==================== and_gate
Fig. 1: and_gate, layout detail
The bar under the picture is 10 um long. Region (20, 34) to (45, 59) um. Cells in gray, sequential cells in the stronger gray; small squares are vias.
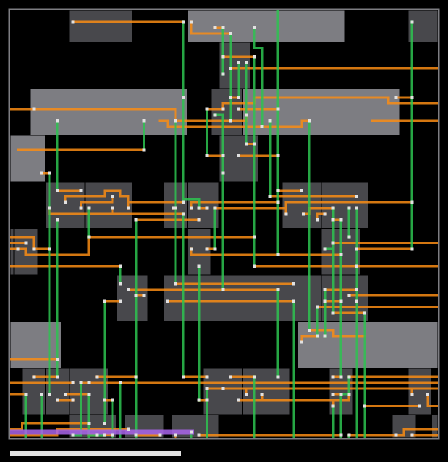

--- config.mk ---
export PLATFORM = sky130hd
export DESIGN_NAME = and_gate
export DESIGN_NICKNAME = d
export VERILOG_FILES = /design/src/rtl/and_gate_pkg.sv /design/src/rtl/and_gate_edge_cnt.sv /design/src/rtl/and_gate.sv
export SDC_FILE = /design/constraint.sdc
export NUM_CORES = 1
export LEC_CHECK = 0
export CORE_UTILIZATION = 24
export CTS_BUF_LIST = sky130_fd_sc_hd__clkbuf_16
export CTS_CLUSTER_DIAMETER = 150
export DETAILED_ROUTE_END_ITERATION = 10
export MAX_ROUTING_LAYER = met4
export PLACE_DENSITY = 0.42
export SYNTH_ARGS = -nofsm -noshare
export SYNTH_HDL_FRONTEND = slang
export SYNTH_SLANG_ARGS = --single-unit
--- constraint.sdc ---
create_clock -name clk -period 4.46 [get_ports clk]
set_input_delay 0.892 -clock clk [delete_from_list [all_inputs] [get_ports clk]]
set_output_delay 0.892 -clock clk [all_outputs]
set_load 0.02 [all_outputs]
--- src/rtl/and_gate_pkg.sv ---
// Shared constants for the and_gate slice.
// Default widths and the saturating counter limit helper.
package and_gate_pkg;

  localparam int DEF_WIDTH = 1;
  localparam int DEF_CNT_W = 16;

  function automatic logic [63:0] cnt_max(input int w);
    return (64'd1 << w) - 64'd1;
  endfunction

  localparam logic [DEF_CNT_W-1:0] DEF_CNT_MAX =
    DEF_CNT_W'(cnt_max(DEF_CNT_W));

endpackage

--- src/rtl/and_gate_edge_cnt.sv ---
// Edge detector on y_all plus a saturating count
// of clock edges that sample y_all high.
module and_gate_edge_cnt
  import and_gate_pkg::*;
#(
  parameter int CNT_W = DEF_CNT_W
) (
  input  logic             clk,
  input  logic             rst_n,
  input  logic             clr,
  input  logic             y_all,
  output logic             y_rise,
  output logic             y_fall,
  output logic [CNT_W-1:0] hi_count
);

  localparam logic [CNT_W-1:0] CNT_MAX =
    CNT_W'(cnt_max(CNT_W));

  logic y_all_d;

  always_ff @(posedge clk or negedge rst_n) begin
    if (!rst_n) begin
      y_all_d  <= 1'b0;
      y_rise   <= 1'b0;
      y_fall   <= 1'b0;
      hi_count <= '0;
    end else begin
      y_all_d <= y_all;
      y_rise  <= y_all & ~y_all_d;
      y_fall  <= ~y_all & y_all_d;
      // clear wins over counting in the same cycle
      if (clr)
        hi_count <= '0;
      else if (y_all && hi_count != CNT_MAX)
        hi_count <= hi_count + 1'b1;
    end
  end

endmodule

--- src/rtl/and_gate.sv ---
// Bitwise AND datapath with registered copy,
// all-ones flag and edge/count monitor.
module and_gate
  import and_gate_pkg::*;
#(
  parameter int WIDTH = DEF_WIDTH,
  parameter int CNT_W = DEF_CNT_W
) (
  input  logic             clk,
  input  logic             rst_n,
  input  logic [WIDTH-1:0] A,
  input  logic [WIDTH-1:0] B,
  input  logic             clr,
  output logic [WIDTH-1:0] Y,
  output logic [WIDTH-1:0] y_q,
  output logic             y_all,
  output logic             y_rise,
  output logic             y_fall,
  output logic [CNT_W-1:0] hi_count
);

  assign Y     = A & B;
  assign y_all = &Y;

  always_ff @(posedge clk or negedge rst_n) begin
    if (!rst_n)
      y_q <= '0;
    else
      y_q <= Y;
  end

  and_gate_edge_cnt #(
    .CNT_W(CNT_W)
  ) u_edge_cnt (
    .clk     (clk),
    .rst_n   (rst_n),
    .clr     (clr),
    .y_all   (y_all),
    .y_rise  (y_rise),
    .y_fall  (y_fall),
    .hi_count(hi_count)
  );

endmodule

==================== rom_stream_reader
File: config.mk
export PLATFORM = sky130hd
export DESIGN_NAME = rom_stream_reader
export DESIGN_NICKNAME = d
export VERILOG_FILES = /design/src/rtl/rom_stream_reader.sv
export SDC_FILE = /design/constraint.sdc
export NUM_CORES = 1
export LEC_CHECK = 0
export ABC_AREA = 0
export ABC_CLOCK_PERIOD_IN_PS = 1850
export CAP_MARGIN = 40
export CORE_UTILIZATION = 46
export CTS_BUF_LIST = sky130_fd_sc_hd__clkbuf_4 sky130_fd_sc_hd__clkbuf_8
export DETAILED_ROUTE_END_ITERATION = 6
export PLACE_DENSITY = 0.78
export SYNTH_ARGS = -nofsm -noshare
export SYNTH_HDL_FRONTEND = slang
export SYNTH_SLANG_ARGS = --single-unit
File: constraint.sdc
create_clock -name clk -period 1.85 [get_ports clk]
set_clock_uncertainty 0.05 [all_clocks]
set_input_delay 0.185 -clock clk [delete_from_list [all_inputs] [get_ports clk]]
set_output_delay 0.185 -clock clk [all_outputs]
set_load 0.01 [all_outputs]
File: src/rtl/rom_stream_reader.sv
// ============================================================================
// rom_stream_reader : ROM burst address sequencer with valid/ready stream out
// Revision 1.0
// ============================================================================
`default_nettype none

module rom_stream_reader #(
  parameter int ADDR_W = 4,
  parameter int DATA_W = 8
) (
  input  logic              clk,
  input  logic              rst,
  input  logic              start,
  input  logic [ADDR_W-1:0] start_addr,
  input  logic [ADDR_W:0]   length,
  output logic [ADDR_W-1:0] rom_addr,
  input  logic [DATA_W-1:0] rom_data,
  output logic [DATA_W-1:0] m_data,
  output logic              m_valid,
  input  logic              m_ready,
  output logic              busy,
  output logic              done,
  output logic [DATA_W-1:0] checksum
);

  typedef enum logic [1:0] {
    IDLE  = 2'd0,
    READ  = 2'd1,
    DRAIN = 2'd2,
    FIN   = 2'd3
  } state_t;

  state_t            state;
  logic [ADDR_W:0]   remaining;
  logic              slot_free;

  assign slot_free = !m_valid || m_ready;

  always_ff @(posedge clk or posedge rst) begin
    if (rst) begin
      state     <= IDLE;
      rom_addr  <= '0;
      m_data    <= '0;
      m_valid   <= 1'b0;
      busy      <= 1'b0;
      done      <= 1'b0;
      checksum  <= '0;
      remaining <= '0;
    end else begin
      done <= 1'b0;
      case (state)
        IDLE: begin
          if (start) begin
            checksum <= '0;
            if (length != '0) begin
              rom_addr  <= start_addr;
              remaining <= length;
              busy      <= 1'b1;
              state     <= READ;
            end else begin
              // Empty burst completes immediately without ever going busy
              done <= 1'b1;
            end
          end
        end
        READ: begin
          if (slot_free) begin
            m_data    <= rom_data;
            m_valid   <= 1'b1;
            checksum  <= checksum + rom_data;
            rom_addr  <= rom_addr + ADDR_W'(1);
            remaining <= remaining - (ADDR_W+1)'(1);
            if (remaining == (ADDR_W+1)'(1)) state <= DRAIN;
          end
        end
        DRAIN: begin
          // Final word is loaded; wait for it to be accepted
          if (m_ready) begin
            m_valid <= 1'b0;
            busy    <= 1'b0;
            done    <= 1'b1;
            state   <= FIN;
          end
        end
        FIN: begin
          state <= IDLE;
        end
        default: state <= IDLE;
      endcase
    end
  end

endmodule

`default_nettype wire
==================== bw_clk_cmp_rst_seq
--- src/rtl/bw_clk_cmp_rst_seq.sv ---
// Global reset / cluster clock-enable sequencer for the CMP clock domain.
// Optional macro BW_CLK_CKEN_STAGGER_EN selects a staggered per-cluster enable ramp.
module bw_clk_cmp_rst_seq #(
    parameter int NUM_CLUST = 4,
    parameter int RST_CYC   = 16,
    parameter int STAGGER   = 4,
    parameter int DBG_CYC   = 8,
    parameter int CNT_W     = 8
) (
    input  logic                 gclk,
    input  logic                 arst_l,
    input  logic                 wrst_req,
    input  logic                 dbg_req,
    input  logic [NUM_CLUST-1:0] cken_mask,
    output logic                 grst_l,
    output logic                 gdbginit_l,
    output logic [NUM_CLUST-1:0] cluster_cken,
    output logic                 seq_busy,
    output logic                 seq_done
);

    typedef enum logic [1:0] {
        RST_HOLD   = 2'd0,
        CKEN_RAMP  = 2'd1,
        RUN        = 2'd2,
        DBG_ASSERT = 2'd3
    } state_e;

    localparam logic [CNT_W-1:0] RST_LAST = CNT_W'(RST_CYC - 1);
    localparam logic [CNT_W-1:0] STG_LAST = CNT_W'(STAGGER - 1);
    localparam logic [CNT_W-1:0] DBG_LAST = CNT_W'(DBG_CYC - 1);

    state_e                 state_q, state_d;
    logic [CNT_W-1:0]       cnt_q, cnt_d;
    logic [NUM_CLUST-1:0]   cken_q, cken_d;
    logic                   grst_q, grst_d;
    logic                   gdbg_q, gdbg_d;
    logic                   busy_q, busy_d;
    logic                   done_q, done_d;
    logic                   wrst_s_q, wrst_p_q;
    logic                   dbg_s_q, dbg_p_q;
    logic                   wrst_edge, dbg_edge;

`ifdef BW_CLK_CKEN_STAGGER_EN
    localparam int IDX_W = (NUM_CLUST > 1) ? $clog2(NUM_CLUST) : 1;
    localparam logic [IDX_W-1:0] LAST_IDX = IDX_W'(NUM_CLUST - 1);
    logic [IDX_W-1:0]       idx_q, idx_d;
    logic [NUM_CLUST-1:0]   slot_bit;

    always_ff @(posedge gclk or negedge arst_l) begin
        if (!arst_l) idx_q <= '0;
        else         idx_q <= idx_d;
    end

    assign slot_bit = NUM_CLUST'(1) << (idx_q + IDX_W'(1));
`endif

    // Request edges: sampled at edge k, previous sample from edge k-1, acted on at k+1.
    assign wrst_edge = wrst_s_q & ~wrst_p_q;
    assign dbg_edge  = dbg_s_q & ~dbg_p_q;

    always_ff @(posedge gclk or negedge arst_l) begin
        if (!arst_l) begin
            state_q  <= RST_HOLD;
            cnt_q    <= '0;
            cken_q   <= '0;
            grst_q   <= 1'b0;
            gdbg_q   <= 1'b0;
            busy_q   <= 1'b1;
            done_q   <= 1'b0;
            wrst_s_q <= 1'b0;
            wrst_p_q <= 1'b0;
            dbg_s_q  <= 1'b0;
            dbg_p_q  <= 1'b0;
        end else begin
            state_q  <= state_d;
            cnt_q    <= cnt_d;
            cken_q   <= cken_d;
            grst_q   <= grst_d;
            gdbg_q   <= gdbg_d;
            busy_q   <= busy_d;
            done_q   <= done_d;
            wrst_s_q <= wrst_req;
            wrst_p_q <= wrst_s_q;
            dbg_s_q  <= dbg_req;
            dbg_p_q  <= dbg_s_q;
        end
    end

    always_comb begin
        state_d = state_q;
        cnt_d   = cnt_q + CNT_W'(1);
        cken_d  = cken_q;
        grst_d  = grst_q;
        gdbg_d  = gdbg_q;
        done_d  = 1'b0;
`ifdef BW_CLK_CKEN_STAGGER_EN
        idx_d   = idx_q;
`endif
        if (wrst_edge) begin
            // Warm reset overrides everything, including a same-cycle debug request.
            state_d = RST_HOLD;
            cnt_d   = '0;
            cken_d  = '0;
            grst_d  = 1'b0;
            gdbg_d  = 1'b0;
        end else begin
            case (state_q)
                RST_HOLD: begin
                    cken_d = '0;
                    grst_d = 1'b0;
                    gdbg_d = 1'b0;
                    if (cnt_q == RST_LAST) begin
                        state_d = CKEN_RAMP;
                        cnt_d   = '0;
`ifdef BW_CLK_CKEN_STAGGER_EN
                        idx_d   = '0;
                        cken_d  = cken_mask & NUM_CLUST'(1);
`else
                        cken_d  = cken_mask;
`endif
                    end
                end
                CKEN_RAMP: begin
                    if (cnt_q == STG_LAST) begin
                        cnt_d = '0;
`ifdef BW_CLK_CKEN_STAGGER_EN
                        // Masked clusters still consume their slot.
                        if (idx_q == LAST_IDX) begin
                            state_d = RUN;
                            grst_d  = 1'b1;
                            gdbg_d  = 1'b1;
                            done_d  = 1'b1;
                        end else begin
                            idx_d  = idx_q + IDX_W'(1);
                            cken_d = cken_q | (cken_mask & slot_bit);
                        end
`else
                        state_d = RUN;
                        grst_d  = 1'b1;
                        gdbg_d  = 1'b1;
                        done_d  = 1'b1;
`endif
                    end
                end
                RUN: begin
                    cken_d = cken_mask;
                    cnt_d  = '0;
                    if (dbg_edge) begin
                        state_d = DBG_ASSERT;
                        gdbg_d  = 1'b0;
                    end
                end
                default: begin
                    cken_d = cken_mask;
                    if (cnt_q == DBG_LAST) begin
                        state_d = RUN;
                        gdbg_d  = 1'b1;
                        done_d  = 1'b1;
                        cnt_d   = '0;
                    end
                end
            endcase
        end
        busy_d = (state_d != RUN);
    end

    assign grst_l       = grst_q;
    assign gdbginit_l   = gdbg_q;
    assign cluster_cken = cken_q;
    assign seq_busy     = busy_q;
    assign seq_done     = done_q;

endmodule
--- config.mk ---
export PLATFORM = sky130hd
export DESIGN_NAME = bw_clk_cmp_rst_seq
export DESIGN_NICKNAME = d
export VERILOG_FILES = /design/src/rtl/bw_clk_cmp_rst_seq.sv
export SDC_FILE = /design/constraint.sdc
export NUM_CORES = 1
export LEC_CHECK = 0
export CAP_MARGIN = 25
export CORE_MARGIN = 2
export CORE_UTILIZATION = 40
export DETAILED_ROUTE_END_ITERATION = 8
export MAX_ROUTING_LAYER = met4
export PLACE_DENSITY = 0.64
export SKIP_LAST_GASP = 1
export SLEW_MARGIN = 20
export SYNTH_ARGS = -nofsm -noshare
export SYNTH_HDL_FRONTEND = slang
export SYNTH_SLANG_ARGS = --single-unit
--- constraint.sdc ---
create_clock -name gclk -period 5.5 [get_ports gclk]
set_input_delay 0.55 -clock gclk [delete_from_list [all_inputs] [get_ports gclk]]
set_output_delay 0.55 -clock gclk [all_outputs]
set_load 0.01 [all_outputs]
==================== aclint_timer_ctrl_flat
`config.mk`:
```
export PLATFORM = sky130hd
export DESIGN_NAME = aclint_timer_ctrl_flat
export DESIGN_NICKNAME = d
export VERILOG_FILES = /design/src/rtl/aclint_timer_ctrl_if.sv /design/src/rtl/aclint_timer_ctrl.sv /design/src/flat_wrapper.sv
export SDC_FILE = /design/constraint.sdc
export NUM_CORES = 1
export LEC_CHECK = 0
export CAP_MARGIN = 20
export CORE_AREA = 2 2 169 171
export CTS_CLUSTER_DIAMETER = 50
export CTS_CLUSTER_SIZE = 30
export DETAILED_ROUTE_END_ITERATION = 6
export DIE_AREA = 0 0 171 173
export PLACE_DENSITY = 0.76
export SLEW_MARGIN = 20
export SYNTH_ARGS = -nofsm -noshare
export SYNTH_HDL_FRONTEND = slang
export SYNTH_SLANG_ARGS = --single-unit
```
`constraint.sdc`:
```
create_clock -name clk -period 5.2 [get_ports clk]
set_clock_uncertainty 0.15 [all_clocks]
set_input_delay 1.04 -clock clk [delete_from_list [all_inputs] [get_ports clk]]
set_output_delay 1.04 -clock clk [all_outputs]
set_load 0.05 [all_outputs]
```
`src/rtl/aclint_timer_ctrl_if.sv`:
```
// Core data-bus port of the ACLINT timer block: one request in flight at a time,
// response is a single-cycle rvalid pulse with no back-pressure.
interface aclint_timer_ctrl_if;
  logic        req_valid;
  logic        req_ready;
  logic [63:0] req_addr;
  logic        req_wen;
  logic [63:0] req_wdata;
  logic [7:0]  req_wmask;
  logic        rvalid;
  logic [63:0] rdata;
  logic        rerr;

  modport master (
    output req_valid, req_addr, req_wen, req_wdata, req_wmask,
    input  req_ready, rvalid, rdata, rerr
  );

  modport slave (
    input  req_valid, req_addr, req_wen, req_wdata, req_wmask,
    output req_ready, rvalid, rdata, rerr
  );
endinterface

```
`src/rtl/aclint_timer_ctrl.sv`:
```
// ACLINT MTIMER + MSWI for one hart: mtime/mtimecmp/msip behind a 64 KiB window.
// Response one cycle after accept; req_ready drops during the response cycle, no response stall.
module aclint_timer_ctrl #(
  parameter logic [63:0] BASE_ADDR = 64'h0200_0000,
  parameter int unsigned MTIME_DIV = 1
) (
  input  logic                clk,
  input  logic                rst,
  aclint_timer_ctrl_if.slave  bus,
  output logic                mtip,
  output logic                msip,
  output logic [63:0]         mtime
);

  localparam logic [15:0] OFF_MSIP     = 16'h0000;
  localparam logic [15:0] OFF_MTIMECMP = 16'h4000;
  localparam logic [15:0] OFF_MTIME    = 16'hBFF8;
  localparam logic [15:0] DIV_LAST     = 16'(MTIME_DIV - 1);

  typedef enum logic {IDLE, RESP} state_t;
  typedef enum logic [1:0] {SEL_NONE, SEL_MSIP, SEL_MTIMECMP, SEL_MTIME} sel_t;

  typedef struct packed {
    logic [63:0] rdata;
    logic        rerr;
  } resp_t;

  state_t      state_q, state_d;
  resp_t       resp_q, resp_d;
  sel_t        sel;
  logic        accept;
  logic        wr_any;
  logic        wr_msip, wr_mtimecmp, wr_mtime;
  logic        presc_wrap;
  logic [63:0] byte_mask;
  logic [63:0] old_val;
  logic [63:0] merged;
  logic [63:0] mtime_q;
  logic [63:0] mtimecmp_q;
  logic        msip_q;
  logic [15:0] presc_q;

  // Address decode; misaligned and out-of-window accesses fall through to SEL_NONE.
  always_comb begin
    sel = SEL_NONE;
    if ((bus.req_addr[63:16] == BASE_ADDR[63:16]) && (bus.req_addr[2:0] == 3'b000)) begin
      case (bus.req_addr[15:0])
        OFF_MSIP:     sel = SEL_MSIP;
        OFF_MTIMECMP: sel = SEL_MTIMECMP;
        OFF_MTIME:    sel = SEL_MTIME;
        default:      sel = SEL_NONE;
      endcase
    end
  end

  always_comb begin
    old_val = 64'd0;
    case (sel)
      SEL_MSIP:     old_val = {63'd0, msip_q};
      SEL_MTIMECMP: old_val = mtimecmp_q;
      SEL_MTIME:    old_val = mtime_q;
      default:      old_val = 64'd0;
    endcase
  end

  always_comb begin
    byte_mask = 64'd0;
    for (int b = 0; b < 8; b++) begin
      byte_mask[8*b +: 8] = {8{bus.req_wmask[b]}};
    end
  end

  assign merged = (bus.req_wdata & byte_mask) | (old_val & ~byte_mask);

  always_comb begin
    resp_d.rdata = old_val;
    resp_d.rerr  = (sel == SEL_NONE);
  end

  always_comb begin
    state_d       = state_q;
    bus.req_ready = 1'b0;
    bus.rvalid    = 1'b0;
    accept        = 1'b0;
    case (state_q)
      IDLE: begin
        bus.req_ready = 1'b1;
        if (bus.req_valid) begin
          accept  = 1'b1;
          state_d = RESP;
        end
      end
      RESP: begin
        bus.rvalid = 1'b1;
        state_d    = IDLE;
      end
      default: state_d = IDLE;
    endcase
  end

  // An all-zero mask must leave mtime and the prescaler phase untouched.
  assign wr_any      = accept && bus.req_wen;
  assign wr_msip     = wr_any && (sel == SEL_MSIP) && bus.req_wmask[0];
  assign wr_mtimecmp = wr_any && (sel == SEL_MTIMECMP);
  assign wr_mtime    = wr_any && (sel == SEL_MTIME) && (bus.req_wmask != 8'h00);
  assign presc_wrap  = (presc_q == DIV_LAST);

  always_ff @(posedge clk) begin
    if (!rst) begin
      state_q <= IDLE;
      resp_q  <= '0;
    end else begin
      state_q <= state_d;
      if (accept) begin
        resp_q <= resp_d;
      end
    end
  end

  always_ff @(posedge clk) begin
    if (!rst) begin
      msip_q     <= 1'b0;
      mtimecmp_q <= '1;
      mtime_q    <= 64'd0;
      presc_q    <= 16'd0;
    end else begin
      if (wr_msip) begin
        msip_q <= bus.req_wdata[0];
      end
      if (wr_mtimecmp) begin
        mtimecmp_q <= merged;
      end
      // A bus write to mtime beats the tick and restarts the prescaler.
      if (wr_mtime) begin
        mtime_q <= merged;
        presc_q <= 16'd0;
      end else if (presc_wrap) begin
        mtime_q <= mtime_q + 64'd1;
        presc_q <= 16'd0;
      end else begin
        presc_q <= presc_q + 16'd1;
      end
    end
  end

  assign bus.rdata = resp_q.rdata;
  assign bus.rerr  = resp_q.rerr;
  assign mtip      = (mtime_q >= mtimecmp_q);
  assign msip      = msip_q;
  assign mtime     = mtime_q;

endmodule

```
`src/flat_wrapper.sv`:
```
// flat-port wrapper written by rule: the top's interface ports become plain ports
module aclint_timer_ctrl_flat 
#(
  parameter logic [63:0] BASE_ADDR = 64'h0200_0000,
  parameter int unsigned MTIME_DIV = 1
)
  (clk, rst, mtip, msip, mtime, bus_req_valid, bus_req_addr, bus_req_wen, bus_req_wdata, bus_req_wmask, bus_req_ready, bus_rvalid, bus_rdata, bus_rerr);
  aclint_timer_ctrl_if bus_i ();
  input  logic clk;
  input  logic rst;
  output logic mtip;
  output logic msip;
  output logic [63:0] mtime;
  input wire logic [$bits(bus_i.req_valid)-1:0] bus_req_valid;
  input wire logic [$bits(bus_i.req_addr)-1:0] bus_req_addr;
  input wire logic [$bits(bus_i.req_wen)-1:0] bus_req_wen;
  input wire logic [$bits(bus_i.req_wdata)-1:0] bus_req_wdata;
  input wire logic [$bits(bus_i.req_wmask)-1:0] bus_req_wmask;
  output wire logic [$bits(bus_i.req_ready)-1:0] bus_req_ready;
  output wire logic [$bits(bus_i.rvalid)-1:0] bus_rvalid;
  output wire logic [$bits(bus_i.rdata)-1:0] bus_rdata;
  output wire logic [$bits(bus_i.rerr)-1:0] bus_rerr;
  assign bus_i.req_valid = bus_req_valid;
  assign bus_i.req_addr = bus_req_addr;
  assign bus_i.req_wen = bus_req_wen;
  assign bus_i.req_wdata = bus_req_wdata;
  assign bus_i.req_wmask = bus_req_wmask;
  assign bus_req_ready = bus_i.req_ready;
  assign bus_rvalid = bus_i.rvalid;
  assign bus_rdata = bus_i.rdata;
  assign bus_rerr = bus_i.rerr;
  aclint_timer_ctrl #(.BASE_ADDR(BASE_ADDR), .MTIME_DIV(MTIME_DIV)) u_core (.clk(clk), .rst(rst), .bus(bus_i), .mtip(mtip), .msip(msip), .mtime(mtime));
endmodule
```
==================== four_serial_subtractor
--- config.mk ---
export PLATFORM = sky130hd
export DESIGN_NAME = four_serial_subtractor
export DESIGN_NICKNAME = d
export VERILOG_FILES = /design/src/rtl/four_serial_subtractor.sv
export SDC_FILE = /design/constraint.sdc
export NUM_CORES = 1
export LEC_CHECK = 0
export ABC_AREA = 1
export ABC_CLOCK_PERIOD_IN_PS = 1200
export CAP_MARGIN = 0
export CORE_AREA = 5 5 61 47
export CTS_CLUSTER_SIZE = 30
export DETAILED_ROUTE_END_ITERATION = 10
export DIE_AREA = 0 0 66 52
export GPL_TIMING_DRIVEN = 0
export MAX_ROUTING_LAYER = met4
export PLACE_DENSITY = 0.69
export SYNTH_ARGS = -nofsm -noshare
export SYNTH_HDL_FRONTEND = slang
export SYNTH_SLANG_ARGS = --single-unit
export TNS_END_PERCENT = 50
--- constraint.sdc ---
create_clock -name clk -period 1.2 [get_ports clk]
set_input_delay 0.18 -clock clk [delete_from_list [all_inputs] [get_ports clk]]
set_output_delay 0.18 -clock clk [all_outputs]
set_load 0.05 [all_outputs]
--- src/rtl/four_serial_subtractor.sv ---
// Bit-serial ripple-borrow subtractor.
// One full-subtractor cell with a registered borrow computes a - b - b_zero,
// LSB first, over WIDTH clocks. start/busy/done handshake; results registered.
module four_serial_subtractor #(
    parameter int WIDTH = 4
) (
    input  logic             clk,
    input  logic             rst_n,
    input  logic             start,
    input  logic [WIDTH-1:0] a,
    input  logic [WIDTH-1:0] b,
    input  logic             b_zero,
    output logic [WIDTH-1:0] diff,
    output logic             b_four,
    output logic             busy,
    output logic             done
);

    localparam int CW = (WIDTH > 1) ? $clog2(WIDTH) : 1;
    localparam logic [CW-1:0] LAST = CW'(WIDTH - 1);

    typedef enum logic {
        IDLE = 1'b0,
        RUN  = 1'b1
    } state_t;

    state_t           state_q, state_d;
    logic [WIDTH-1:0] a_q, a_d;      // minuend, shifted right each bit
    logic [WIDTH-1:0] b_q, b_d;      // subtrahend, shifted right each bit
    logic [WIDTH-1:0] dsh_q, dsh_d;  // partial difference, filled from the MSB side
    logic             br_q, br_d;    // running borrow
    logic [CW-1:0]    cnt_q, cnt_d;  // index of the bit processed on the next edge
    logic [WIDTH-1:0] diff_q, diff_d;
    logic             bf_q, bf_d;
    logic             done_q, done_d;

    logic             ai, bi, d_bit, br_nxt;

    // Full-subtractor cell on the current LSB of the operand shifters.
    always_comb begin
        ai     = a_q[0];
        bi     = b_q[0];
        d_bit  = ai ^ bi ^ br_q;
        br_nxt = (~ai & bi) | (~(ai ^ bi) & br_q);
    end

    // Next-state and datapath update: accept in IDLE, one bit per edge in RUN.
    always_comb begin
        state_d = state_q;
        a_d     = a_q;
        b_d     = b_q;
        dsh_d   = dsh_q;
        br_d    = br_q;
        cnt_d   = cnt_q;
        diff_d  = diff_q;
        bf_d    = bf_q;
        done_d  = 1'b0;

        unique case (state_q)
            IDLE: begin
                if (start) begin
                    a_d     = a;
                    b_d     = b;
                    br_d    = b_zero;
                    dsh_d   = '0;
                    cnt_d   = '0;
                    state_d = RUN;
                end
            end
            RUN: begin
                a_d   = a_q >> 1;
                b_d   = b_q >> 1;
                dsh_d = {d_bit, dsh_q[WIDTH-1:1]};
                br_d  = br_nxt;
                cnt_d = cnt_q + CW'(1);
                if (cnt_q == LAST) begin
                    // Last bit: publish the whole difference and final borrow at once
                    // so the outputs never show a partial result.
                    diff_d  = {d_bit, dsh_q[WIDTH-1:1]};
                    bf_d    = br_nxt;
                    done_d  = 1'b1;
                    cnt_d   = '0;
                    state_d = IDLE;
                end
            end
            default: state_d = IDLE;
        endcase
    end

    // State and datapath registers; reset aborts any operation in flight.
    always_ff @(posedge clk or negedge rst_n) begin
        if (!rst_n) begin
            state_q <= IDLE;
            a_q     <= '0;
            b_q     <= '0;
            dsh_q   <= '0;
            br_q    <= 1'b0;
            cnt_q   <= '0;
            diff_q  <= '0;
            bf_q    <= 1'b0;
            done_q  <= 1'b0;
        end else begin
            state_q <= state_d;
            a_q     <= a_d;
            b_q     <= b_d;
            dsh_q   <= dsh_d;
            br_q    <= br_d;
            cnt_q   <= cnt_d;
            diff_q  <= diff_d;
            bf_q    <= bf_d;
            done_q  <= done_d;
        end
    end

    assign diff   = diff_q;
    assign b_four = bf_q;
    assign busy   = (state_q == RUN);
    assign done   = done_q;

endmodule


==> notes/layouts.md <==
Pictures saved along the way, in no particular order.

Clock network drawn from the DEF.
Plate I
The bar under the picture is 20 um long.
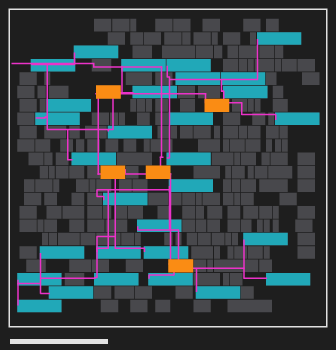
Plate II
The bar under the picture is 20 um long.
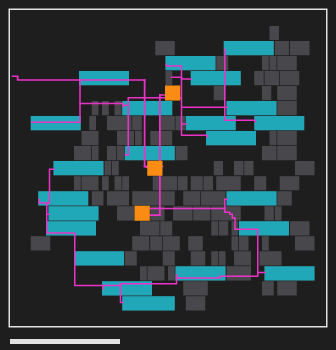
Plate III
The bar under the picture is 20 um long.
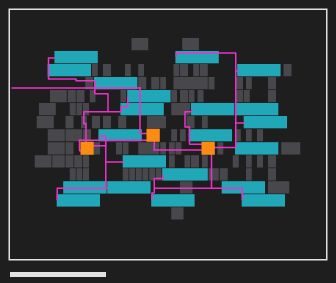
Plate IV
The bar under the picture is 50 um long.
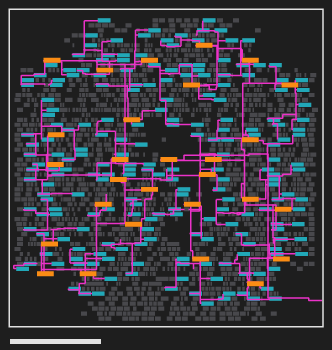
Plate V
The bar under the picture is 20 um long.
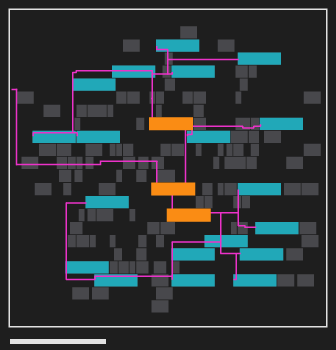
The one with the most sequential cells is Plate IV.
The one with the largest die is Plate IV.
Plate II: bw_clk_cmp_rst_seq
Plate V: and_gate
Plate I: rom_stream_reader
Plate IV: aclint_timer_ctrl_flat
Plate III: four_serial_subtractor

Key to Plate I:
flip-flops: marked cyan, count 30. clock wires: marked magenta, length 430 um. clock drivers: marked orange, count 5.
Position of the flops: all over the die.

Fig. 2: aclint_timer_ctrl_flat, signal metal coverage by tile
The die is cut into 34 by 35 equal tiles; dark blue is low, red is high, scaled to the fullest tile. Values are wire area over tile area, all layers added.
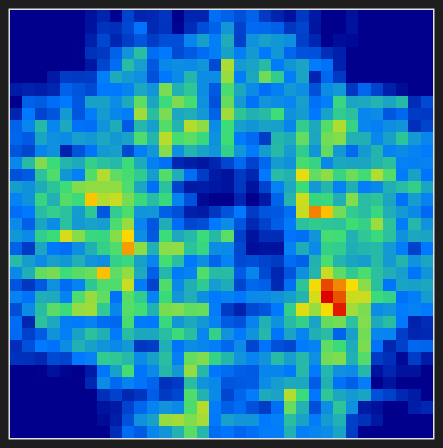
The fullest tile reaches 0.72. 12% of the tiles are nearly empty. 13% of the tiles are over half the peak. The mean over all tiles is 0.20.

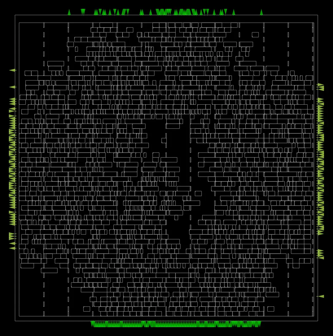
Fig. 3. Cell outlines without signal wires (aclint_timer_ctrl_flat).
Final Instance Count excl. Fillers: 2,076
standard-cell row count: 61

==> run notes, aclint_timer_ctrl_flat <==
Physical design

The share of cells above drive strength 1 stands at 6.77%. In this run the most critical hold path is launched from u_core.bus.rdata[19]. The first detailed-routing pass took 5 iterations. The multiplexer fraction of the synthesized cell area stands at 5.33%. Of the total synthesized cell area, the portion taken by AND-OR and OR-AND cells is 19.9%. Per the OpenROAD timing report, the critical path contains 10 cells. Per the detailed placement report, the placed cell area equals 15,200 sq um. The clock net sink count stands at 211.

Ranked by total area, the top cell class in this layout is multi-input combinational cells. The count of fill cells added during filler insertion stands at 2,481. Setup repair after global routing left no endpoint under its margin. In the global route stage, overall resource usage came out at 24.8%. Global routing consumed, on the met1 layer, 32.6% of the routing resources. dfxtp_1 takes more of the synthesized area than any other cell. Leaving out fill and tap cells, the most frequent cell in the layout is clkdlybuf4s50_1.

The proportion of cell area occupied by multi-input gates stands at 45.1%. The run finished with clean final reports. The number of antenna violations at the first check in global routing stands at 0. TritonCTS built the clock tree. Per the skew report, the later register of the worst-skew pair sees a clock latency of 0.54 ns.

Yosys printed 0 warnings. The clock buffer count stands at 30. The net count after synthesis stands at 1,665. There are 211 flip-flops and latches.
aclint_timer_ctrl_flat: worst min-delay path, stage by stage (launching register included):
cell	delay [ns]
dfxtp_1	0.31
nand2_1	0.05
a21boi_1	0.05
aclint_timer_ctrl_flat: stage by stage:
stage	setup slack (ns)	utilization [%]
floorplan	1.65	-
global placement	0.637	55.2
detailed placement	0.630	55.2
CTS	0.0579	58.8
global route	0.150	58.8
finish	0.392	58.8
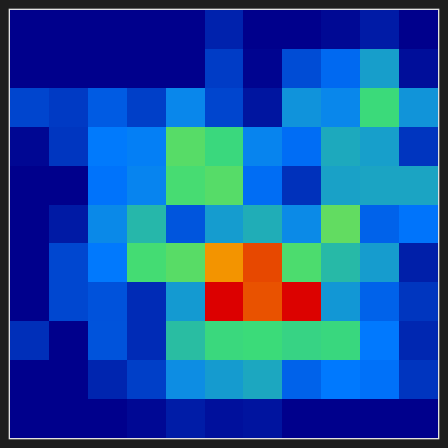
Fig. 4. Signal metal coverage by tile (bw_clk_cmp_rst_seq).
The die is cut into 11 by 11 equal tiles; dark blue is low, red is high, scaled to the fullest tile. Values are wire area over tile area, all layers added.
9.9% of the tiles are over half the peak. The densest ninth of the die: center. The emptiest ninth of the die: south-west. The fullest tile reaches 0.48. 26% of the tiles are nearly empty.
drt total wl: 2.12 mm
final routed wire length divided by cell count: 13.7 um

==> run notes, bw_clk_cmp_rst_seq <==
Physical design

The synthesis stats list as the most numerous cell dfrtp_1. The HPWL reported at the end of detailed placement stands at 1.55 mm. The largest total area in the synthesized netlist belongs to dfrtp_1.

The flow reported a cell area power density of 412 nW/um^2. The internal cell power stands at 0.341 mW. Of all power groups, the one with the highest power is combinational logic. The number of cells traversed by the worst register-to-register path stands at 4. The run finished with clean final reports. Among the non-sequential cells, simple AND/OR/NAND/NOR gates take the most area. The total count of max-transition violations in the final report stands at 0. In the floorplan report the effective utilization is 41.4%. In the synthesized netlist, the number of instances is 110. The proportion of cell area occupied by multi-input gates stands at 40.2%.

Per the post-route antenna check, the number of violating nets is 0. Clock tree synthesis selected as its root buffer the cell clkbuf_4. STA classifies the critical path endpoint as a flip-flop.

The first detailed-routing pass took 4 iterations. Counting flops per register, the top entry is cnt_q. Ranking logic cells in the layout by count gives the top entries 21 x dfrtp_1, 15 x clkdlybuf4s50_1, 13 x nor2_1.

16 I/O pins were placed. The area of the placeable core stands at 2730 sq um. The cell-mix breakdown from Yosys lists the XOR/XNOR area share as 3.87%. For reference, the top cells by area after synthesis are dfrtp_1 46%, ha_1 5.5%, nor2_1 4.3%. The filler cells instantiated in the layout total 271. The tree built by TritonCTS fans out to 22 sinks.

The data arrival time of the critical path stands at 2.15 ns. The maximum count of clock buffers along a single path stands at 2.
bw_clk_cmp_rst_seq: stage by stage:
stage | instances | power, mW | cell area, sq um | setup WS (ns) | utilization (%)
2_1_floorplan | 110 | 0.402 | 1130 | 3.63 | -
4_1_cts | 154 | 0.546 | 1310 | 3.54 | 47.9
3_5_place_dp | 150 | 0.469 | 1280 | 3.55 | 47.0
3_3_place_gp | 150 | 0.464 | 1280 | 3.60 | 47.0
5_1_grt | 155 | 0.587 | 1320 | 3.44 | 48.3
6_report | 155 | 0.544 | 1320 | 3.55 | 48.3
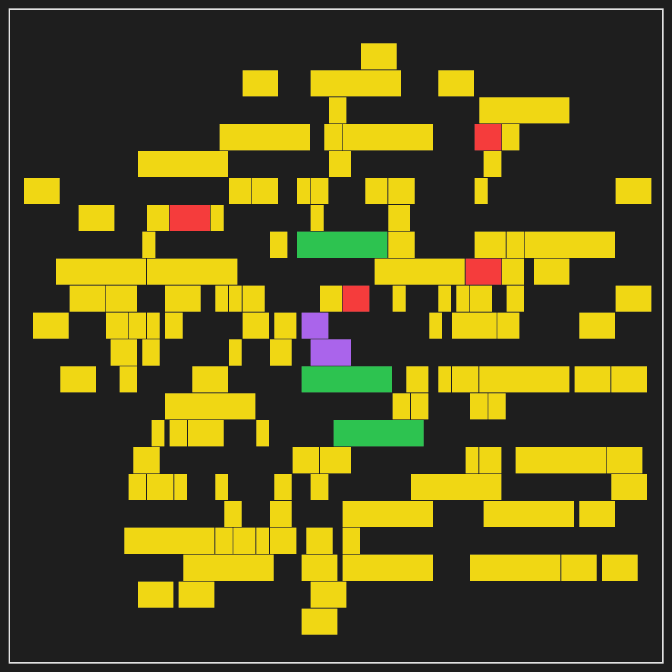
Fig. 5. Cell sizes after repair (and_gate).
_3 and _4 cells: marked purple, cells 2. _0 and _1 cells: marked yellow, cells 121, most used clkdlybuf4s50_1. _2 cells: marked red, cells 4, most used or3_2. _6 and larger: marked green, cells 3, most used clkbuf_16.
synthesis-to-layout area growth: 38.2%
post-route worst setup slack: 1.07 ns
Layout Cell Area excl Fill: 1350 sq um
layout buffer count excluding clock buffers: 26

Notes on Fig. 1 above:
metal 1: marked orange. metal 3: marked purple. metal 2: marked green.
Netlist names of flops here include u_edge_cnt.hi_count (4). 31 logic cells have their middle in the window. Most frequent: nand2_1 (4), dfrtp_1 (4). Sequential cells in the window: 4.

==> run notes, and_gate <==
Physical design

The flow ran to the end, and the final reports show no timing, DRC or antenna violations. The fraction of final cell area spent on clock buffers and inverters in this run is 5.82%. For this run, the register share of the synthesized area comes to 48.5%. The first global-routing pass estimated 4.22 mm of wire. The final report gives the core utilization as 35.6%. Data arrives at the worst endpoint at 2.50 ns. The final routed wire length divided by cell count stands at 13.5 um. Across all hold checks on the routed design, the worst slack comes to 0.458 ns.

The startpoint identified for the worst register-to-register timing path is u_edge_cnt.hi_count[0]. Counting flops per register, the top entry is u_edge_cnt.hi_count. The initialized floorplan defines 22 standard-cell rows. After Yosys synthesis, and, or, nand and nor cells account for 26.7% of the synthesized area. The transition time recorded at the tightest slew-check pin is 0.887 ns. Per the post-place timing report, worst setup slack is 1.03 ns. The number of top-level pins stands at 26. The stage logs contain a warning count of 26. The number of cells traversed by the worst register-to-register path stands at 5. Per the post-route antenna check, the number of violating nets is 0.

The repair_antennas step left the layout with diodes totalling 0. The root buffer cell chosen for the clock tree is clkbuf_16. The count of fill cells added during filler insertion stands at 391. The net count after synthesis stands at 111. The worst setup path is launched from an input pin.
==> and_gate: critical path, cell delays in order <==
cell and delay [ns]:
clkdlybuf4s50_1 0.48, nand2_1 0.20, inv_1 0.28, clkdlybuf4s50_1 0.65
==> and_gate: routing by layer <==
layer  GRT usage [%]  vias to the layer above
met1            19.1                      407
met5               -                        -
li1                -                      446
met2            18.1                       18
met3            2.59                        2
met4            4.89                        0
==> and_gate: where the power goes <==
part | leakage, nW | internal (mW) | switching, mW
clock network | 0.0423 | 0.119 | 0.0621
registers | 0.262 | 0.175 | 0.00187
logic | 0.200 | 0.0102 | 0.0151
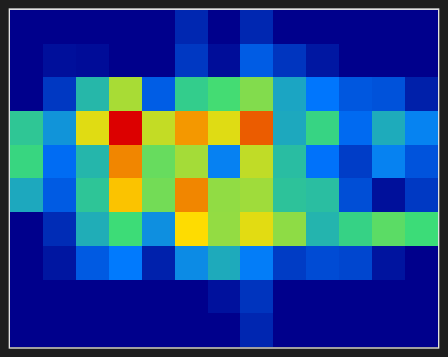
Fig. 6. Signal metal coverage by tile (four_serial_subtractor).
The die is cut into 13 by 10 equal tiles; dark blue is low, red is high, scaled to the fullest tile. Values are wire area over tile area, all layers added.
The densest ninth of the die: center. 34% of the tiles are nearly empty. 19% of the tiles are over half the peak. The emptiest ninth of the die: south-west. The mean over all tiles is 0.078. The fullest tile reaches 0.33.
Tot GR Track Use: 11.2%
Vias: 694

==> run notes, four_serial_subtractor <==
Physical design

The flow ran to the end, and the final reports show no timing, DRC or antenna violations. The area of the placeable core stands at 2270 sq um. The number of enable flip-flop cells stands at 0. The worst setup path is captured at a flip-flop. For reference, compound AND-OR and OR-AND cells occupy 2.82% of the area reported after synthesis. Among all stages on the critical path, the largest delay is contributed by fa_1.

In this run the number of H-tree levels came out at 1. The count of fill cells added during filler insertion stands at 233. In this run, post-CTS repair resized a total of 32 instances. For this configuration, the core starts out at a cell density of 39.1%. The internal cell power stands at 1.55 mW. The async set or reset register ratio after synthesis stands at 100%.

The number of cells in the yosys synthesis report stands at 97. Tracing the worst setup path back leads to its startpoint at a_q[0]. Per STA, the highest per-stage delay on the worst path measures 0.55 ns.

The final critical-path setup slack stands at 0.0193 ns. The number of failing hold endpoints at the final stage stands at 0. After layout, the inverter instance count without clock inverters stands at 7. The proportion of power drawn by combinational gates stands at 46.4%. The synthesis stats list as the most numerous cell nand2_1.

The design received a total of 34 well taps at floorplan. Looking at the global route congestion table, the highest-usage layer is met2. The final standard cell area without fillers stands at 1100 sq um. The hold slack stands at 0.00348 ns. The final layout report lists a non-clock buffer count of 21. According to the finish report, the design has a final net count of 133. The path class of the tightest hold or removal check is in2async.
-- four_serial_subtractor: registers in the layout, indices dropped and copies added, names as in the netlist --
signal / flops
a_q: 4
b_q: 4
diff: 4
dsh_q: 3
cnt_q: 2
b_four: 1
br_q: 1
busy: 1
done: 1
-- four_serial_subtractor: routing by layer --
metal	up-vias	wire, um
met5	-	0
met4	0	9
met3	2	130
met2	24	731
met1	317	776
li1	351	-
-- four_serial_subtractor: worst register-to-register path: stages (launching register included) --
cell and delay, ns:
dfrtp_1 0.41, fa_1 0.55, inv_2 0.04, o21ai_1 0.11
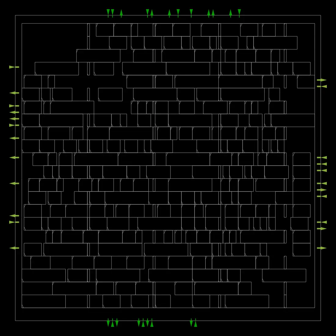
Fig. 7. Cell outlines without signal wires (rom_stream_reader).
Taps Inserted: 48
number of fill cells: 274
area of the core: 3690 sq um
standard-cell row count: 22
Final Instance Count excl. Fillers: 303

==> run notes, rom_stream_reader <==
Physical design

The flow ran to the end, but the final reports show violations. The checks that failed: negative setup slack. In the final layout, the registers with the most flip-flops are checksum: 8 flops, m_data: 8 flops, remaining: 5 flops. The post-synthesis share of cell area spent on and, or, nand and nor gates stands at 14.8%. The CTS buffer count stands at 5. In this run the critical register-to-register path is launched from state[1].

The fraction of the core area covered by cells at the end of the flow stands at 72.0%. The clock insertion delay at the later pin of the skew report stands at 0.28 ns. The power report attributes to the combinational group a share of 62.9%. In the final report, the number of endpoints failing setup comes to 10.

The capture point of the critical path was reported as remaining[2]. In this run the top signal layer used is met4. Per the post-route antenna check, the number of violating nets is 0.

The layer flagged by global routing as most heavily used is met2. For reference, the most critical setup path is categorized as reg2reg. The final critical-path setup slack stands at -0.110 ns. The via count of the first global-routing pass stands at 1,564.
-- rom_stream_reader: power groups by stage --
stage	Clock, mW	Sequential, mW	Combinational, mW
2_1_floorplan	0	1.27	1.42
3_3_place_gp	0	1.18	2.46
3_5_place_dp	0	1.18	2.51
4_1_cts	0.540	1.18	2.63
5_1_grt	0.556	1.21	3.12
6_report	0.519	1.17	2.86
-- rom_stream_reader: what timing repair did --
item / 4_1_cts / 5_1_grt
setup endpoints to repair: 11 / 15
pin swaps: 1 / 4
gates cloned: 1 / 0
buffers inserted: 3 / 4
resized: 5 / 11

==================== sram_synaptic_rmw_ctrl
Fig. 8: sram_synaptic_rmw_ctrl, layout detail
The bar under the picture is 10 um long. Region (45, 99) to (70, 124) um. Cells in gray, sequential cells in the stronger gray; small squares are vias.
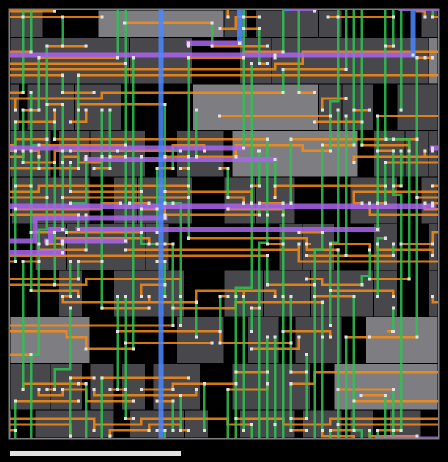

$ cat config.mk
export PLATFORM = sky130hd
export DESIGN_NAME = sram_synaptic_rmw_ctrl
export DESIGN_NICKNAME = d
export VERILOG_FILES = /design/src/rtl/sram_syn_pkg.sv /design/src/rtl/syn_lane_update.sv /design/src/rtl/sram_synaptic_rmw_ctrl.sv
export SDC_FILE = /design/constraint.sdc
export NUM_CORES = 1
export LEC_CHECK = 0
export CAP_MARGIN = 15
export CORE_ASPECT_RATIO = 1.4
export CORE_MARGIN = 2
export CORE_UTILIZATION = 56
export CTS_BUF_LIST = sky130_fd_sc_hd__clkbuf_8 sky130_fd_sc_hd__clkbuf_16
export DETAILED_ROUTE_END_ITERATION = 10
export PLACE_DENSITY_LB_ADDON = 0.05
export SYNTH_ARGS = -nofsm -noshare
export SYNTH_HDL_FRONTEND = slang
export SYNTH_SLANG_ARGS = --single-unit
$ cat constraint.sdc
create_clock -name CK -period 5.5 [get_ports CK]
set_input_delay 0.825 -clock CK [delete_from_list [all_inputs] [get_ports CK]]
set_output_delay 0.825 -clock CK [all_outputs]
set_load 0.05 [all_outputs]
$ cat src/rtl/sram_syn_pkg.sv
// Shared types and helpers for the synaptic SRAM read-modify-write controller.
package sram_syn_pkg;

  typedef enum logic [2:0] {IDLE, RD, CAP, WR, RSP} state_t;

  localparam logic OP_READ   = 1'b0;
  localparam logic OP_UPDATE = 1'b1;

  function automatic int lanes_of(input int dw, input int ww);
    return dw / ww;
  endfunction

endpackage

$ cat src/rtl/syn_lane_update.sv
// One signed weight lane: old + delta under mask.
// SYN_WEIGHT_SAT_EN selects saturating add; otherwise the add wraps modulo 2^W.
module syn_lane_update #(
  parameter int W = 8
) (
  input  logic [W-1:0] old,
  input  logic [W-1:0] delta,
  input  logic         mask,
  output logic [W-1:0] new_wt
);

  logic [W-1:0] sum;
  logic [W-1:0] res;

  assign sum = old + delta;

`ifdef SYN_WEIGHT_SAT_EN
  logic ovf;
  // Overflow only when both operands share a sign and the result flips it.
  assign ovf = (old[W-1] == delta[W-1]) && (sum[W-1] != old[W-1]);
  assign res = !ovf ? sum :
               old[W-1] ? {1'b1, {(W-1){1'b0}}} : {1'b0, {(W-1){1'b1}}};
`else
  assign res = sum;
`endif

  assign new_wt = mask ? res : old;

endmodule

$ cat src/rtl/sram_synaptic_rmw_ctrl.sv
// Single-outstanding read / read-modify-write initiator for a 1-cycle-latency synaptic SRAM.
// Define SYN_WEIGHT_SAT_EN for saturating lane updates (default: wrap-around).
module sram_synaptic_rmw_ctrl
  import sram_syn_pkg::*;
#(
  parameter  int ADDR_WIDTH   = 8,
  parameter  int DATA_WIDTH   = 32,
  parameter  int WEIGHT_WIDTH = 8,
  localparam int LANES        = lanes_of(DATA_WIDTH, WEIGHT_WIDTH)
) (
  input  logic                  CK,
  input  logic                  RST,
  input  logic                  req_valid,
  output logic                  req_ready,
  input  logic                  req_op,
  input  logic [ADDR_WIDTH-1:0] req_addr,
  input  logic [DATA_WIDTH-1:0] req_delta,
  input  logic [LANES-1:0]      req_mask,
  output logic                  rsp_valid,
  output logic [DATA_WIDTH-1:0] rsp_old,
  output logic [DATA_WIDTH-1:0] rsp_new,
  output logic                  busy,
  output logic                  CS,
  output logic                  WE,
  output logic [ADDR_WIDTH-1:0] A,
  output logic [DATA_WIDTH-1:0] D,
  input  logic [DATA_WIDTH-1:0] Q
);

  state_t                state, state_d;
  logic                  op_q;
  logic [DATA_WIDTH-1:0] delta_q;
  logic [LANES-1:0]      mask_q;
  logic [DATA_WIDTH-1:0] old_q, new_q;
  logic [DATA_WIDTH-1:0] upd;
  logic                  accept;

  for (genvar i = 0; i < LANES; i++) begin : g_lane
    syn_lane_update #(.W(WEIGHT_WIDTH)) u_lane (
      .old   (Q[i*WEIGHT_WIDTH +: WEIGHT_WIDTH]),
      .delta (delta_q[i*WEIGHT_WIDTH +: WEIGHT_WIDTH]),
      .mask  (mask_q[i]),
      .new_wt(upd[i*WEIGHT_WIDTH +: WEIGHT_WIDTH])
    );
  end

  // SRAM strobes are gated by reset so an abort can never leak a write.
  assign req_ready = ~RST & (state == IDLE);
  assign accept    = req_valid & req_ready;
  assign busy      = (state != IDLE);
  assign CS        = ~RST & ((state == RD) | (state == WR));
  assign WE        = ~RST & (state == WR);

  always_comb begin
    state_d = state;
    case (state)
      IDLE:    if (accept) state_d = RD;
      RD:      state_d = CAP;
      CAP:     state_d = (op_q == OP_UPDATE) ? WR : RSP;
      WR:      state_d = RSP;
      RSP:     state_d = IDLE;
      default: state_d = IDLE;
    endcase
  end

  always_ff @(posedge CK) begin
    if (RST) begin
      state     <= IDLE;
      op_q      <= OP_READ;
      delta_q   <= '0;
      mask_q    <= '0;
      old_q     <= '0;
      new_q     <= '0;
      A         <= '0;
      D         <= '0;
      rsp_valid <= 1'b0;
      rsp_old   <= '0;
      rsp_new   <= '0;
    end else begin
      state     <= state_d;
      rsp_valid <= (state == RSP);
      if (accept) begin
        op_q    <= req_op;
        delta_q <= req_delta;
        mask_q  <= req_mask;
        A       <= req_addr;
      end
      if (state == CAP) begin
        old_q <= Q;
        new_q <= (op_q == OP_UPDATE) ? upd : Q;
        // D only moves when a write is about to be issued.
        if (op_q == OP_UPDATE) D <= upd;
      end
      if (state == RSP) begin
        rsp_old <= old_q;
        rsp_new <= new_q;
      end
    end
  end

endmodule

==================== tcam_match_resolver
**config.mk**
```make
export PLATFORM = sky130hd
export DESIGN_NAME = tcam_match_resolver
export DESIGN_NICKNAME = d
export VERILOG_FILES = /design/src/rtl/tcam_match_resolver_pkg.sv /design/src/rtl/tcam_match_resolver_priority_encoder.sv /design/src/rtl/tcam_match_resolver.sv
export SDC_FILE = /design/constraint.sdc
export NUM_CORES = 1
export LEC_CHECK = 0
export CORE_MARGIN = 1
export CORE_UTILIZATION = 37
export DETAILED_ROUTE_END_ITERATION = 6
export HOLD_SLACK_MARGIN = 0.08
export SETUP_SLACK_MARGIN = 0.5
export SLEW_MARGIN = 10
export SYNTH_ARGS = -nofsm -noshare
export SYNTH_HDL_FRONTEND = slang
export SYNTH_SLANG_ARGS = --single-unit
```
**constraint.sdc**
```tcl
create_clock -name clock -period 3.72 [get_ports clock]
set_input_delay 0.744 -clock clock [delete_from_list [all_inputs] [get_ports clock]]
set_output_delay 0.744 -clock clock [all_outputs]
set_load 0.005 [all_outputs]
```
**src/rtl/tcam_match_resolver_pkg.sv**
```systemverilog
// Shared definitions for the TCAM match resolver: resolver state encoding and
// the address_size -> entries derivation used by the TCAM search path.
package tcam_match_resolver_pkg;

  localparam int unsigned TCAM_ADDR_SIZE = 4;

  typedef enum logic [1:0] {
    ST_IDLE = 2'd0,
    ST_SCAN = 2'd1,
    ST_DONE = 2'd2
  } state_e;

  // Number of TCAM entries addressed by an address of the given width.
  function automatic int unsigned tcam_entries(input int unsigned asz);
    return int'(32'd1 << asz);
  endfunction

endpackage

```
**src/rtl/tcam_match_resolver_priority_encoder.sv**
```systemverilog
// Combinational lowest-set-bit encoder over the TCAM match lines.
module tcam_match_resolver_priority_encoder
  import tcam_match_resolver_pkg::*;
#(
  parameter  int unsigned address_size = TCAM_ADDR_SIZE,
  localparam int unsigned entries      = tcam_entries(address_size)
) (
  input  logic [entries-1:0]      vec,
  output logic [address_size-1:0] index_c,
  output logic                    any_c
);

  always_comb begin
    index_c = '0;
    any_c   = 1'b0;
    for (int unsigned i = 0; i < entries; i++) begin
      if (vec[i] && !any_c) begin
        index_c = address_size'(i);
        any_c   = 1'b1;
      end
    end
  end

endmodule

```
**src/rtl/tcam_match_resolver.sv**
```systemverilog
// Serialises the hits of one TCAM search into lowest-first address handshakes.
// Optional MATCH_COUNT_EN adds a match_count output holding popcount(matched).
module tcam_match_resolver
  import tcam_match_resolver_pkg::*;
#(
  parameter  int unsigned address_size = TCAM_ADDR_SIZE,
  localparam int unsigned entries      = tcam_entries(address_size),
  localparam int unsigned count_w      = address_size + 1
) (
  input  logic                    clock,
  input  logic                    reset,
  input  logic [entries-1:0]      matched,
  input  logic                    start,
  output logic                    busy,
  output logic [address_size-1:0] address,
  output logic                    address_valid,
  input  logic                    address_ready,
  output logic                    done,
`ifdef MATCH_COUNT_EN
  output logic                    none,
  output logic [count_w-1:0]      match_count
`else
  output logic                    none
`endif
);

  state_e                  state_q, state_d;
  logic [entries-1:0]      pending_q, pending_d;
  logic [address_size-1:0] address_q, address_d;
  logic                    busy_q, busy_d;
  logic                    valid_q, valid_d;
  logic                    done_q, done_d;
  logic                    none_q, none_d;

  logic [entries-1:0]      pe_vec;
  logic [address_size-1:0] pe_index;
  logic                    pe_any;

  tcam_match_resolver_priority_encoder #(
    .address_size (address_size)
  ) u_pe (
    .vec     (pe_vec),
    .index_c (pe_index),
    .any_c   (pe_any)
  );

  // The encoder looks at the fresh capture in IDLE and at the post-handshake
  // remainder in SCAN, so the next address is ready to register on that edge.
  always_comb begin
    state_d   = state_q;
    pending_d = pending_q;
    address_d = address_q;
    busy_d    = busy_q;
    valid_d   = valid_q;
    done_d    = 1'b0;
    none_d    = 1'b0;
    pe_vec    = pending_q & ~(entries'(1) << address_q);

    case (state_q)
      ST_IDLE: begin
        pe_vec = matched;
        if (start) begin
          pending_d = matched;
          busy_d    = 1'b1;
          if (pe_any) begin
            state_d   = ST_SCAN;
            address_d = pe_index;
            valid_d   = 1'b1;
          end else begin
            state_d = ST_DONE;
            done_d  = 1'b1;
            none_d  = 1'b1;
          end
        end
      end
      ST_SCAN: begin
        if (address_ready) begin
          pending_d = pe_vec;
          if (pe_any) begin
            address_d = pe_index;
          end else begin
            state_d = ST_DONE;
            valid_d = 1'b0;
            done_d  = 1'b1;
          end
        end
      end
      ST_DONE: begin
        state_d = ST_IDLE;
        busy_d  = 1'b0;
      end
      default: begin
        state_d   = ST_IDLE;
        pending_d = '0;
        busy_d    = 1'b0;
        valid_d   = 1'b0;
      end
    endcase
  end

  always_ff @(posedge clock or posedge reset) begin
    if (reset) begin
      state_q   <= ST_IDLE;
      pending_q <= '0;
      address_q <= '0;
      busy_q    <= 1'b0;
      valid_q   <= 1'b0;
      done_q    <= 1'b0;
      none_q    <= 1'b0;
    end else begin
      state_q   <= state_d;
      pending_q <= pending_d;
      address_q <= address_d;
      busy_q    <= busy_d;
      valid_q   <= valid_d;
      done_q    <= done_d;
      none_q    <= none_d;
    end
  end

`ifdef MATCH_COUNT_EN
  logic [count_w-1:0] count_q, count_d, pop_c;

  always_comb begin
    pop_c = '0;
    for (int unsigned i = 0; i < entries; i++) begin
      pop_c = pop_c + count_w'(matched[i]);
    end
    count_d = count_q;
    if (state_q == ST_IDLE && start) begin
      count_d = pop_c;
    end
  end

  always_ff @(posedge clock or posedge reset) begin
    if (reset) begin
      count_q <= '0;
    end else begin
      count_q <= count_d;
    end
  end

  assign match_count = count_q;
`endif

  assign busy          = busy_q;
  assign address       = address_q;
  assign address_valid = valid_q;
  assign done          = done_q;
  assign none          = none_q;

endmodule

```
==================== mm_product_sequencer
--- src/rtl/mm_pkg.sv ---
// Shared constants and types for the matrix-multiplier product sequencer.
// Latency: n/a (package only).
// Backpressure: n/a (package only).
//
// Contents: result-matrix geometry, element/product/accumulator widths,
// the sequencer state encoding and a small overflow helper.
package mm_pkg;

  localparam int ROWS        = 2;
  localparam int COLS        = 4;
  localparam int ELEM_W      = 8;
  localparam int NUM_ENTRIES = ROWS * COLS;

  // Result entry index i*COLS+j spans 0..7.
  localparam int IDX_W = 3;

  // Inner-dimension counter; K is limited to 1..8, so 3 bits always suffice.
  localparam int K_W = 3;

  // An 8x8 product is 16 bits; summing up to 8 of them needs 3 more bits.
  localparam int PROD_W = 2 * ELEM_W;
  localparam int ACC_W  = PROD_W + 3;

  typedef enum logic [1:0] {
    IDLE  = 2'd0,
    MAC   = 2'd1,
    WRITE = 2'd2,
    DONE  = 2'd3
  } state_e;

  // True when an accumulated element no longer fits in one result byte.
  function automatic logic acc_overflows(input logic [ACC_W-1:0] acc);
    return (acc >= ACC_W'(1 << ELEM_W));
  endfunction

endpackage

--- src/rtl/mm_mac_unit.sv ---
// Single multiply-accumulate lane: acc += a*b when en, acc := 0 when clear.
// Latency: acc_sum is combinational (acc + a*b); acc updates one clock later.
// Backpressure: none; en/clear are sampled every cycle.
//
// Ports:
//   clk, reset      rising-edge clock, synchronous active-high reset
//   clear           synchronous clear of the accumulator (wins over en)
//   en              add a*b into the accumulator this cycle
//   a, b            unsigned 8-bit operands
//   acc_sum         accumulator plus current product, before registering
module mm_mac_unit
  import mm_pkg::*;
(
  input  logic              clk,
  input  logic              reset,
  input  logic              clear,
  input  logic              en,
  input  logic [ELEM_W-1:0] a,
  input  logic [ELEM_W-1:0] b,
  output logic [ACC_W-1:0]  acc_sum
);

  logic [ACC_W-1:0]  acc_q;
  logic [ACC_W-1:0]  acc_d;
  logic [PROD_W-1:0] prod;

  always_comb begin
    prod    = a * b;
    acc_sum = acc_q + {{(ACC_W-PROD_W){1'b0}}, prod};
    acc_d   = acc_q;
    if (clear) begin
      acc_d = '0;
    end else if (en) begin
      acc_d = acc_sum;
    end
  end

  always_ff @(posedge clk) begin
    if (reset) begin
      acc_q <= '0;
    end else begin
      acc_q <= acc_d;
    end
  end

endmodule

--- src/rtl/mm_product_sequencer.sv ---
// Computes C = A(2xK) * B(Kx4) one element at a time and streams each byte to
// the result register file as a one-cycle (value, index) write strobe.
// Latency: start to done is 8K+9 cycles; entry e is written in cycle (e+1)(K+1).
// Backpressure: none; start is ignored while busy, writes are fire-and-forget.
//
// Ports:
//   clk, reset      rising-edge clock, synchronous active-high reset
//   start           begin a run (sampled only when idle)
//   a_flat          A row-major, A[i][k] at byte i*K+k
//   b_flat          B row-major, B[k][j] at byte k*4+j
//   busy            high from the cycle after start through the done cycle
//   done            one-cycle pulse after the eighth write
//   product_out     result byte (held between writes)
//   reg_specifier   result entry index i*4+j (held between writes)
//   update_reg      one-cycle write strobe
//   overflow        sticky: some element of this run was >= 256
module mm_product_sequencer
  import mm_pkg::*;
#(
  parameter int K = 4
) (
  input  logic                       clk,
  input  logic                       reset,
  input  logic                       start,
  input  logic [ROWS*K*ELEM_W-1:0]   a_flat,
  input  logic [K*COLS*ELEM_W-1:0]   b_flat,
  output logic                       busy,
  output logic                       done,
  output logic [ELEM_W-1:0]          product_out,
  output logic [IDX_W-1:0]           reg_specifier,
  output logic                       update_reg,
  output logic                       overflow
);

  if (K < 1 || K > 8) begin : g_bad_k
    $error("mm_product_sequencer: K must be in 1..8");
  end

  localparam logic [K_W-1:0]   K_LAST   = K_W'(K - 1);
  localparam logic [IDX_W-1:0] IDX_LAST = IDX_W'(NUM_ENTRIES - 1);

  state_e                     state_q, state_d;
  logic [K_W-1:0]             k_q, k_d;
  logic [IDX_W-1:0]           idx_q, idx_d;
  logic [ROWS*K*ELEM_W-1:0]   a_q, a_d;
  logic [K*COLS*ELEM_W-1:0]   b_q, b_d;
  logic                       busy_q, busy_d;
  logic                       done_q, done_d;
  logic                       update_reg_q, update_reg_d;
  logic [ELEM_W-1:0]          product_out_q, product_out_d;
  logic [IDX_W-1:0]           reg_specifier_q, reg_specifier_d;
  logic                       overflow_q, overflow_d;

  logic                       mac_en;
  logic                       mac_clr;
  logic [ELEM_W-1:0]          a_sel;
  logic [ELEM_W-1:0]          b_sel;
  logic [ACC_W-1:0]           mac_sum;

  // Operand selection: row = idx/4 (top index bit), column = idx%4 (low bits).
  // Loops compare against constants so every part-select has a fixed base.
  always_comb begin
    a_sel = '0;
    for (int r = 0; r < ROWS; r++) begin
      for (int kk = 0; kk < K; kk++) begin
        if (idx_q[IDX_W-1] == 1'(r) && k_q == K_W'(kk)) begin
          a_sel = a_q[(r*K + kk)*ELEM_W +: ELEM_W];
        end
      end
    end
  end

  always_comb begin
    b_sel = '0;
    for (int kk = 0; kk < K; kk++) begin
      for (int c = 0; c < COLS; c++) begin
        if (k_q == K_W'(kk) && idx_q[1:0] == 2'(c)) begin
          b_sel = b_q[(kk*COLS + c)*ELEM_W +: ELEM_W];
        end
      end
    end
  end

  mm_mac_unit u_mac (
    .clk     (clk),
    .reset   (reset),
    .clear   (mac_clr),
    .en      (mac_en),
    .a       (a_sel),
    .b       (b_sel),
    .acc_sum (mac_sum)
  );

  always_comb begin
    state_d         = state_q;
    k_d             = k_q;
    idx_d           = idx_q;
    a_d             = a_q;
    b_d             = b_q;
    busy_d          = busy_q;
    done_d          = 1'b0;
    update_reg_d    = 1'b0;
    product_out_d   = product_out_q;
    reg_specifier_d = reg_specifier_q;
    overflow_d      = overflow_q;
    mac_en          = 1'b0;
    mac_clr         = 1'b0;

    unique case (state_q)
      IDLE: begin
        if (start) begin
          a_d        = a_flat;
          b_d        = b_flat;
          k_d        = '0;
          idx_d      = '0;
          overflow_d = 1'b0;
          mac_clr    = 1'b1;
          busy_d     = 1'b1;
          state_d    = MAC;
        end
      end

      MAC: begin
        mac_en = 1'b1;
        if (k_q == K_LAST) begin
          // The final sum is only available combinationally here, so the
          // write outputs are registered on entry to WRITE and stay stable
          // for the whole strobe cycle and until the next write.
          update_reg_d    = 1'b1;
          product_out_d   = mac_sum[ELEM_W-1:0];
          reg_specifier_d = idx_q;
          if (acc_overflows(mac_sum)) begin
            overflow_d = 1'b1;
          end
          k_d     = '0;
          state_d = WRITE;
        end else begin
          k_d = k_q + K_W'(1);
        end
      end

      WRITE: begin
        mac_clr = 1'b1;
        k_d     = '0;
        if (idx_q == IDX_LAST) begin
          done_d  = 1'b1;
          state_d = DONE;
        end else begin
          idx_d   = idx_q + IDX_W'(1);
          state_d = MAC;
        end
      end

      DONE: begin
        busy_d  = 1'b0;
        state_d = IDLE;
      end

      default: begin
        state_d = IDLE;
      end
    endcase
  end

  always_ff @(posedge clk) begin
    if (reset) begin
      state_q         <= IDLE;
      k_q             <= '0;
      idx_q           <= '0;
      a_q             <= '0;
      b_q             <= '0;
      busy_q          <= 1'b0;
      done_q          <= 1'b0;
      update_reg_q    <= 1'b0;
      product_out_q   <= '0;
      reg_specifier_q <= '0;
      overflow_q      <= 1'b0;
    end else begin
      state_q         <= state_d;
      k_q             <= k_d;
      idx_q           <= idx_d;
      a_q             <= a_d;
      b_q             <= b_d;
      busy_q          <= busy_d;
      done_q          <= done_d;
      update_reg_q    <= update_reg_d;
      product_out_q   <= product_out_d;
      reg_specifier_q <= reg_specifier_d;
      overflow_q      <= overflow_d;
    end
  end

  assign busy          = busy_q;
  assign done          = done_q;
  assign update_reg    = update_reg_q;
  assign product_out   = product_out_q;
  assign reg_specifier = reg_specifier_q;
  assign overflow      = overflow_q;

endmodule

--- config.mk ---
export PLATFORM = sky130hd
export DESIGN_NAME = mm_product_sequencer
export DESIGN_NICKNAME = d
export VERILOG_FILES = /design/src/rtl/mm_pkg.sv /design/src/rtl/mm_mac_unit.sv /design/src/rtl/mm_product_sequencer.sv
export SDC_FILE = /design/constraint.sdc
export NUM_CORES = 1
export LEC_CHECK = 0
export CELL_PAD_IN_SITES_DETAIL_PLACEMENT = 0
export CELL_PAD_IN_SITES_GLOBAL_PLACEMENT = 1
export CORE_ASPECT_RATIO = 0.7
export CORE_UTILIZATION = 42
export CTS_BUF_LIST = sky130_fd_sc_hd__clkbuf_16
export DETAILED_ROUTE_END_ITERATION = 10
export GPL_ROUTABILITY_DRIVEN = 0
export PLACE_DENSITY = 0.84
export SYNTH_ARGS = -nofsm -noshare
export SYNTH_HDL_FRONTEND = slang
export SYNTH_SLANG_ARGS = --single-unit
--- constraint.sdc ---
create_clock -name clk -period 13.6 [get_ports clk]
set_input_delay 3.4 -clock clk [delete_from_list [all_inputs] [get_ports clk]]
set_output_delay 3.4 -clock clk [all_outputs]
set_load 0.05 [all_outputs]
==================== jts16_nvram_dump
**src/rtl/jts16_dump_pkg.sv**
```systemverilog
// Shared types and constants for the NVRAM/EEPROM dump reader.
// Contents: FSM state enum, checksum width, latency counter width.
package jts16_dump_pkg;

    localparam int unsigned CKSUM_W = 16;
    // Read latency is at most 15 cycles, so a 4-bit counter covers it.
    localparam int unsigned LAT_W   = 4;

    typedef enum logic [2:0] {
        IDLE,
        SETUP,
        WAIT,
        SEND,
        TRAILER,
        DONE
    } state_t;

endpackage

```
**src/rtl/jts16_nvram_dump.sv**
```systemverilog
// jts16_nvram_dump: reader side of the game NVRAM/EEPROM dump path.
// Walks ioctl_addr from 0 to DUMP_LEN-1, waits RD_LAT cycles per address for the
// game to return ioctl_din, and streams each byte to the HPS with valid/ready.
//
// Ports:
//   clk, rst_n         clock, asynchronous active-low reset
//   start              one-cycle pulse, begins a dump when idle
//   abort              level, cancels a dump in progress
//   ioctl_addr [AW]    byte address presented to the game
//   ioctl_ram          high while a dump is in progress
//   ioctl_din  [8]     byte returned by the game
//   up_data/up_valid   byte stream to HPS, held stable until up_ready
//   up_ready           HPS accept
//   busy               high from start acceptance until completion
//   done               one-cycle pulse after the last byte is accepted
//
// Build option: define JTS16_DUMP_CKSUM_EN to append a 16-bit additive checksum
// of all data bytes (high byte, then low byte) after the last data byte.
module jts16_nvram_dump
    import jts16_dump_pkg::*;
#(
    parameter int unsigned AW       = 16,
    parameter int unsigned DUMP_LEN = 32'h4000,
    parameter int unsigned RD_LAT   = 2
) (
    input  logic          clk,
    input  logic          rst_n,
    input  logic          start,
    input  logic          abort,
    output logic [AW-1:0] ioctl_addr,
    output logic          ioctl_ram,
    input  logic [7:0]    ioctl_din,
    output logic [7:0]    up_data,
    output logic          up_valid,
    input  logic          up_ready,
    output logic          busy,
    output logic          done
);

    // Final address; for DUMP_LEN == 2**AW this is all ones, so the counter never wraps.
    localparam logic [AW-1:0]    LAST_ADDR = AW'(DUMP_LEN - 1);
    localparam logic [LAT_W-1:0] LAT_LAST  = LAT_W'(RD_LAT - 1);

    state_t             state_q, state_d;
    logic [AW-1:0]      addr_q, addr_d;
    logic               ram_q, ram_d;
    logic [7:0]         data_q, data_d;
    logic               valid_q, valid_d;
    logic               busy_q, busy_d;
    logic               done_q, done_d;
    logic [LAT_W-1:0]   lat_q, lat_d;
    logic               hshake;

`ifdef JTS16_DUMP_CKSUM_EN
    logic [CKSUM_W-1:0] cksum_q, cksum_d;
    logic [CKSUM_W-1:0] cksum_sum;
    logic               trl_q, trl_d;
`endif

    assign hshake = valid_q & up_ready;

`ifdef JTS16_DUMP_CKSUM_EN
    // Running sum including the byte being accepted this cycle.
    assign cksum_sum = cksum_q + CKSUM_W'(data_q);
`endif

    // Next-state and next-output logic.
    always_comb begin
        state_d = state_q;
        addr_d  = addr_q;
        ram_d   = ram_q;
        data_d  = data_q;
        valid_d = valid_q;
        busy_d  = busy_q;
        done_d  = 1'b0;
        lat_d   = lat_q;
`ifdef JTS16_DUMP_CKSUM_EN
        cksum_d = cksum_q;
        trl_d   = trl_q;
`endif

        case (state_q)
            IDLE: begin
                if (start && !abort) begin
                    addr_d  = '0;
                    ram_d   = 1'b1;
                    busy_d  = 1'b1;
                    lat_d   = '0;
`ifdef JTS16_DUMP_CKSUM_EN
                    cksum_d = '0;
`endif
                    state_d = SETUP;
                end
            end

            SETUP: begin
                state_d = WAIT;
            end

            WAIT: begin
                if (lat_q == LAT_LAST) begin
                    data_d  = ioctl_din;
                    valid_d = 1'b1;
                    state_d = SEND;
                end else begin
                    lat_d = lat_q + LAT_W'(1);
                end
            end

            SEND: begin
                if (hshake) begin
                    valid_d = 1'b0;
`ifdef JTS16_DUMP_CKSUM_EN
                    cksum_d = cksum_sum;
`endif
                    if (addr_q == LAST_ADDR) begin
`ifdef JTS16_DUMP_CKSUM_EN
                        data_d  = cksum_sum[15:8];
                        valid_d = 1'b1;
                        trl_d   = 1'b0;
                        state_d = TRAILER;
`else
                        busy_d  = 1'b0;
                        ram_d   = 1'b0;
                        done_d  = 1'b1;
                        state_d = DONE;
`endif
                    end else begin
                        addr_d  = addr_q + AW'(1);
                        lat_d   = '0;
                        state_d = SETUP;
                    end
                end
            end

`ifdef JTS16_DUMP_CKSUM_EN
            // Two checksum bytes back to back: high byte first, then low byte.
            TRAILER: begin
                if (hshake) begin
                    if (!trl_q) begin
                        data_d = cksum_q[7:0];
                        trl_d  = 1'b1;
                    end else begin
                        valid_d = 1'b0;
                        busy_d  = 1'b0;
                        ram_d   = 1'b0;
                        done_d  = 1'b1;
                        state_d = DONE;
                    end
                end
            end
`endif

            DONE: begin
                state_d = IDLE;
            end

            default: begin
                state_d = IDLE;
            end
        endcase

        // Abort overrides everything, including a handshake in the same cycle.
        if (abort && (state_q != IDLE)) begin
            state_d = IDLE;
            addr_d  = '0;
            ram_d   = 1'b0;
            valid_d = 1'b0;
            busy_d  = 1'b0;
            done_d  = 1'b0;
            lat_d   = '0;
        end
    end

    // State and output registers.
    always_ff @(posedge clk or negedge rst_n) begin
        if (!rst_n) begin
            state_q <= IDLE;
            addr_q  <= '0;
            ram_q   <= 1'b0;
            data_q  <= '0;
            valid_q <= 1'b0;
            busy_q  <= 1'b0;
            done_q  <= 1'b0;
            lat_q   <= '0;
`ifdef JTS16_DUMP_CKSUM_EN
            cksum_q <= '0;
            trl_q   <= 1'b0;
`endif
        end else begin
            state_q <= state_d;
            addr_q  <= addr_d;
            ram_q   <= ram_d;
            data_q  <= data_d;
            valid_q <= valid_d;
            busy_q  <= busy_d;
            done_q  <= done_d;
            lat_q   <= lat_d;
`ifdef JTS16_DUMP_CKSUM_EN
            cksum_q <= cksum_d;
            trl_q   <= trl_d;
`endif
        end
    end

    assign ioctl_addr = addr_q;
    assign ioctl_ram  = ram_q;
    assign up_data    = data_q;
    assign up_valid   = valid_q;
    assign busy       = busy_q;
    assign done       = done_q;

endmodule

```
**config.mk**
```make
export PLATFORM = sky130hd
export DESIGN_NAME = jts16_nvram_dump
export DESIGN_NICKNAME = d
export VERILOG_FILES = /design/src/rtl/jts16_dump_pkg.sv /design/src/rtl/jts16_nvram_dump.sv
export SDC_FILE = /design/constraint.sdc
export NUM_CORES = 1
export LEC_CHECK = 0
export CAP_MARGIN = 10
export CORE_ASPECT_RATIO = 1.5
export CORE_MARGIN = 2
export CORE_UTILIZATION = 53
export CTS_CLUSTER_SIZE = 30
export DETAILED_ROUTE_END_ITERATION = 10
export GPL_ROUTABILITY_DRIVEN = 0
export HOLD_SLACK_MARGIN = 0.05
export PLACE_DENSITY_LB_ADDON = 0.3
export SETUP_SLACK_MARGIN = 0.5
export SYNTH_ARGS = -nofsm -noshare
export SYNTH_HDL_FRONTEND = slang
export SYNTH_SLANG_ARGS = --single-unit
```
**constraint.sdc**
```tcl
create_clock -name clk -period 3.6 [get_ports clk]
set_input_delay 0.72 -clock clk [delete_from_list [all_inputs] [get_ports clk]]
set_output_delay 0.72 -clock clk [all_outputs]
set_load 0.005 [all_outputs]
```

==> notes/layouts.md <==
Pictures saved along the way, in no particular order.

Cell outlines without signal wires.
picture 1
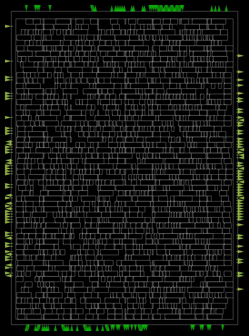
picture 2
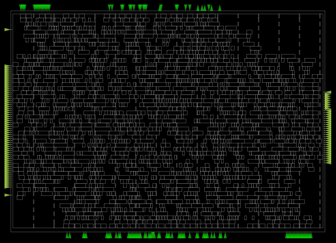
picture 3
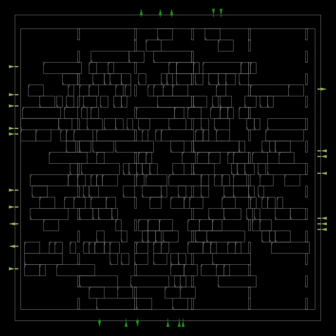
picture 4
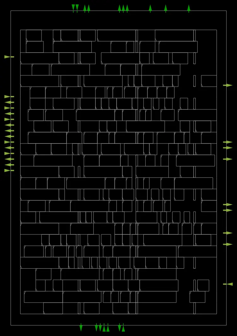
- picture 3 = tcam_match_resolver
- picture 4 = jts16_nvram_dump
- picture 2 = mm_product_sequencer
- picture 1 = sram_synaptic_rmw_ctrl
Of these, most cells: picture 2

Fig. 9: mm_product_sequencer, register map, names as in the netlist
The bar under the picture is 50 um long.
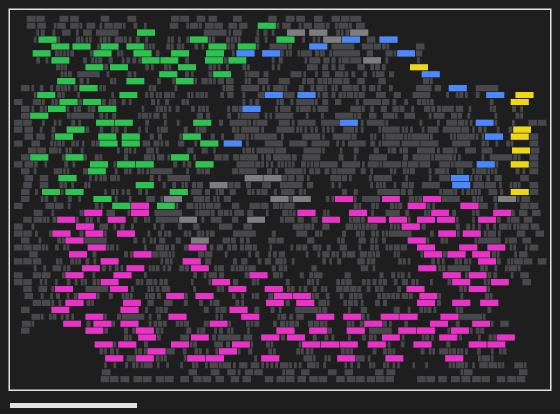
a_q: marked green, placed flops 64. u_mac.acc_q: marked blue, placed flops 19. product_out: marked yellow, placed flops 8. b_q: marked magenta, placed flops 128.
total area of sequential cells: 4680 sq um
power of the sequential group: 0.749 mW
sequential cell area share: 29.3%
core utilization of the finished layout: 53.0%

==> run notes, mm_product_sequencer <==
Physical design

Per the synthesis report, the AND-OR/OR-AND share of the synthesized area is 20.6%. Wires add up to 40.1 mm. The upper clock frequency limit stands at 121 MHz. The most common logic cell in the final layout is nand2_1.

The core region is 30,200 sq um. The H-tree depth stands at 1. The number of routed nets with antenna violations stands at 0. TritonCTS built the clock tree. The number of optimization iterations in the first detailed-route pass stands at 6. The launch point of the worst min-delay path is recorded as product_out[0]. The actual slew at the worst max-slew pin stands at 1.19 ns.

In the synthesis report, Yosys lists the chip area as 13,000 sq um. The final routed wire length divided by cell count stands at 17.2 um. Headroom to the max-slew limit came out at 20.2%. The final standard cell area without fillers stands at 16,000 sq um. The flow ran to the end, and the final reports show no timing, DRC or antenna violations.

The initial utilization of the core area, before any placement, comes to 43.0%. Setup repair after global routing left no endpoint under its margin. The clock period could shrink to 8.25 ns. The number of antenna violations at the first check in global routing stands at 1.
[mm_product_sequencer: layer usage]
layer	wire, um	part of all wire (%)
met1	20100	50
met2	16100	40
met3	3280	8.2
met4	609	1.5
met5	0	0
[mm_product_sequencer: cell type report]
type,count,area [sq um]
sequential,234,4680
clock inverter,18,150
fill,2977,14200
timing repair buffer,226,2220
tap,412,515
clock buffer,24,601
inverter,94,353
antenna,1,2.50
multi-input combinational,1318,7470
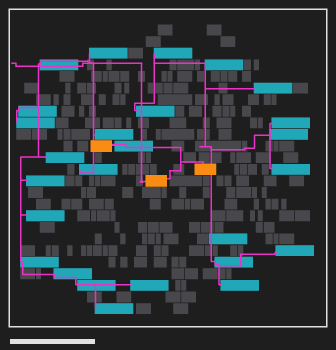
Fig. 10. Clock network drawn from the DEF (tcam_match_resolver).
The bar under the picture is 20 um long.
clock wires: marked magenta, length 402 um. flip-flops: marked cyan, count 26. clock drivers: marked orange, count 3.
There are 4 routed clock nets.
post-route clock skew: 0.00763 ns
reported clock group power: 0.245 mW

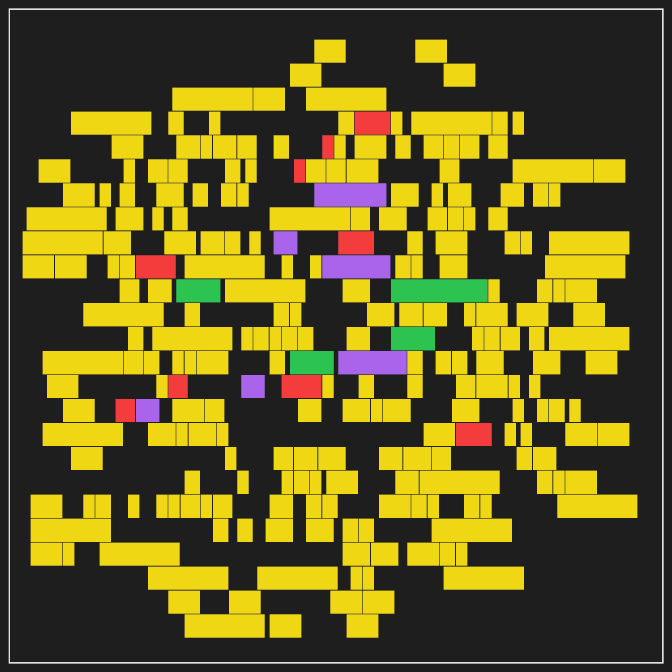
Fig. 11. Cell sizes after repair (tcam_match_resolver).
_6 and larger: marked green, cells 4, most used clkbuf_8. _3 and _4 cells: marked purple, cells 6, most used buf_4. _0 and _1 cells: marked yellow, cells 229, most used clkdlybuf4s50_1. _2 cells: marked red, cells 9, most used mux2_2.
Layout Cell Area excl Fill: 2270 sq um
post-route worst setup slack: 1.04 ns
synthesis-to-layout area growth: 18.0%
layout buffer count excluding clock buffers: 30

==> run notes, tcam_match_resolver <==
Physical design

Per report_power, the Combinational row totals 0.472 mW. The maximum number of pins on one net before global-route repair stands at 27. The combinational gate area stands at 1130 sq um. Among the non-sequential cells, AND-OR/OR-AND gates take the most area.

The ratio of final minimum period to clock period stands at 71.9%. By count the netlist is led by 26 x dfrtp_1, 26 x nand2_1, 23 x nor2_1. After the first detailed-routing iteration, the DRC count stood at 154.

The non-clock inverter total of the final layout stands at 9. Endpoints with negative setup slack in the final report add up to 0. The areal power density over the cells stands at 520 nW/um^2.

The critical path in this run is classified as reg2reg. The width of the die stands at 74.0 um. The flow ran to the end, and the final reports show no timing, DRC or antenna violations. CTS built an H-tree with a depth of 1.

According to the floorplan log, the row count is 25. The sum of negative setup slack stands at 0 ns. The power report lists the sequential group at 0.462 mW. The analysis reports a worst IR drop on VDD of 0.308 mV.

The reported leakage power stands at 0.891 nW. The wire length of the first global-routing pass stands at 9.08 mm. The internal portion of the total power is 0.735 mW. Per the cell usage report, the commonest logic cell in the layout is clkdlybuf4s50_1.

STA classifies the critical path startpoint as a flip-flop. Looking at the critical path, the single cell with the biggest stage delay is dfrtp_1. The chip height stands at 74.0 um. The repair_antennas step left the layout with diodes totalling 0. The clock net sink count stands at 26. The clock distribution area overhead in the final layout stands at 3.15%.
==> tcam_match_resolver: layer usage <==
layer / track usage [%] / vias to the layer above
met2: 33.9 / 67
li1: - / 888
met3: 4.47 / 6
met5: 0 / -
met4: 8.55 / 0
met1: 31.1 / 876
==> tcam_match_resolver: stage by stage <==
stage               std cells  hold slack (ns)  power [mW]
floorplan                 230            0.466       0.818
global placement          311            0.490       0.931
detailed placement        311            0.487       0.930
CTS                       315            0.520        1.18
global route              315            0.543        1.26
finish                    315            0.512        1.18
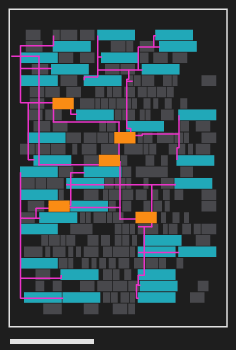
Fig. 12. Clock network drawn from the DEF (jts16_nvram_dump).
The bar under the picture is 20 um long.
flip-flops: marked cyan, count 34. clock drivers: marked orange, count 5. clock wires: marked magenta, length 402 um.
There are 6 routed clock nets. Position of the flops: all over the die.

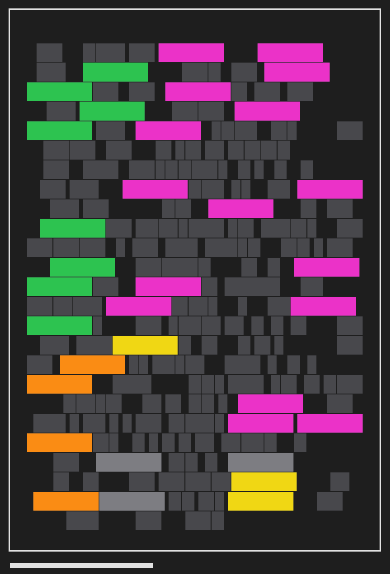
Fig. 13. Register map, names as in the netlist (jts16_nvram_dump).
The bar under the picture is 20 um long.
lat_q: marked orange, placed flops 4, where south-west. up_data: marked green, placed flops 8. state_q: marked yellow, placed flops 3. ioctl_addr: marked magenta, placed flops 16.

==> run notes, jts16_nvram_dump <==
Physical design

The most used flip-flop cell after synthesis is dfrtp_1. After clock tree synthesis, the setup repair step added 0 buffers. The combinational gate area stands at 868 sq um. The delay of the slowest cell on the worst path stands at 0.59 ns.

Setup repair after global routing left no endpoint under its margin. The run finished with clean final reports. The power dissipated in sequential cells stands at 0.488 mW. The net switching component of the power stands at 0.280 mW.

STA classifies the critical path endpoint as a flip-flop. Timing would allow up to 392 MHz. STA reports a reg2reg setup slack of 1.54 ns. The sequential share of power stands at 46.7%. The number of sequential storage elements stands at 34.

Logic depth along the worst register-to-register path is recorded as 5. The final critical-path setup slack stands at 1.05 ns. The hold slack stands at 0.505 ns.

Post-synthesis, Yosys gives the total cell area as 1800 sq um. After synthesis, the design contains 182 cells according to Yosys. The data arrival time of the critical path stands at 2.75 ns. The final standard cell area without fillers stands at 2290 sq um. Total power normalized to cell area comes to 456 nW/um^2. The startpoint identified for the worst hold timing path is up_data[1].
-- jts16_nvram_dump: state kept, by name, indices dropped and copies added (netlist names) --
signal / cells
busy: 1
done: 1
ioctl_addr: 16
lat_q: 4
state_q: 3
up_data: 8
up_valid: 1
-- jts16_nvram_dump: routing by layer --
layer	track usage, %	wire, um	up-vias
met1	26.4	1620	780
met3	5.69	185	9
met2	43.9	2300	46
met4	9.65	74	0
met5	0	0	-
li1	-	-	752
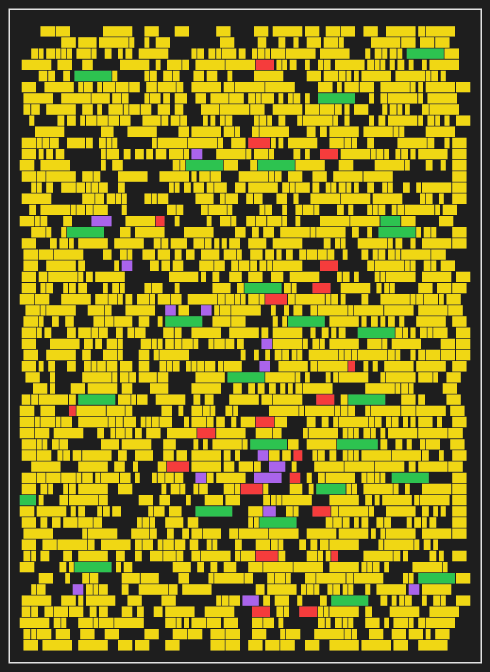
Fig. 14. Cell sizes after repair (sram_synaptic_rmw_ctrl).
_2 cells: marked red, cells 21, most used nor3b_2. _0 and _1 cells: marked yellow, cells 1,282, most used nand2_1. _3 and _4 cells: marked purple, cells 15, most used buf_4. _6 and larger: marked green, cells 25, most used clkbuf_16.
synthesis-to-layout area growth: 25.5%
post-route worst setup slack: 2.20 ns
Layout Cell Area excl Fill: 12,000 sq um
layout buffer count excluding clock buffers: 196

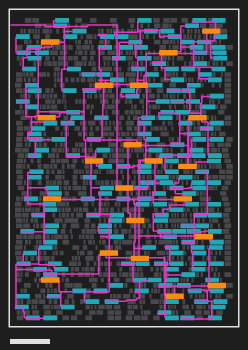
Fig. 15. Clock network drawn from the DEF (sram_synaptic_rmw_ctrl).
The bar under the picture is 20 um long.
clock wires: marked magenta, length 2,470 um. flip-flops: marked cyan, count 209. clock drivers: marked orange, count 21.
Position of the flops: all over the die.
post-route clock skew: 0.00631 ns
Worst-Skew Late Latency: 0.49 ns
reported clock group power: 1.30 mW

## Picture notes: Fig. 8
metal 2: marked green. metal 4: marked blue. metal 1: marked orange. metal 3: marked purple.
Netlist names of flops here include D (4), new_q (2). 62 logic cells have their middle in the window. Most frequent: nand2_1 (9), dfxtp_1 (6), a21oi_1 (6). Sequential cells in the window: 6.

==> run notes, sram_synaptic_rmw_ctrl <==
Physical design

The internal portion of the total power is 2.46 mW. In this run the power spent charging and discharging nets is 0.905 mW. The flow ran to the end, and the final reports show no timing, DRC or antenna violations. The detailed route wirelength on metal2 stands at 11.2 mm.

The count of fill cells added during filler insertion stands at 1,393. The upper clock frequency limit stands at 303 MHz. Ranked by power, first place goes to registers.

The hold slack stands at 0.451 ns. In the final layout, non-clock buffers account for 16.4% of the cell area. Looking at the critical path, the single cell with the biggest stage delay is clkdlybuf4s50_1. The worst setup path is launched from an input pin. The total vias in the final route stands at 8,751. The power dissipated in sequential cells stands at 1.61 mW.

For this run, the post-layout net count is 1,442. The proportion of power drawn by combinational gates stands at 13.4%. The most common cell in the synthesized netlist is nand2_1.

After synthesis, the mean cell area works out to 8.02 sq um. The capture point of the worst register-to-register path is recorded as D[15]. The wire length of the first global-routing pass stands at 41.1 mm. The fraction of synthesized cell area taken by the top area cell type stands at 43.6%.
-- sram_synaptic_rmw_ctrl: metrics by stage --
step	area, sq um	worst slack (ns)	instances
global placement	11400	2.19	1508
detailed placement	11400	2.18	1508
floorplan	9600	2.00	1196
CTS	12000	2.18	1544
global route	12000	2.07	1546
finish	12000	2.20	1546
-- sram_synaptic_rmw_ctrl: logic make-up after synthesis --
family                     share of synthesized area [%]
and+or+nand+nor                                     25.4
AOI/OAI and AO/OA                                   20.1
DFF                                                 43.6
buffers and inverters                               5.10
adders and majority gates                           4.49
muxes                                              0.939
xor gates and xnor gates                           0.456

==================== alu_pwr_seq_flat
[config.mk]
export PLATFORM = sky130hd
export DESIGN_NAME = alu_pwr_seq_flat
export DESIGN_NICKNAME = d
export VERILOG_FILES = /design/src/rtl/alu_pwr_pkg.sv /design/src/rtl/alu_pwr_if.sv /design/src/rtl/alu_pwr_timer.sv /design/src/rtl/alu_pwr_seq.sv /design/src/flat_wrapper.sv
export SDC_FILE = /design/constraint.sdc
export NUM_CORES = 1
export LEC_CHECK = 0
export CORE_MARGIN = 2
export CORE_UTILIZATION = 45
export DETAILED_ROUTE_END_ITERATION = 10
export GPL_TIMING_DRIVEN = 0
export PLACE_DENSITY_LB_ADDON = 0.3
export SETUP_SLACK_MARGIN = 0.1
export SLEW_MARGIN = 20
export SYNTH_ARGS = -nofsm -noshare
export SYNTH_HDL_FRONTEND = slang
export SYNTH_SLANG_ARGS = --single-unit
[constraint.sdc]
create_clock -name clk -period 3.65 [get_ports clk]
set_input_delay 0.365 -clock clk [delete_from_list [all_inputs] [get_ports clk]]
set_output_delay 0.365 -clock clk [all_outputs]
set_load 0.02 [all_outputs]
[src/rtl/alu_pwr_pkg.sv]
// Shared types and constants for the ALU power/isolation sequencer.
// State encoding, safe output defaults and counter sizing helper.
package alu_pwr_pkg;

    localparam int STATE_W = 3;

    typedef enum logic [STATE_W-1:0] {
        OFF    = 3'd0,
        PWR_UP = 3'd1,
        ON     = 3'd2,
        DRAIN  = 3'd3,
        ISO_ON = 3'd4,
        PWR_DN = 3'd5
    } state_t;

    typedef struct packed {
        logic pwr_en;
        logic iso_en;
        logic ready;
    } pwr_out_t;

    localparam pwr_out_t SAFE_OUT = '{
        pwr_en: 1'b0,
        iso_en: 1'b1,
        ready:  1'b0
    };

    // Output levels held in each state; anything illegal maps to safe.
    function automatic pwr_out_t state_out(input state_t s);
        pwr_out_t o;
        o = SAFE_OUT;
        case (s)
            PWR_UP:  o = '{pwr_en: 1'b1, iso_en: 1'b1, ready: 1'b0};
            ON:      o = '{pwr_en: 1'b1, iso_en: 1'b0, ready: 1'b1};
            DRAIN:   o = '{pwr_en: 1'b1, iso_en: 1'b0, ready: 1'b0};
            ISO_ON:  o = '{pwr_en: 1'b1, iso_en: 1'b1, ready: 1'b0};
            default: o = SAFE_OUT;
        endcase
        return o;
    endfunction

    // Counter width: clog2 of the largest timing parameter, plus one.
    function automatic int cnt_width(
        input int a,
        input int b,
        input int c,
        input int d
    );
        int m;
        m = a;
        if (b > m) m = b;
        if (c > m) m = c;
        if (d > m) m = d;
        if (m < 1) m = 1;
        return $clog2(m) + 1;
    endfunction

endpackage

[src/rtl/alu_pwr_if.sv]
// Handshake bundle between issuing logic and the ALU power sequencer.
// master = issuing side, slave = sequencer.
interface alu_pwr_if;
    import alu_pwr_pkg::*;

    logic               pwr_req;
    logic               start_in;
    logic               busy;
    logic               start_out;
    logic               alu_pwr_en;
    logic               iso_en;
    logic               ready;
    logic               start_drop;
    logic [STATE_W-1:0] state;

    modport master (
        output pwr_req,
        output start_in,
        output busy,
        input  start_out,
        input  alu_pwr_en,
        input  iso_en,
        input  ready,
        input  start_drop,
        input  state
    );

    modport slave (
        input  pwr_req,
        input  start_in,
        input  busy,
        output start_out,
        output alu_pwr_en,
        output iso_en,
        output ready,
        output start_drop,
        output state
    );

endinterface

[src/rtl/alu_pwr_timer.sv]
// Loadable down-counter with a done flag for the timed sequencer waits.
// Loading value N gives N+1 cycles before done is seen.
module alu_pwr_timer #(
    parameter int W = 4
) (
    input  logic         clk,
    input  logic         rst_n,
    input  logic         load,
    input  logic [W-1:0] load_val,
    output logic         done
);

    logic [W-1:0] cnt;

    // Load on state entry, otherwise count down and park at zero.
    always_ff @(posedge clk or negedge rst_n) begin
        if (!rst_n) begin
            cnt <= '0;
        end else if (load) begin
            cnt <= load_val;
        end else if (cnt != '0) begin
            cnt <= cnt - 1'b1;
        end
    end

    assign done = (cnt == '0);

endmodule

[src/rtl/alu_pwr_seq.sv]
// Power/isolation sequencer in front of the ALU.
// Orders power and isolation glitch-free and gates the start strobe.
module alu_pwr_seq
    import alu_pwr_pkg::*;
#(
    parameter int PWR_UP_CYCLES = 4,
    parameter int ISO_CYCLES    = 2,
    parameter int PD_CYCLES     = 3,
    parameter int IDLE_CYCLES   = 8
) (
    input logic       clk,
    input logic       rst_n,
    alu_pwr_if.slave  bus
);

    localparam int CNT_W = cnt_width(
        PWR_UP_CYCLES, ISO_CYCLES, PD_CYCLES, IDLE_CYCLES
    );

    typedef logic [CNT_W-1:0] cnt_t;

    localparam cnt_t PU_LAST   = cnt_t'(PWR_UP_CYCLES - 1);
    localparam cnt_t ISO_LAST  = cnt_t'(ISO_CYCLES - 1);
    localparam cnt_t PD_LAST   = cnt_t'(PD_CYCLES - 1);
    localparam cnt_t IDLE_LAST =
        cnt_t'((IDLE_CYCLES > 0) ? IDLE_CYCLES - 1 : 0);
    localparam bit   IDLE_EN   = (IDLE_CYCLES > 0);

    state_t   state_q;
    state_t   state_d;
    pwr_out_t out_q;
    pwr_out_t out_d;
    logic     drop_q;
    logic     slept;
    cnt_t     idle_cnt;
    logic     idle_cyc;
    logic     idle_hit;
    logic     tmr_load;
    cnt_t     tmr_val;
    logic     tmr_done;

    alu_pwr_timer #(
        .W(CNT_W)
    ) u_timer (
        .clk      (clk),
        .rst_n    (rst_n),
        .load     (tmr_load),
        .load_val (tmr_val),
        .done     (tmr_done)
    );

    assign idle_cyc = !bus.start_in && !bus.busy;
    assign idle_hit = IDLE_EN && (state_q == ON)
                   && idle_cyc && (idle_cnt == IDLE_LAST);

    // Next state, timer reload on entry and next output levels.
    always_comb begin
        state_d  = state_q;
        tmr_load = 1'b0;
        tmr_val  = '0;
        unique case (state_q)
            OFF: begin
                if (bus.pwr_req && (!slept || bus.start_in))
                    state_d = PWR_UP;
            end
            PWR_UP: begin
                if (!bus.pwr_req)
                    state_d = PWR_DN;
                else if (tmr_done)
                    state_d = ON;
            end
            ON: begin
                if (!bus.pwr_req || idle_hit)
                    state_d = DRAIN;
            end
            DRAIN: begin
                if (!bus.busy)
                    state_d = ISO_ON;
            end
            ISO_ON: begin
                if (tmr_done)
                    state_d = PWR_DN;
            end
            PWR_DN: begin
                if (tmr_done)
                    state_d = OFF;
            end
            default: state_d = OFF;
        endcase
        tmr_load = (state_d != state_q);
        case (state_d)
            PWR_UP:  tmr_val = PU_LAST;
            ISO_ON:  tmr_val = ISO_LAST;
            PWR_DN:  tmr_val = PD_LAST;
            default: tmr_val = '0;
        endcase
        out_d = state_out(state_d);
    end

    // State and outputs move together on the same edge.
    always_ff @(posedge clk or negedge rst_n) begin
        if (!rst_n) begin
            state_q <= OFF;
            out_q   <= SAFE_OUT;
            drop_q  <= 1'b0;
        end else begin
            state_q <= state_d;
            out_q   <= out_d;
            drop_q  <= bus.start_in && (state_q != ON);
        end
    end

    // Idle run length while ON; any activity or leaving ON clears it.
    always_ff @(posedge clk or negedge rst_n) begin
        if (!rst_n) begin
            idle_cnt <= '0;
        end else if (!IDLE_EN || state_q != ON || !idle_cyc) begin
            idle_cnt <= '0;
        end else if (idle_cnt != '1) begin
            idle_cnt <= idle_cnt + 1'b1;
        end
    end

    // Auto-sleep marker: only a start request may wake from it.
    always_ff @(posedge clk or negedge rst_n) begin
        if (!rst_n) begin
            slept <= 1'b0;
        end else if (!bus.pwr_req) begin
            slept <= 1'b0;
        end else if (state_q != PWR_UP && state_d == PWR_UP) begin
            slept <= 1'b0;
        end else if (idle_hit) begin
            slept <= 1'b1;
        end
    end

    assign bus.start_out  = bus.start_in && (state_q == ON);
    assign bus.alu_pwr_en = out_q.pwr_en;
    assign bus.iso_en     = out_q.iso_en;
    assign bus.ready      = out_q.ready;
    assign bus.start_drop = drop_q;
    assign bus.state      = state_q;

endmodule
[src/flat_wrapper.sv]
// flat-port wrapper written by rule: the top's interface ports become plain ports
module alu_pwr_seq_flat import alu_pwr_pkg::*;
#(
    parameter int PWR_UP_CYCLES = 4,
    parameter int ISO_CYCLES    = 2,
    parameter int PD_CYCLES     = 3,
    parameter int IDLE_CYCLES   = 8
)
  (clk, rst_n, bus_pwr_req, bus_start_in, bus_busy, bus_start_out, bus_alu_pwr_en, bus_iso_en, bus_ready, bus_start_drop, bus_state);
  alu_pwr_if bus_i ();
  input logic clk;
  input logic rst_n;
  input wire logic [$bits(bus_i.pwr_req)-1:0] bus_pwr_req;
  input wire logic [$bits(bus_i.start_in)-1:0] bus_start_in;
  input wire logic [$bits(bus_i.busy)-1:0] bus_busy;
  output wire logic [$bits(bus_i.start_out)-1:0] bus_start_out;
  output wire logic [$bits(bus_i.alu_pwr_en)-1:0] bus_alu_pwr_en;
  output wire logic [$bits(bus_i.iso_en)-1:0] bus_iso_en;
  output wire logic [$bits(bus_i.ready)-1:0] bus_ready;
  output wire logic [$bits(bus_i.start_drop)-1:0] bus_start_drop;
  output wire logic [$bits(bus_i.state)-1:0] bus_state;
  assign bus_i.pwr_req = bus_pwr_req;
  assign bus_i.start_in = bus_start_in;
  assign bus_i.busy = bus_busy;
  assign bus_start_out = bus_i.start_out;
  assign bus_alu_pwr_en = bus_i.alu_pwr_en;
  assign bus_iso_en = bus_i.iso_en;
  assign bus_ready = bus_i.ready;
  assign bus_start_drop = bus_i.start_drop;
  assign bus_state = bus_i.state;
  alu_pwr_seq #(.PWR_UP_CYCLES(PWR_UP_CYCLES), .ISO_CYCLES(ISO_CYCLES), .PD_CYCLES(PD_CYCLES), .IDLE_CYCLES(IDLE_CYCLES)) u_core (.clk(clk), .rst_n(rst_n), .bus(bus_i));
endmodule
==================== press_round_controller
===== src/rtl/press_pkg.sv =====
// Shared types and helpers for the button-press round controller.
package press_pkg;

    localparam int unsigned BTN_W = 3;
    localparam int unsigned SEL_W = 2;
    localparam int unsigned IND_W = 10;

    typedef enum logic [2:0] {
        StIdle,
        StClear,
        StArm,
        StCollect,
        StLatch,
        StDone
    } state_e;

    // Index of the lowest set bit; bit 0 has the highest priority.
    function automatic logic [SEL_W-1:0] lowest_set(input logic [BTN_W-1:0] btn);
        logic [SEL_W-1:0] sel;
        sel = '0;
        for (int i = BTN_W - 1; i >= 0; i--) begin
            if (btn[i]) sel = SEL_W'(i);
        end
        return sel;
    endfunction

endpackage


===== src/rtl/press_detect.sv =====
// Button press edge detector: a press is buttons leaving 000 while enabled.
// Registers the increment command (strobe, index, weight) one cycle after detection.
module press_detect
    import press_pkg::*;
(
    input  logic             clk_i,
    input  logic             rst_i,
    input  logic             en_i,
    input  logic [BTN_W-1:0] buttons_i,
    input  logic [2:0]       equalizer_i,
    output logic             press_o,
    output logic             valid_o,
    output logic [SEL_W-1:0] sel_o,
    output logic [2:0]       weight_o
);

    logic [BTN_W-1:0] btn_prev_q, btn_prev_d;
    logic             valid_q, valid_d;
    logic [SEL_W-1:0] sel_q, sel_d;
    logic [2:0]       weight_q, weight_d;

    // History tracks regardless of enable so a held button never counts later.
    assign press_o = en_i && (buttons_i != '0) && (btn_prev_q == '0);

    always_comb begin
        btn_prev_d = buttons_i;
        valid_d    = press_o;
        sel_d      = sel_q;
        weight_d   = weight_q;
        if (press_o) begin
            sel_d    = lowest_set(buttons_i);
            weight_d = equalizer_i;
        end
    end

    always_ff @(posedge clk_i) begin
        if (rst_i) begin
            btn_prev_q <= '0;
            valid_q    <= 1'b0;
            sel_q      <= '0;
            weight_q   <= '0;
        end else begin
            btn_prev_q <= btn_prev_d;
            valid_q    <= valid_d;
            sel_q      <= sel_d;
            weight_q   <= weight_d;
        end
    end

    assign valid_o  = valid_q;
    assign sel_o    = sel_q;
    assign weight_o = weight_q;

endmodule


===== src/rtl/press_round_controller.sv =====
// Round sequencer: clear, settle, collect bounded presses with an idle timeout,
// then latch the result and hold it until the activator drops.
module press_round_controller
    import press_pkg::*;
#(
    parameter int unsigned PRESSES       = 5,
    parameter int unsigned ARM_CYCLES    = 8,
    parameter int unsigned WINDOW_CYCLES = 1000
) (
    input  logic             clk_i,
    input  logic             rst_i,
    input  logic             activator_i,
    input  logic [BTN_W-1:0] buttons_i,
    input  logic [2:0]       equalizer_i,
    output logic             clr_o,
    output logic             inc_valid_o,
    output logic [SEL_W-1:0] inc_sel_o,
    output logic [2:0]       inc_weight_o,
    output logic             latch_o,
    output logic             busy_o,
    output logic             done_o,
    output logic             timeout_o,
    output logic [3:0]       press_cnt_o,
    output logic [IND_W-1:0] progress_o
);

    localparam int unsigned ArmW = (ARM_CYCLES > 1) ? $clog2(ARM_CYCLES) : 1;
    localparam int unsigned TmrW = $clog2(WINDOW_CYCLES);
    localparam logic [ArmW-1:0] ArmLast = ArmW'(ARM_CYCLES - 1);
    localparam logic [TmrW-1:0] TmrLast = TmrW'(WINDOW_CYCLES - 1);
    localparam logic [3:0]      CntMax  = 4'(PRESSES);

    state_e          state_q, state_d;
    logic            act_prev_q;
    logic            act_low_seen_q;
    logic [ArmW-1:0] arm_cnt_q, arm_cnt_d;
    logic [TmrW-1:0] timer_q, timer_d;
    logic [3:0]      press_cnt_q, press_cnt_d;
    logic            timeout_q, timeout_d;
    logic            start;
    logic            collect_en;
    logic            press;

    // A level held high through reset must drop once before it can start a round.
    assign start      = (state_q == StIdle) && activator_i && !act_prev_q && act_low_seen_q;
    assign collect_en = (state_q == StCollect) && (press_cnt_q < CntMax);

    press_detect u_press_detect (
        .clk_i       (clk_i),
        .rst_i       (rst_i),
        .en_i        (collect_en),
        .buttons_i   (buttons_i),
        .equalizer_i (equalizer_i),
        .press_o     (press),
        .valid_o     (inc_valid_o),
        .sel_o       (inc_sel_o),
        .weight_o    (inc_weight_o)
    );

    always_comb begin
        state_d     = state_q;
        arm_cnt_d   = arm_cnt_q;
        timer_d     = timer_q;
        press_cnt_d = press_cnt_q;
        timeout_d   = timeout_q;
        if (press) press_cnt_d = press_cnt_q + 4'd1;
        unique case (state_q)
            StIdle: begin
                if (start) begin
                    state_d     = StClear;
                    press_cnt_d = '0;
                    timeout_d   = 1'b0;
                end
            end
            StClear: begin
                arm_cnt_d = '0;
                state_d   = activator_i ? StArm : StIdle;
            end
            StArm: begin
                if (!activator_i) begin
                    state_d = StIdle;
                end else if (arm_cnt_q == ArmLast) begin
                    state_d = StCollect;
                    timer_d = '0;
                end else begin
                    arm_cnt_d = arm_cnt_q + ArmW'(1);
                end
            end
            StCollect: begin
                // Limit check sits on the cycle the last increment is visible.
                if (!activator_i) begin
                    state_d = StIdle;
                end else if (press_cnt_q == CntMax) begin
                    state_d = StLatch;
                end else if (press) begin
                    timer_d = '0;
                end else if (timer_q == TmrLast) begin
                    timeout_d = 1'b1;
                    state_d   = StLatch;
                end else begin
                    timer_d = timer_q + TmrW'(1);
                end
            end
            StLatch: state_d = StDone;
            StDone: begin
                if (!activator_i) state_d = StIdle;
            end
            default: state_d = StIdle;
        endcase
    end

    always_ff @(posedge clk_i) begin
        if (rst_i) begin
            state_q        <= StIdle;
            act_prev_q     <= 1'b0;
            act_low_seen_q <= 1'b0;
            arm_cnt_q      <= '0;
            timer_q        <= '0;
            press_cnt_q    <= '0;
            timeout_q      <= 1'b0;
        end else begin
            state_q        <= state_d;
            act_prev_q     <= activator_i;
            act_low_seen_q <= act_low_seen_q | ~activator_i;
            arm_cnt_q      <= arm_cnt_d;
            timer_q        <= timer_d;
            press_cnt_q    <= press_cnt_d;
            timeout_q      <= timeout_d;
        end
    end

    assign clr_o       = (state_q == StClear);
    assign latch_o     = (state_q == StLatch);
    assign done_o      = (state_q == StDone);
    assign busy_o      = (state_q == StClear) || (state_q == StArm) ||
                         (state_q == StCollect) || (state_q == StLatch);
    assign timeout_o   = timeout_q;
    assign press_cnt_o = press_cnt_q;

    always_comb begin
        progress_o = '0;
        for (int i = 0; i < IND_W; i++) begin
            progress_o[i] = (int'(press_cnt_q) > i);
        end
    end

endmodule


===== config.mk =====
export PLATFORM = sky130hd
export DESIGN_NAME = press_round_controller
export DESIGN_NICKNAME = d
export VERILOG_FILES = /design/src/rtl/press_pkg.sv /design/src/rtl/press_detect.sv /design/src/rtl/press_round_controller.sv
export SDC_FILE = /design/constraint.sdc
export NUM_CORES = 1
export LEC_CHECK = 0
export CORE_MARGIN = 2
export CORE_UTILIZATION = 47
export DETAILED_ROUTE_END_ITERATION = 10
export PLACE_DENSITY = 0.8
export SYNTH_ARGS = -nofsm -noshare
export SYNTH_HDL_FRONTEND = slang
export SYNTH_SLANG_ARGS = --single-unit

===== constraint.sdc =====
create_clock -name clk_i -period 1.78 [get_ports clk_i]
set_input_delay 0.178 -clock clk_i [delete_from_list [all_inputs] [get_ports clk_i]]
set_output_delay 0.178 -clock clk_i [all_outputs]
set_load 0.1 [all_outputs]

==================== sys_bridge
**src/rtl/sys_bridge.sv**
```systemverilog
// sys_bridge: CPU data-bus responder; decodes loads/stores to DMEM, the timer block, or an unmapped-address error.
// Latency: DMEM req->cpu_ready = MEM_WAIT+2 cycles; timer/error = 1 cycle; next request sampled the cycle after ready.
// Backpressure: the CPU holds its request until the one-cycle cpu_ready pulse; requests seen during RESP are ignored.
//
// Ports: clk/rst (async active-high); cpu_* request/response channel; mem_* DMEM strobe/address/data
// (mem_rdata is sampled once the wait counter expires); irq = CTRL.IM & timer status.
module sys_bridge #(
    parameter int          DMEM_AW    = 12,
    parameter int          MEM_WAIT   = 1,
    parameter logic [31:0] TIMER_BASE = 32'h0000_7F00
) (
    input  logic               clk,
    input  logic               rst,
    input  logic               cpu_req,
    input  logic               cpu_we,
    input  logic [31:0]        cpu_addr,
    input  logic [3:0]         cpu_be,
    input  logic [31:0]        cpu_wdata,
    output logic [31:0]        cpu_rdata,
    output logic               cpu_ready,
    output logic               cpu_err,
    output logic               mem_en,
    output logic [3:0]         mem_we,
    output logic [DMEM_AW-1:0] mem_addr,
    output logic [31:0]        mem_wdata,
    input  logic [31:0]        mem_rdata,
    output logic               irq
);

    typedef enum logic [1:0] {IDLE, ACCESS, RESP} bus_state_t;
    typedef enum logic [1:0] {T_IDLE, T_LOAD, T_CNT, T_INT} tmr_state_t;

    bus_state_t         state, state_nxt;
    tmr_state_t         t_state, t_nxt;

    logic               req_we;
    logic [3:0]         req_be;
    logic [DMEM_AW-1:0] req_addr;
    logic [31:0]        req_wdata;
    logic [3:0]         wcnt;
    logic [31:0]        rdata_q;
    logic               err_q;

    logic [3:0]         ctrl;      // [0] EN, [2:1] MODE, [3] IM
    logic [31:0]        preset;
    logic [31:0]        count;
    logic               status;

    logic               take;
    logic [31:0]        toff;
    logic               dmem_hit;
    logic               tmr_hit;
    logic               tmr_ok;
    logic [1:0]         tmr_idx;
    logic               ctrl_wr;
    logic               preset_wr;
    logic [31:0]        tmr_rdata;
    logic               cnt_load;
    logic               cnt_dec;
    logic               expire;
    logic               en_clr;

    // Address decode, evaluated only while IDLE (take). DMEM has priority.
    assign take      = (state == IDLE) && cpu_req;
    assign toff      = cpu_addr - TIMER_BASE;
    assign dmem_hit  = (cpu_addr[31:DMEM_AW+2] == '0);
    assign tmr_hit   = !dmem_hit && (toff < 32'd12);
    assign tmr_idx   = toff[3:2];
    // Timer stores must be full-word and COUNT is read-only.
    assign tmr_ok    = tmr_hit && !(cpu_we && ((cpu_be != 4'hF) || (tmr_idx == 2'd2)));
    assign ctrl_wr   = take && tmr_ok && cpu_we && (tmr_idx == 2'd0);
    assign preset_wr = take && tmr_ok && cpu_we && (tmr_idx == 2'd1);

    always_comb begin
        tmr_rdata = count;
        case (tmr_idx)
            2'd0:    tmr_rdata = {28'd0, ctrl};
            2'd1:    tmr_rdata = preset;
            default: tmr_rdata = count;
        endcase
    end

    // Bus FSM
    always_ff @(posedge clk or posedge rst) begin
        if (rst) state <= IDLE;
        else     state <= state_nxt;
    end

    always_comb begin
        state_nxt = state;
        cpu_ready = 1'b0;
        mem_en    = 1'b0;
        case (state)
            IDLE:    if (cpu_req) state_nxt = dmem_hit ? ACCESS : RESP;
            ACCESS: begin
                mem_en = 1'b1;
                if (wcnt == 4'd0) state_nxt = RESP;
            end
            RESP: begin
                cpu_ready = 1'b1;
                state_nxt = IDLE;
            end
            default: state_nxt = IDLE;
        endcase
    end

    assign cpu_rdata = cpu_ready ? rdata_q : 32'd0;
    assign cpu_err   = cpu_ready & err_q;
    assign mem_we    = (mem_en && req_we) ? req_be : 4'h0;
    assign mem_addr  = req_addr;
    assign mem_wdata = req_wdata;

    // Request latch and response data. Timer/error responses are resolved at
    // decode so RESP only has to present them.
    always_ff @(posedge clk or posedge rst) begin
        if (rst) begin
            req_we    <= 1'b0;
            req_be    <= 4'h0;
            req_addr  <= '0;
            req_wdata <= 32'd0;
            wcnt      <= 4'd0;
            rdata_q   <= 32'd0;
            err_q     <= 1'b0;
        end else if (take) begin
            req_we    <= cpu_we;
            req_be    <= cpu_be;
            req_addr  <= cpu_addr[DMEM_AW+1:2];
            req_wdata <= cpu_wdata;
            wcnt      <= 4'(MEM_WAIT);
            rdata_q   <= (tmr_ok && !cpu_we) ? tmr_rdata : 32'd0;
            err_q     <= !dmem_hit && !tmr_ok;
        end else if (state == ACCESS) begin
            if (wcnt == 4'd0) begin
                rdata_q <= mem_rdata;
                err_q   <= 1'b0;
            end else begin
                wcnt <= wcnt - 4'd1;
            end
        end
    end

    // Timer FSM
    always_ff @(posedge clk or posedge rst) begin
        if (rst) t_state <= T_IDLE;
        else     t_state <= t_nxt;
    end

    always_comb begin
        t_nxt    = t_state;
        cnt_load = 1'b0;
        cnt_dec  = 1'b0;
        expire   = 1'b0;
        en_clr   = 1'b0;
        case (t_state)
            T_IDLE: if (ctrl[0]) t_nxt = T_LOAD;
            T_LOAD: begin
                cnt_load = 1'b1;
                t_nxt    = T_CNT;
            end
            T_CNT: begin
                if (!ctrl[0])          t_nxt = T_IDLE;
                else if (count > 32'd1) cnt_dec = 1'b1;
                else begin
                    expire = 1'b1;
                    t_nxt  = T_INT;
                end
            end
            T_INT: begin
                if (ctrl[2:1] == 2'b01) t_nxt = T_LOAD;
                else begin
                    en_clr = 1'b1;
                    t_nxt  = T_IDLE;
                end
            end
            default: t_nxt = T_IDLE;
        endcase
        // Writing EN=0 parks the timer immediately, whatever it was doing.
        if (ctrl_wr && !cpu_wdata[0]) t_nxt = T_IDLE;
    end

    // CPU writes are applied last so they win over same-cycle timer updates.
    always_ff @(posedge clk or posedge rst) begin
        if (rst) begin
            ctrl   <= 4'h0;
            preset <= 32'd0;
            count  <= 32'd0;
            status <= 1'b0;
        end else begin
            if (cnt_load)     count <= preset;
            else if (cnt_dec) count <= count - 32'd1;
            else if (expire)  count <= 32'd0;
            if (expire) status  <= 1'b1;
            if (en_clr) ctrl[0] <= 1'b0;
            if (ctrl_wr) begin
                ctrl   <= cpu_wdata[3:0];
                status <= 1'b0;
            end
            if (preset_wr) preset <= cpu_wdata;
        end
    end

    assign irq = ctrl[3] & status;

endmodule

```
**config.mk**
```make
export PLATFORM = sky130hd
export DESIGN_NAME = sys_bridge
export DESIGN_NICKNAME = d
export VERILOG_FILES = /design/src/rtl/sys_bridge.sv
export SDC_FILE = /design/constraint.sdc
export NUM_CORES = 1
export LEC_CHECK = 0
export ABC_CLOCK_PERIOD_IN_PS = 7050
export CORE_MARGIN = 2
export CORE_UTILIZATION = 42
export DETAILED_ROUTE_END_ITERATION = 12
export GPL_ROUTABILITY_DRIVEN = 0
export MAX_ROUTING_LAYER = met4
export PLACE_DENSITY_LB_ADDON = 0.1
export SLEW_MARGIN = 20
export SYNTH_ARGS = -nofsm -noshare
export SYNTH_HDL_FRONTEND = slang
export SYNTH_SLANG_ARGS = --single-unit
```
**constraint.sdc**
```tcl
create_clock -name clk -period 7.05 [get_ports clk]
set_input_delay 2.115 -clock clk [delete_from_list [all_inputs] [get_ports clk]]
set_output_delay 2.115 -clock clk [all_outputs]
set_load 0.1 [all_outputs]
```

==> gallery <==
Signal metal coverage by tile.
panel A
The die is cut into 28 by 28 equal tiles; dark blue is low, red is high, scaled to the fullest tile. Values are wire area over tile area, all layers added.
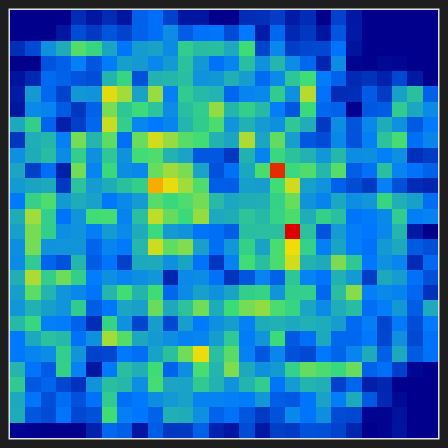
panel B
The die is cut into 10 by 10 equal tiles; dark blue is low, red is high, scaled to the fullest tile. Values are wire area over tile area, all layers added.
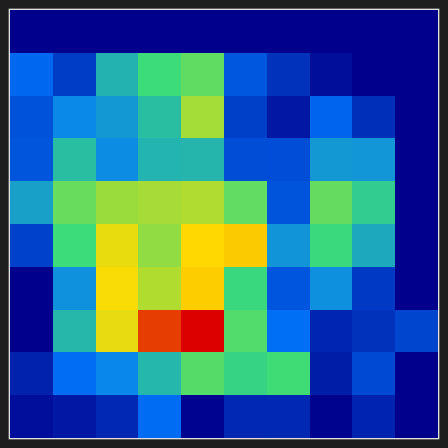
panel C
The die is cut into 13 by 13 equal tiles; dark blue is low, red is high, scaled to the fullest tile. Values are wire area over tile area, all layers added.
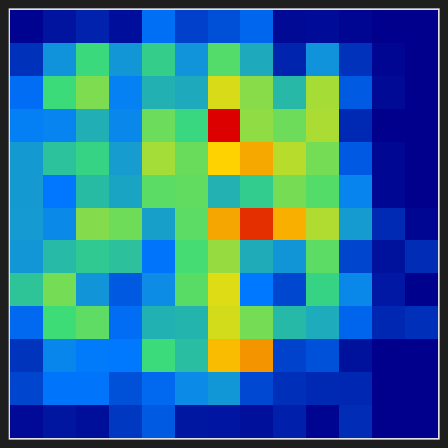
sys_bridge: panel A
alu_pwr_seq_flat: panel B
press_round_controller: panel C

Key to panel C:
The densest ninth of the die: center. The emptiest ninth of the die: south-east. The fullest tile reaches 0.57. The mean over all tiles is 0.17. 23% of the tiles are over half the peak.

Fig. 16: press_round_controller, clock network drawn from the DEF
The bar under the picture is 20 um long.
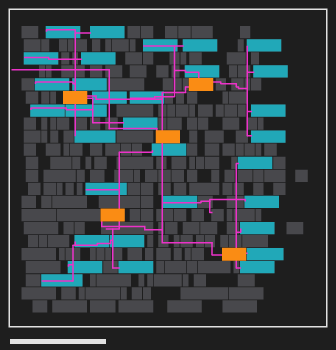
clock wires: marked magenta, length 403 um. flip-flops: marked cyan, count 32. clock drivers: marked orange, count 5.
Position of the flops: all over the die.

==> run notes, press_round_controller <==
Physical design

Buffers inserted during clock tree synthesis total 5. Counting instances in the post-synthesis netlist gives the leading cell types as 32 x dfxtp_1, 22 x nand2_1, 15 x nor2_1. The count of port buffers added during placement stands at 33. The ratio of final minimum period to clock period stands at 97.4%. The AND-OR/OR-AND share of the synthesized area stands at 18.7%.

The timing report notes that buffer and inverter cells on the critical path total 1. The chip height stands at 65.8 um. The run finished with clean final reports. The highest ir drop seen on vdd stands at 0.669 mV. STA lists the startpoint of the worst hold path as equalizer_i[0]. The via count of the first global-routing pass is 1,593. The power dissipated in sequential cells stands at 0.734 mW. Per the skew report, the later register of the worst-skew pair sees a clock latency of 0.29 ns. The distinct cell type count after synthesis stands at 52. The clock net sink count stands at 32. The number of placed instances with taps included stands at 301. In the log, the iteration count for the first detailed-route pass is 4.

The reg2reg setup slack stands at 0.05 ns. The register with the most flip-flops in the final layout is timer_q. The maximum fanout encountered on the critical timing path stands at 5. In this run the maximum-capacitance check reported violations numbering 0. After global routing, the most crowded layer is met2. The count of fill cells added during filler insertion stands at 274. The worst hold path terminates at u_press_detect.weight_o[0].
==> press_round_controller: what timing repair did <==
action,4_1_cts,5_1_grt
gates resized,0,9
buffers inserted,0,1
endpoints found under the setup margin,0,13
hold endpoints to repair,0,0
hold buffers,0,0
==> press_round_controller: final cells by class <==
class / count / area (sq um) / area share (%)
Clock buffer: 5 / 68.8 / 2.58
Sequential cell: 32 / 657 / 24.6
Tap cell: 48 / 60.1 / 2.25
Multi-Input combinational cell: 160 / 1200 / 45.0
Timing Repair Buffer: 56 / 603 / 22.6
Inverter: 8 / 35.0 / 1.31
Clock inverter: 3 / 42.5 / 1.60
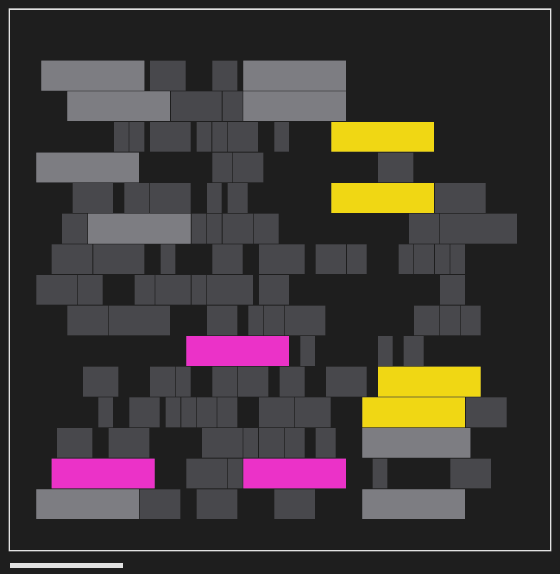
Fig. 17. Register map, names as in the netlist (alu_pwr_seq_flat).
The bar under the picture is 10 um long.
u_core.bus.state: marked magenta, placed flops 3. u_core.u_timer.cnt: marked yellow, placed flops 4.
Another 9 sequential cells are not colored.

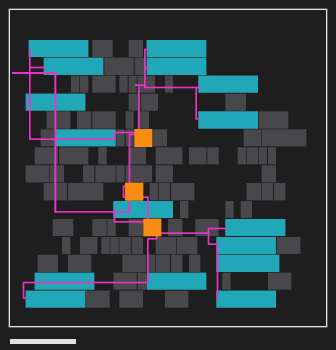
Fig. 18. Clock network drawn from the DEF (alu_pwr_seq_flat).
The bar under the picture is 10 um long.
flip-flops: marked cyan, count 16. clock wires: marked magenta, length 187 um. clock drivers: marked orange, count 3.
There are 4 routed clock nets. Position of the flops: all over the die.
reported clock group power: 0.0931 mW
Worst-Skew Late Latency: 0.28 ns

==> run notes, alu_pwr_seq_flat <==
Physical design

The net count after synthesis stands at 95. The die area stands at 2300 sq um. By instance count after routing, the leading logic cell types are 15 x dfrtp_1, 12 x nor2_1, 12 x clkdlybuf4s50_1. For this design the top-level I/O count stands at 13.

The final routed wire length divided by cell count stands at 12.8 um. Global routing consumed, over all layers together, 17.6% of the routing resources. The flow ran to the end, and the final reports show no timing, DRC or antenna violations. Based on the critical path, the design can be clocked at up to 431 MHz.

The post-route clock skew stands at 0.00630 ns. Per the post-CTS timing run, clock transition at the registers of the reported paths is 0.09 ns. In this run the most used layer during global routing was met2. For this run, the leading register cell type out of synthesis is dfrtp_1. The detailed placer reported the number of placed instances as 125. The reported leakage power stands at 0.469 nW. The share of cells above drive strength 1 stands at 13.5%.

The H-tree depth stands at 1. Per the layout area report, the sequential fraction of cell area is 38.3%. The async set or reset register ratio after synthesis stands at 100%.

Per the detail_route log, the uppermost layer with routed signals is met4. The fraction of power consumed by the clock network stands at 12.0%. The number of warnings printed during yosys synthesis stands at 0. Wire segments on met3 add up to 79 um in the final route.

The count of port buffers added during placement stands at 12.
-- alu_pwr_seq_flat: worst max-delay path, cell delays in order, from the launching register on --
cell and delay [ns]:
dfrtp_1 0.37, buf_2 0.21, nor3b_2 0.33, and2_1 0.18, clkdlybuf4s50_1 0.60
-- alu_pwr_seq_flat: cells by family (layout without fill, tap and decap cells) --
kind of cell,count (synthesis),count (layout),synth area share (%)
AND-OR/OR-AND,17,17,13.2
flip-flops,16,16,46.1
adder cells (fa/ha/maj),2,2,2.87
multiplexers,1,1,1.15
XOR/XNOR,3,3,3.02
AND/OR/NAND/NOR,43,43,30.6
buffers and inverters,6,22,3.02
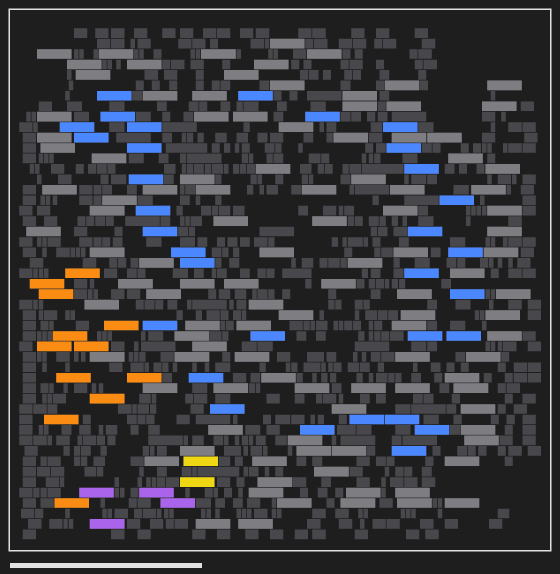
Fig. 19. Register map, names as in the netlist (sys_bridge).
The bar under the picture is 50 um long.
mem_addr: marked orange, placed flops 12. preset: marked blue, placed flops 32. state: marked yellow, placed flops 2. req_be: marked purple, placed flops 4, where south-west.
total area of sequential cells: 3980 sq um
core utilization of the finished layout: 57.8%
power of the sequential group: 1.00 mW
sequential cell area share: 37.9%

==> run notes, sys_bridge <==
Physical design

CTS saw 159 sinks. The reg2reg setup slack stands at 3.54 ns. Per the hold report, the tightest min-delay path originates at req_be[0]. Summing all non-filler instances in the final layout gives an area of 10,500 sq um. Of all flip-flops after synthesis, the portion carrying an async set or reset was 100%.

The wire length of the first global-routing pass stands at 35.8 mm. Per the placement log, port buffering inserted 185 buffers. The total congestion overflow after global routing stands at 0. The area of the placeable core stands at 18,100 sq um.

The hold slack stands at 0.472 ns. The AND-OR/OR-AND share of the synthesized area stands at 16.1%. Looking at the global route congestion table, the highest-usage layer is met2. The highest layer touched by signal routing is met4. Summed over its instances, the top area cell type makes up 50.7% of the synthesized netlist area. The flow ran to the end, and the final reports show no timing, DRC or antenna violations. The main area contributors are dfrtp_1 51%, nand2_1 8.1%, mux2_2 4.7%.
==> sys_bridge: critical path: cells and delay by family (launching register included) <==
kind                   cells  cell delay [ns]
flip-flops                 1             0.41
AND/OR/NAND/NOR            2             0.74
buffers and inverters      2             1.52
==> sys_bridge: flip-flops by register name, summed over array words and instances, names as in the netlist <==
register and count:
count 32, mem_wdata 32, preset 32, rdata_q 32, mem_addr 12, ctrl 4, req_be 4, wcnt 4
state 2, t_state 2, err_q 1, req_we 1, status 1


==> screenshots <==
Cell sizes after repair.
shot_01.png
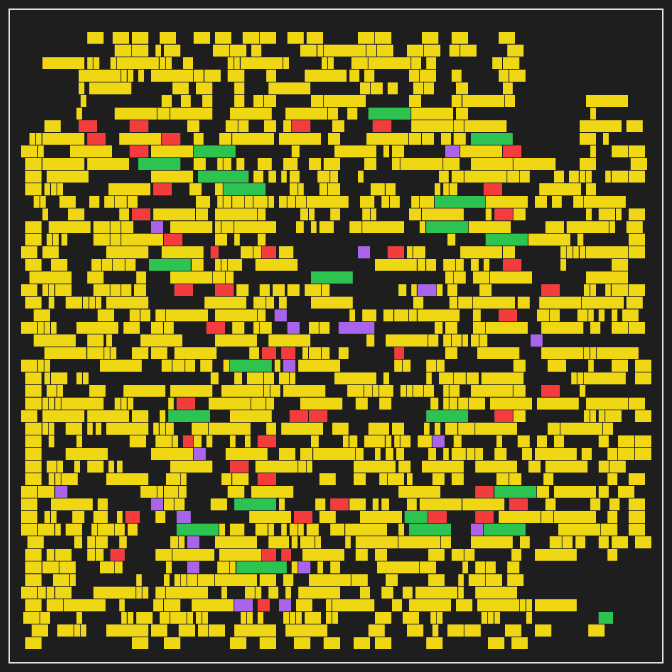
shot_02.png
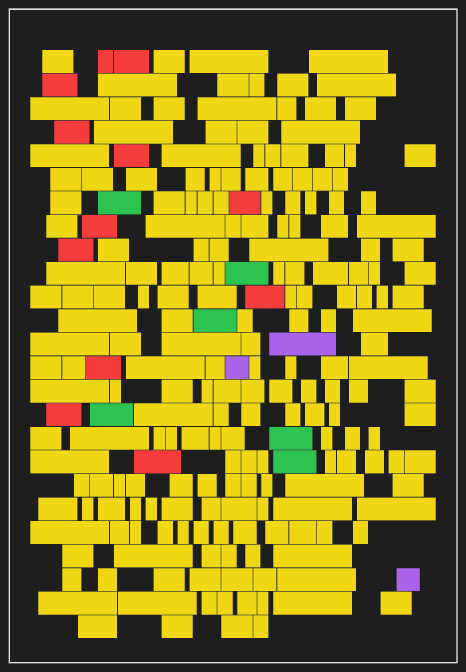
shot_03.png
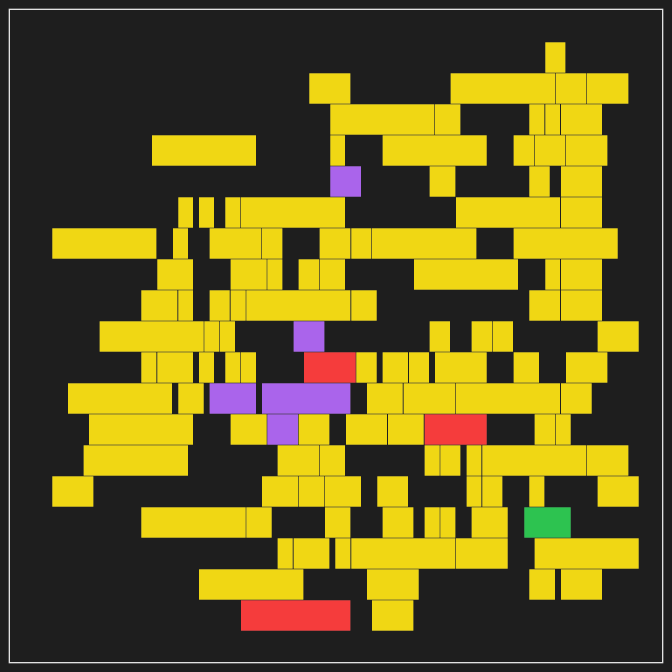
shot_04.png
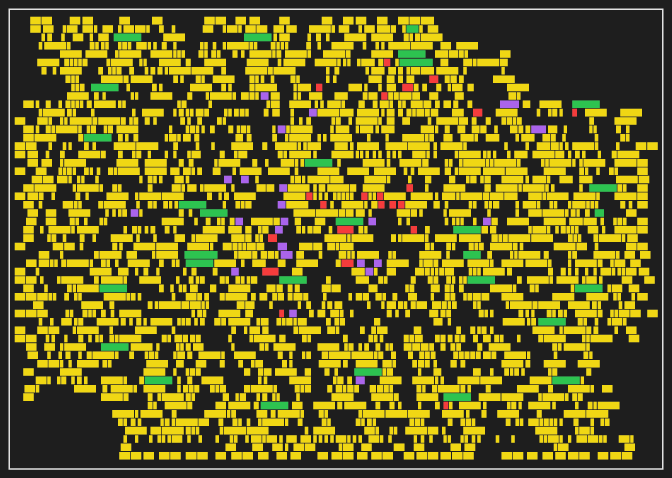
shot_05.png
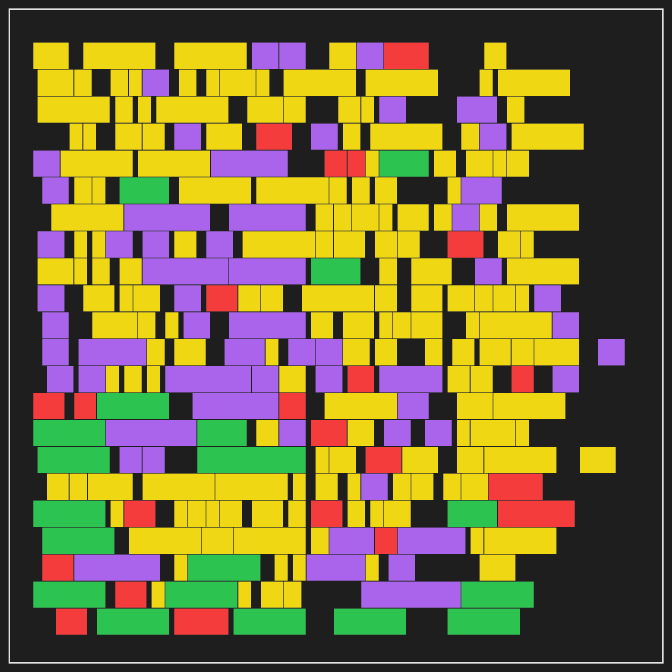
shot_06.png
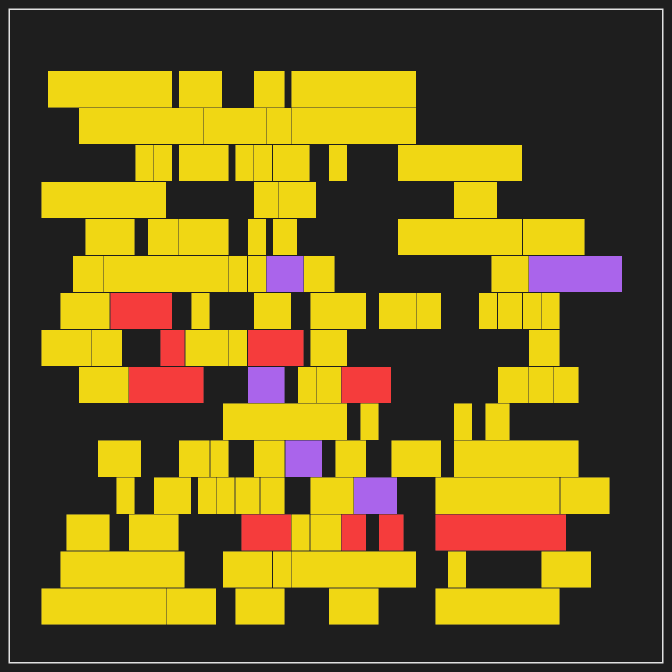
The one with the most cells is shot_04.png.
The one with the fewest cells is shot_06.png.
press_round_controller is shot_05.png.
jts16_nvram_dump is shot_02.png.
alu_pwr_seq_flat is shot_06.png.
sys_bridge is shot_01.png.
mm_product_sequencer is shot_04.png.
bw_clk_cmp_rst_seq is shot_03.png.

Key to shot_06.png:
_2 cells: marked red, cells 9, most used buf_2. _0 and _1 cells: marked yellow, cells 90, most used dfrtp_1. _3 and _4 cells: marked purple, cells 5, most used clkbuf_4.


==> gallery <==
Signal metal coverage by tile.
image #1
The die is cut into 15 by 15 equal tiles; dark blue is low, red is high, scaled to the fullest tile. Values are wire area over tile area, all layers added.
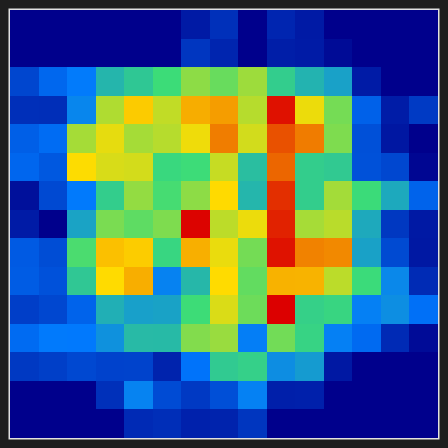
image #2
The die is cut into 21 by 15 equal tiles; dark blue is low, red is high, scaled to the fullest tile. Values are wire area over tile area, all layers added.
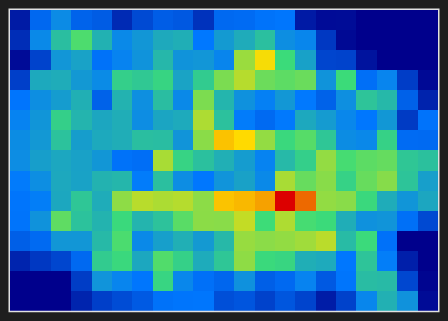
image #3
The die is cut into 13 by 13 equal tiles; dark blue is low, red is high, scaled to the fullest tile. Values are wire area over tile area, all layers added.
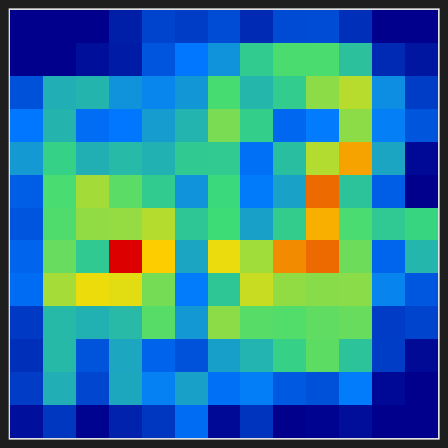
image #4
The die is cut into 13 by 13 equal tiles; dark blue is low, red is high, scaled to the fullest tile. Values are wire area over tile area, all layers added.
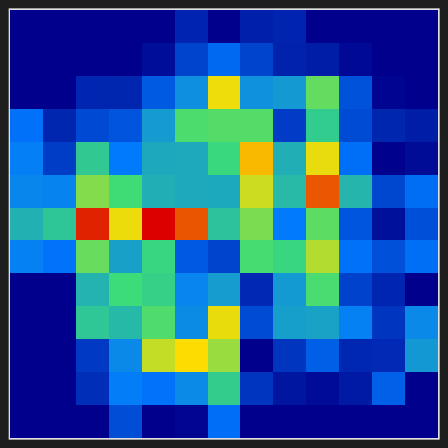
image #5
The die is cut into 10 by 15 equal tiles; dark blue is low, red is high, scaled to the fullest tile. Values are wire area over tile area, all layers added.
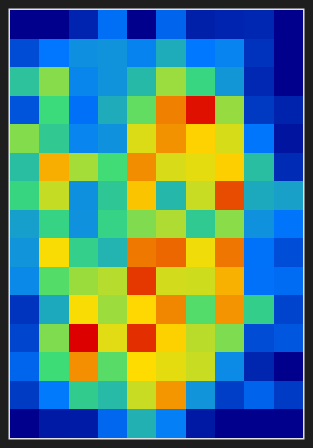
image #6
The die is cut into 23 by 32 equal tiles; dark blue is low, red is high, scaled to the fullest tile. Values are wire area over tile area, all layers added.
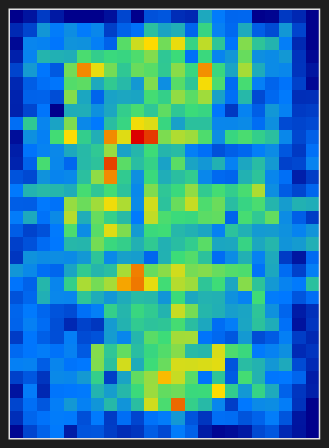
- mm_product_sequencer = image #2
- sram_synaptic_rmw_ctrl = image #6
- jts16_nvram_dump = image #5
- rom_stream_reader = image #3
- tcam_match_resolver = image #1
- and_gate = image #4

Power figures rest on the tool's default switching activity, not on a simulated workload.
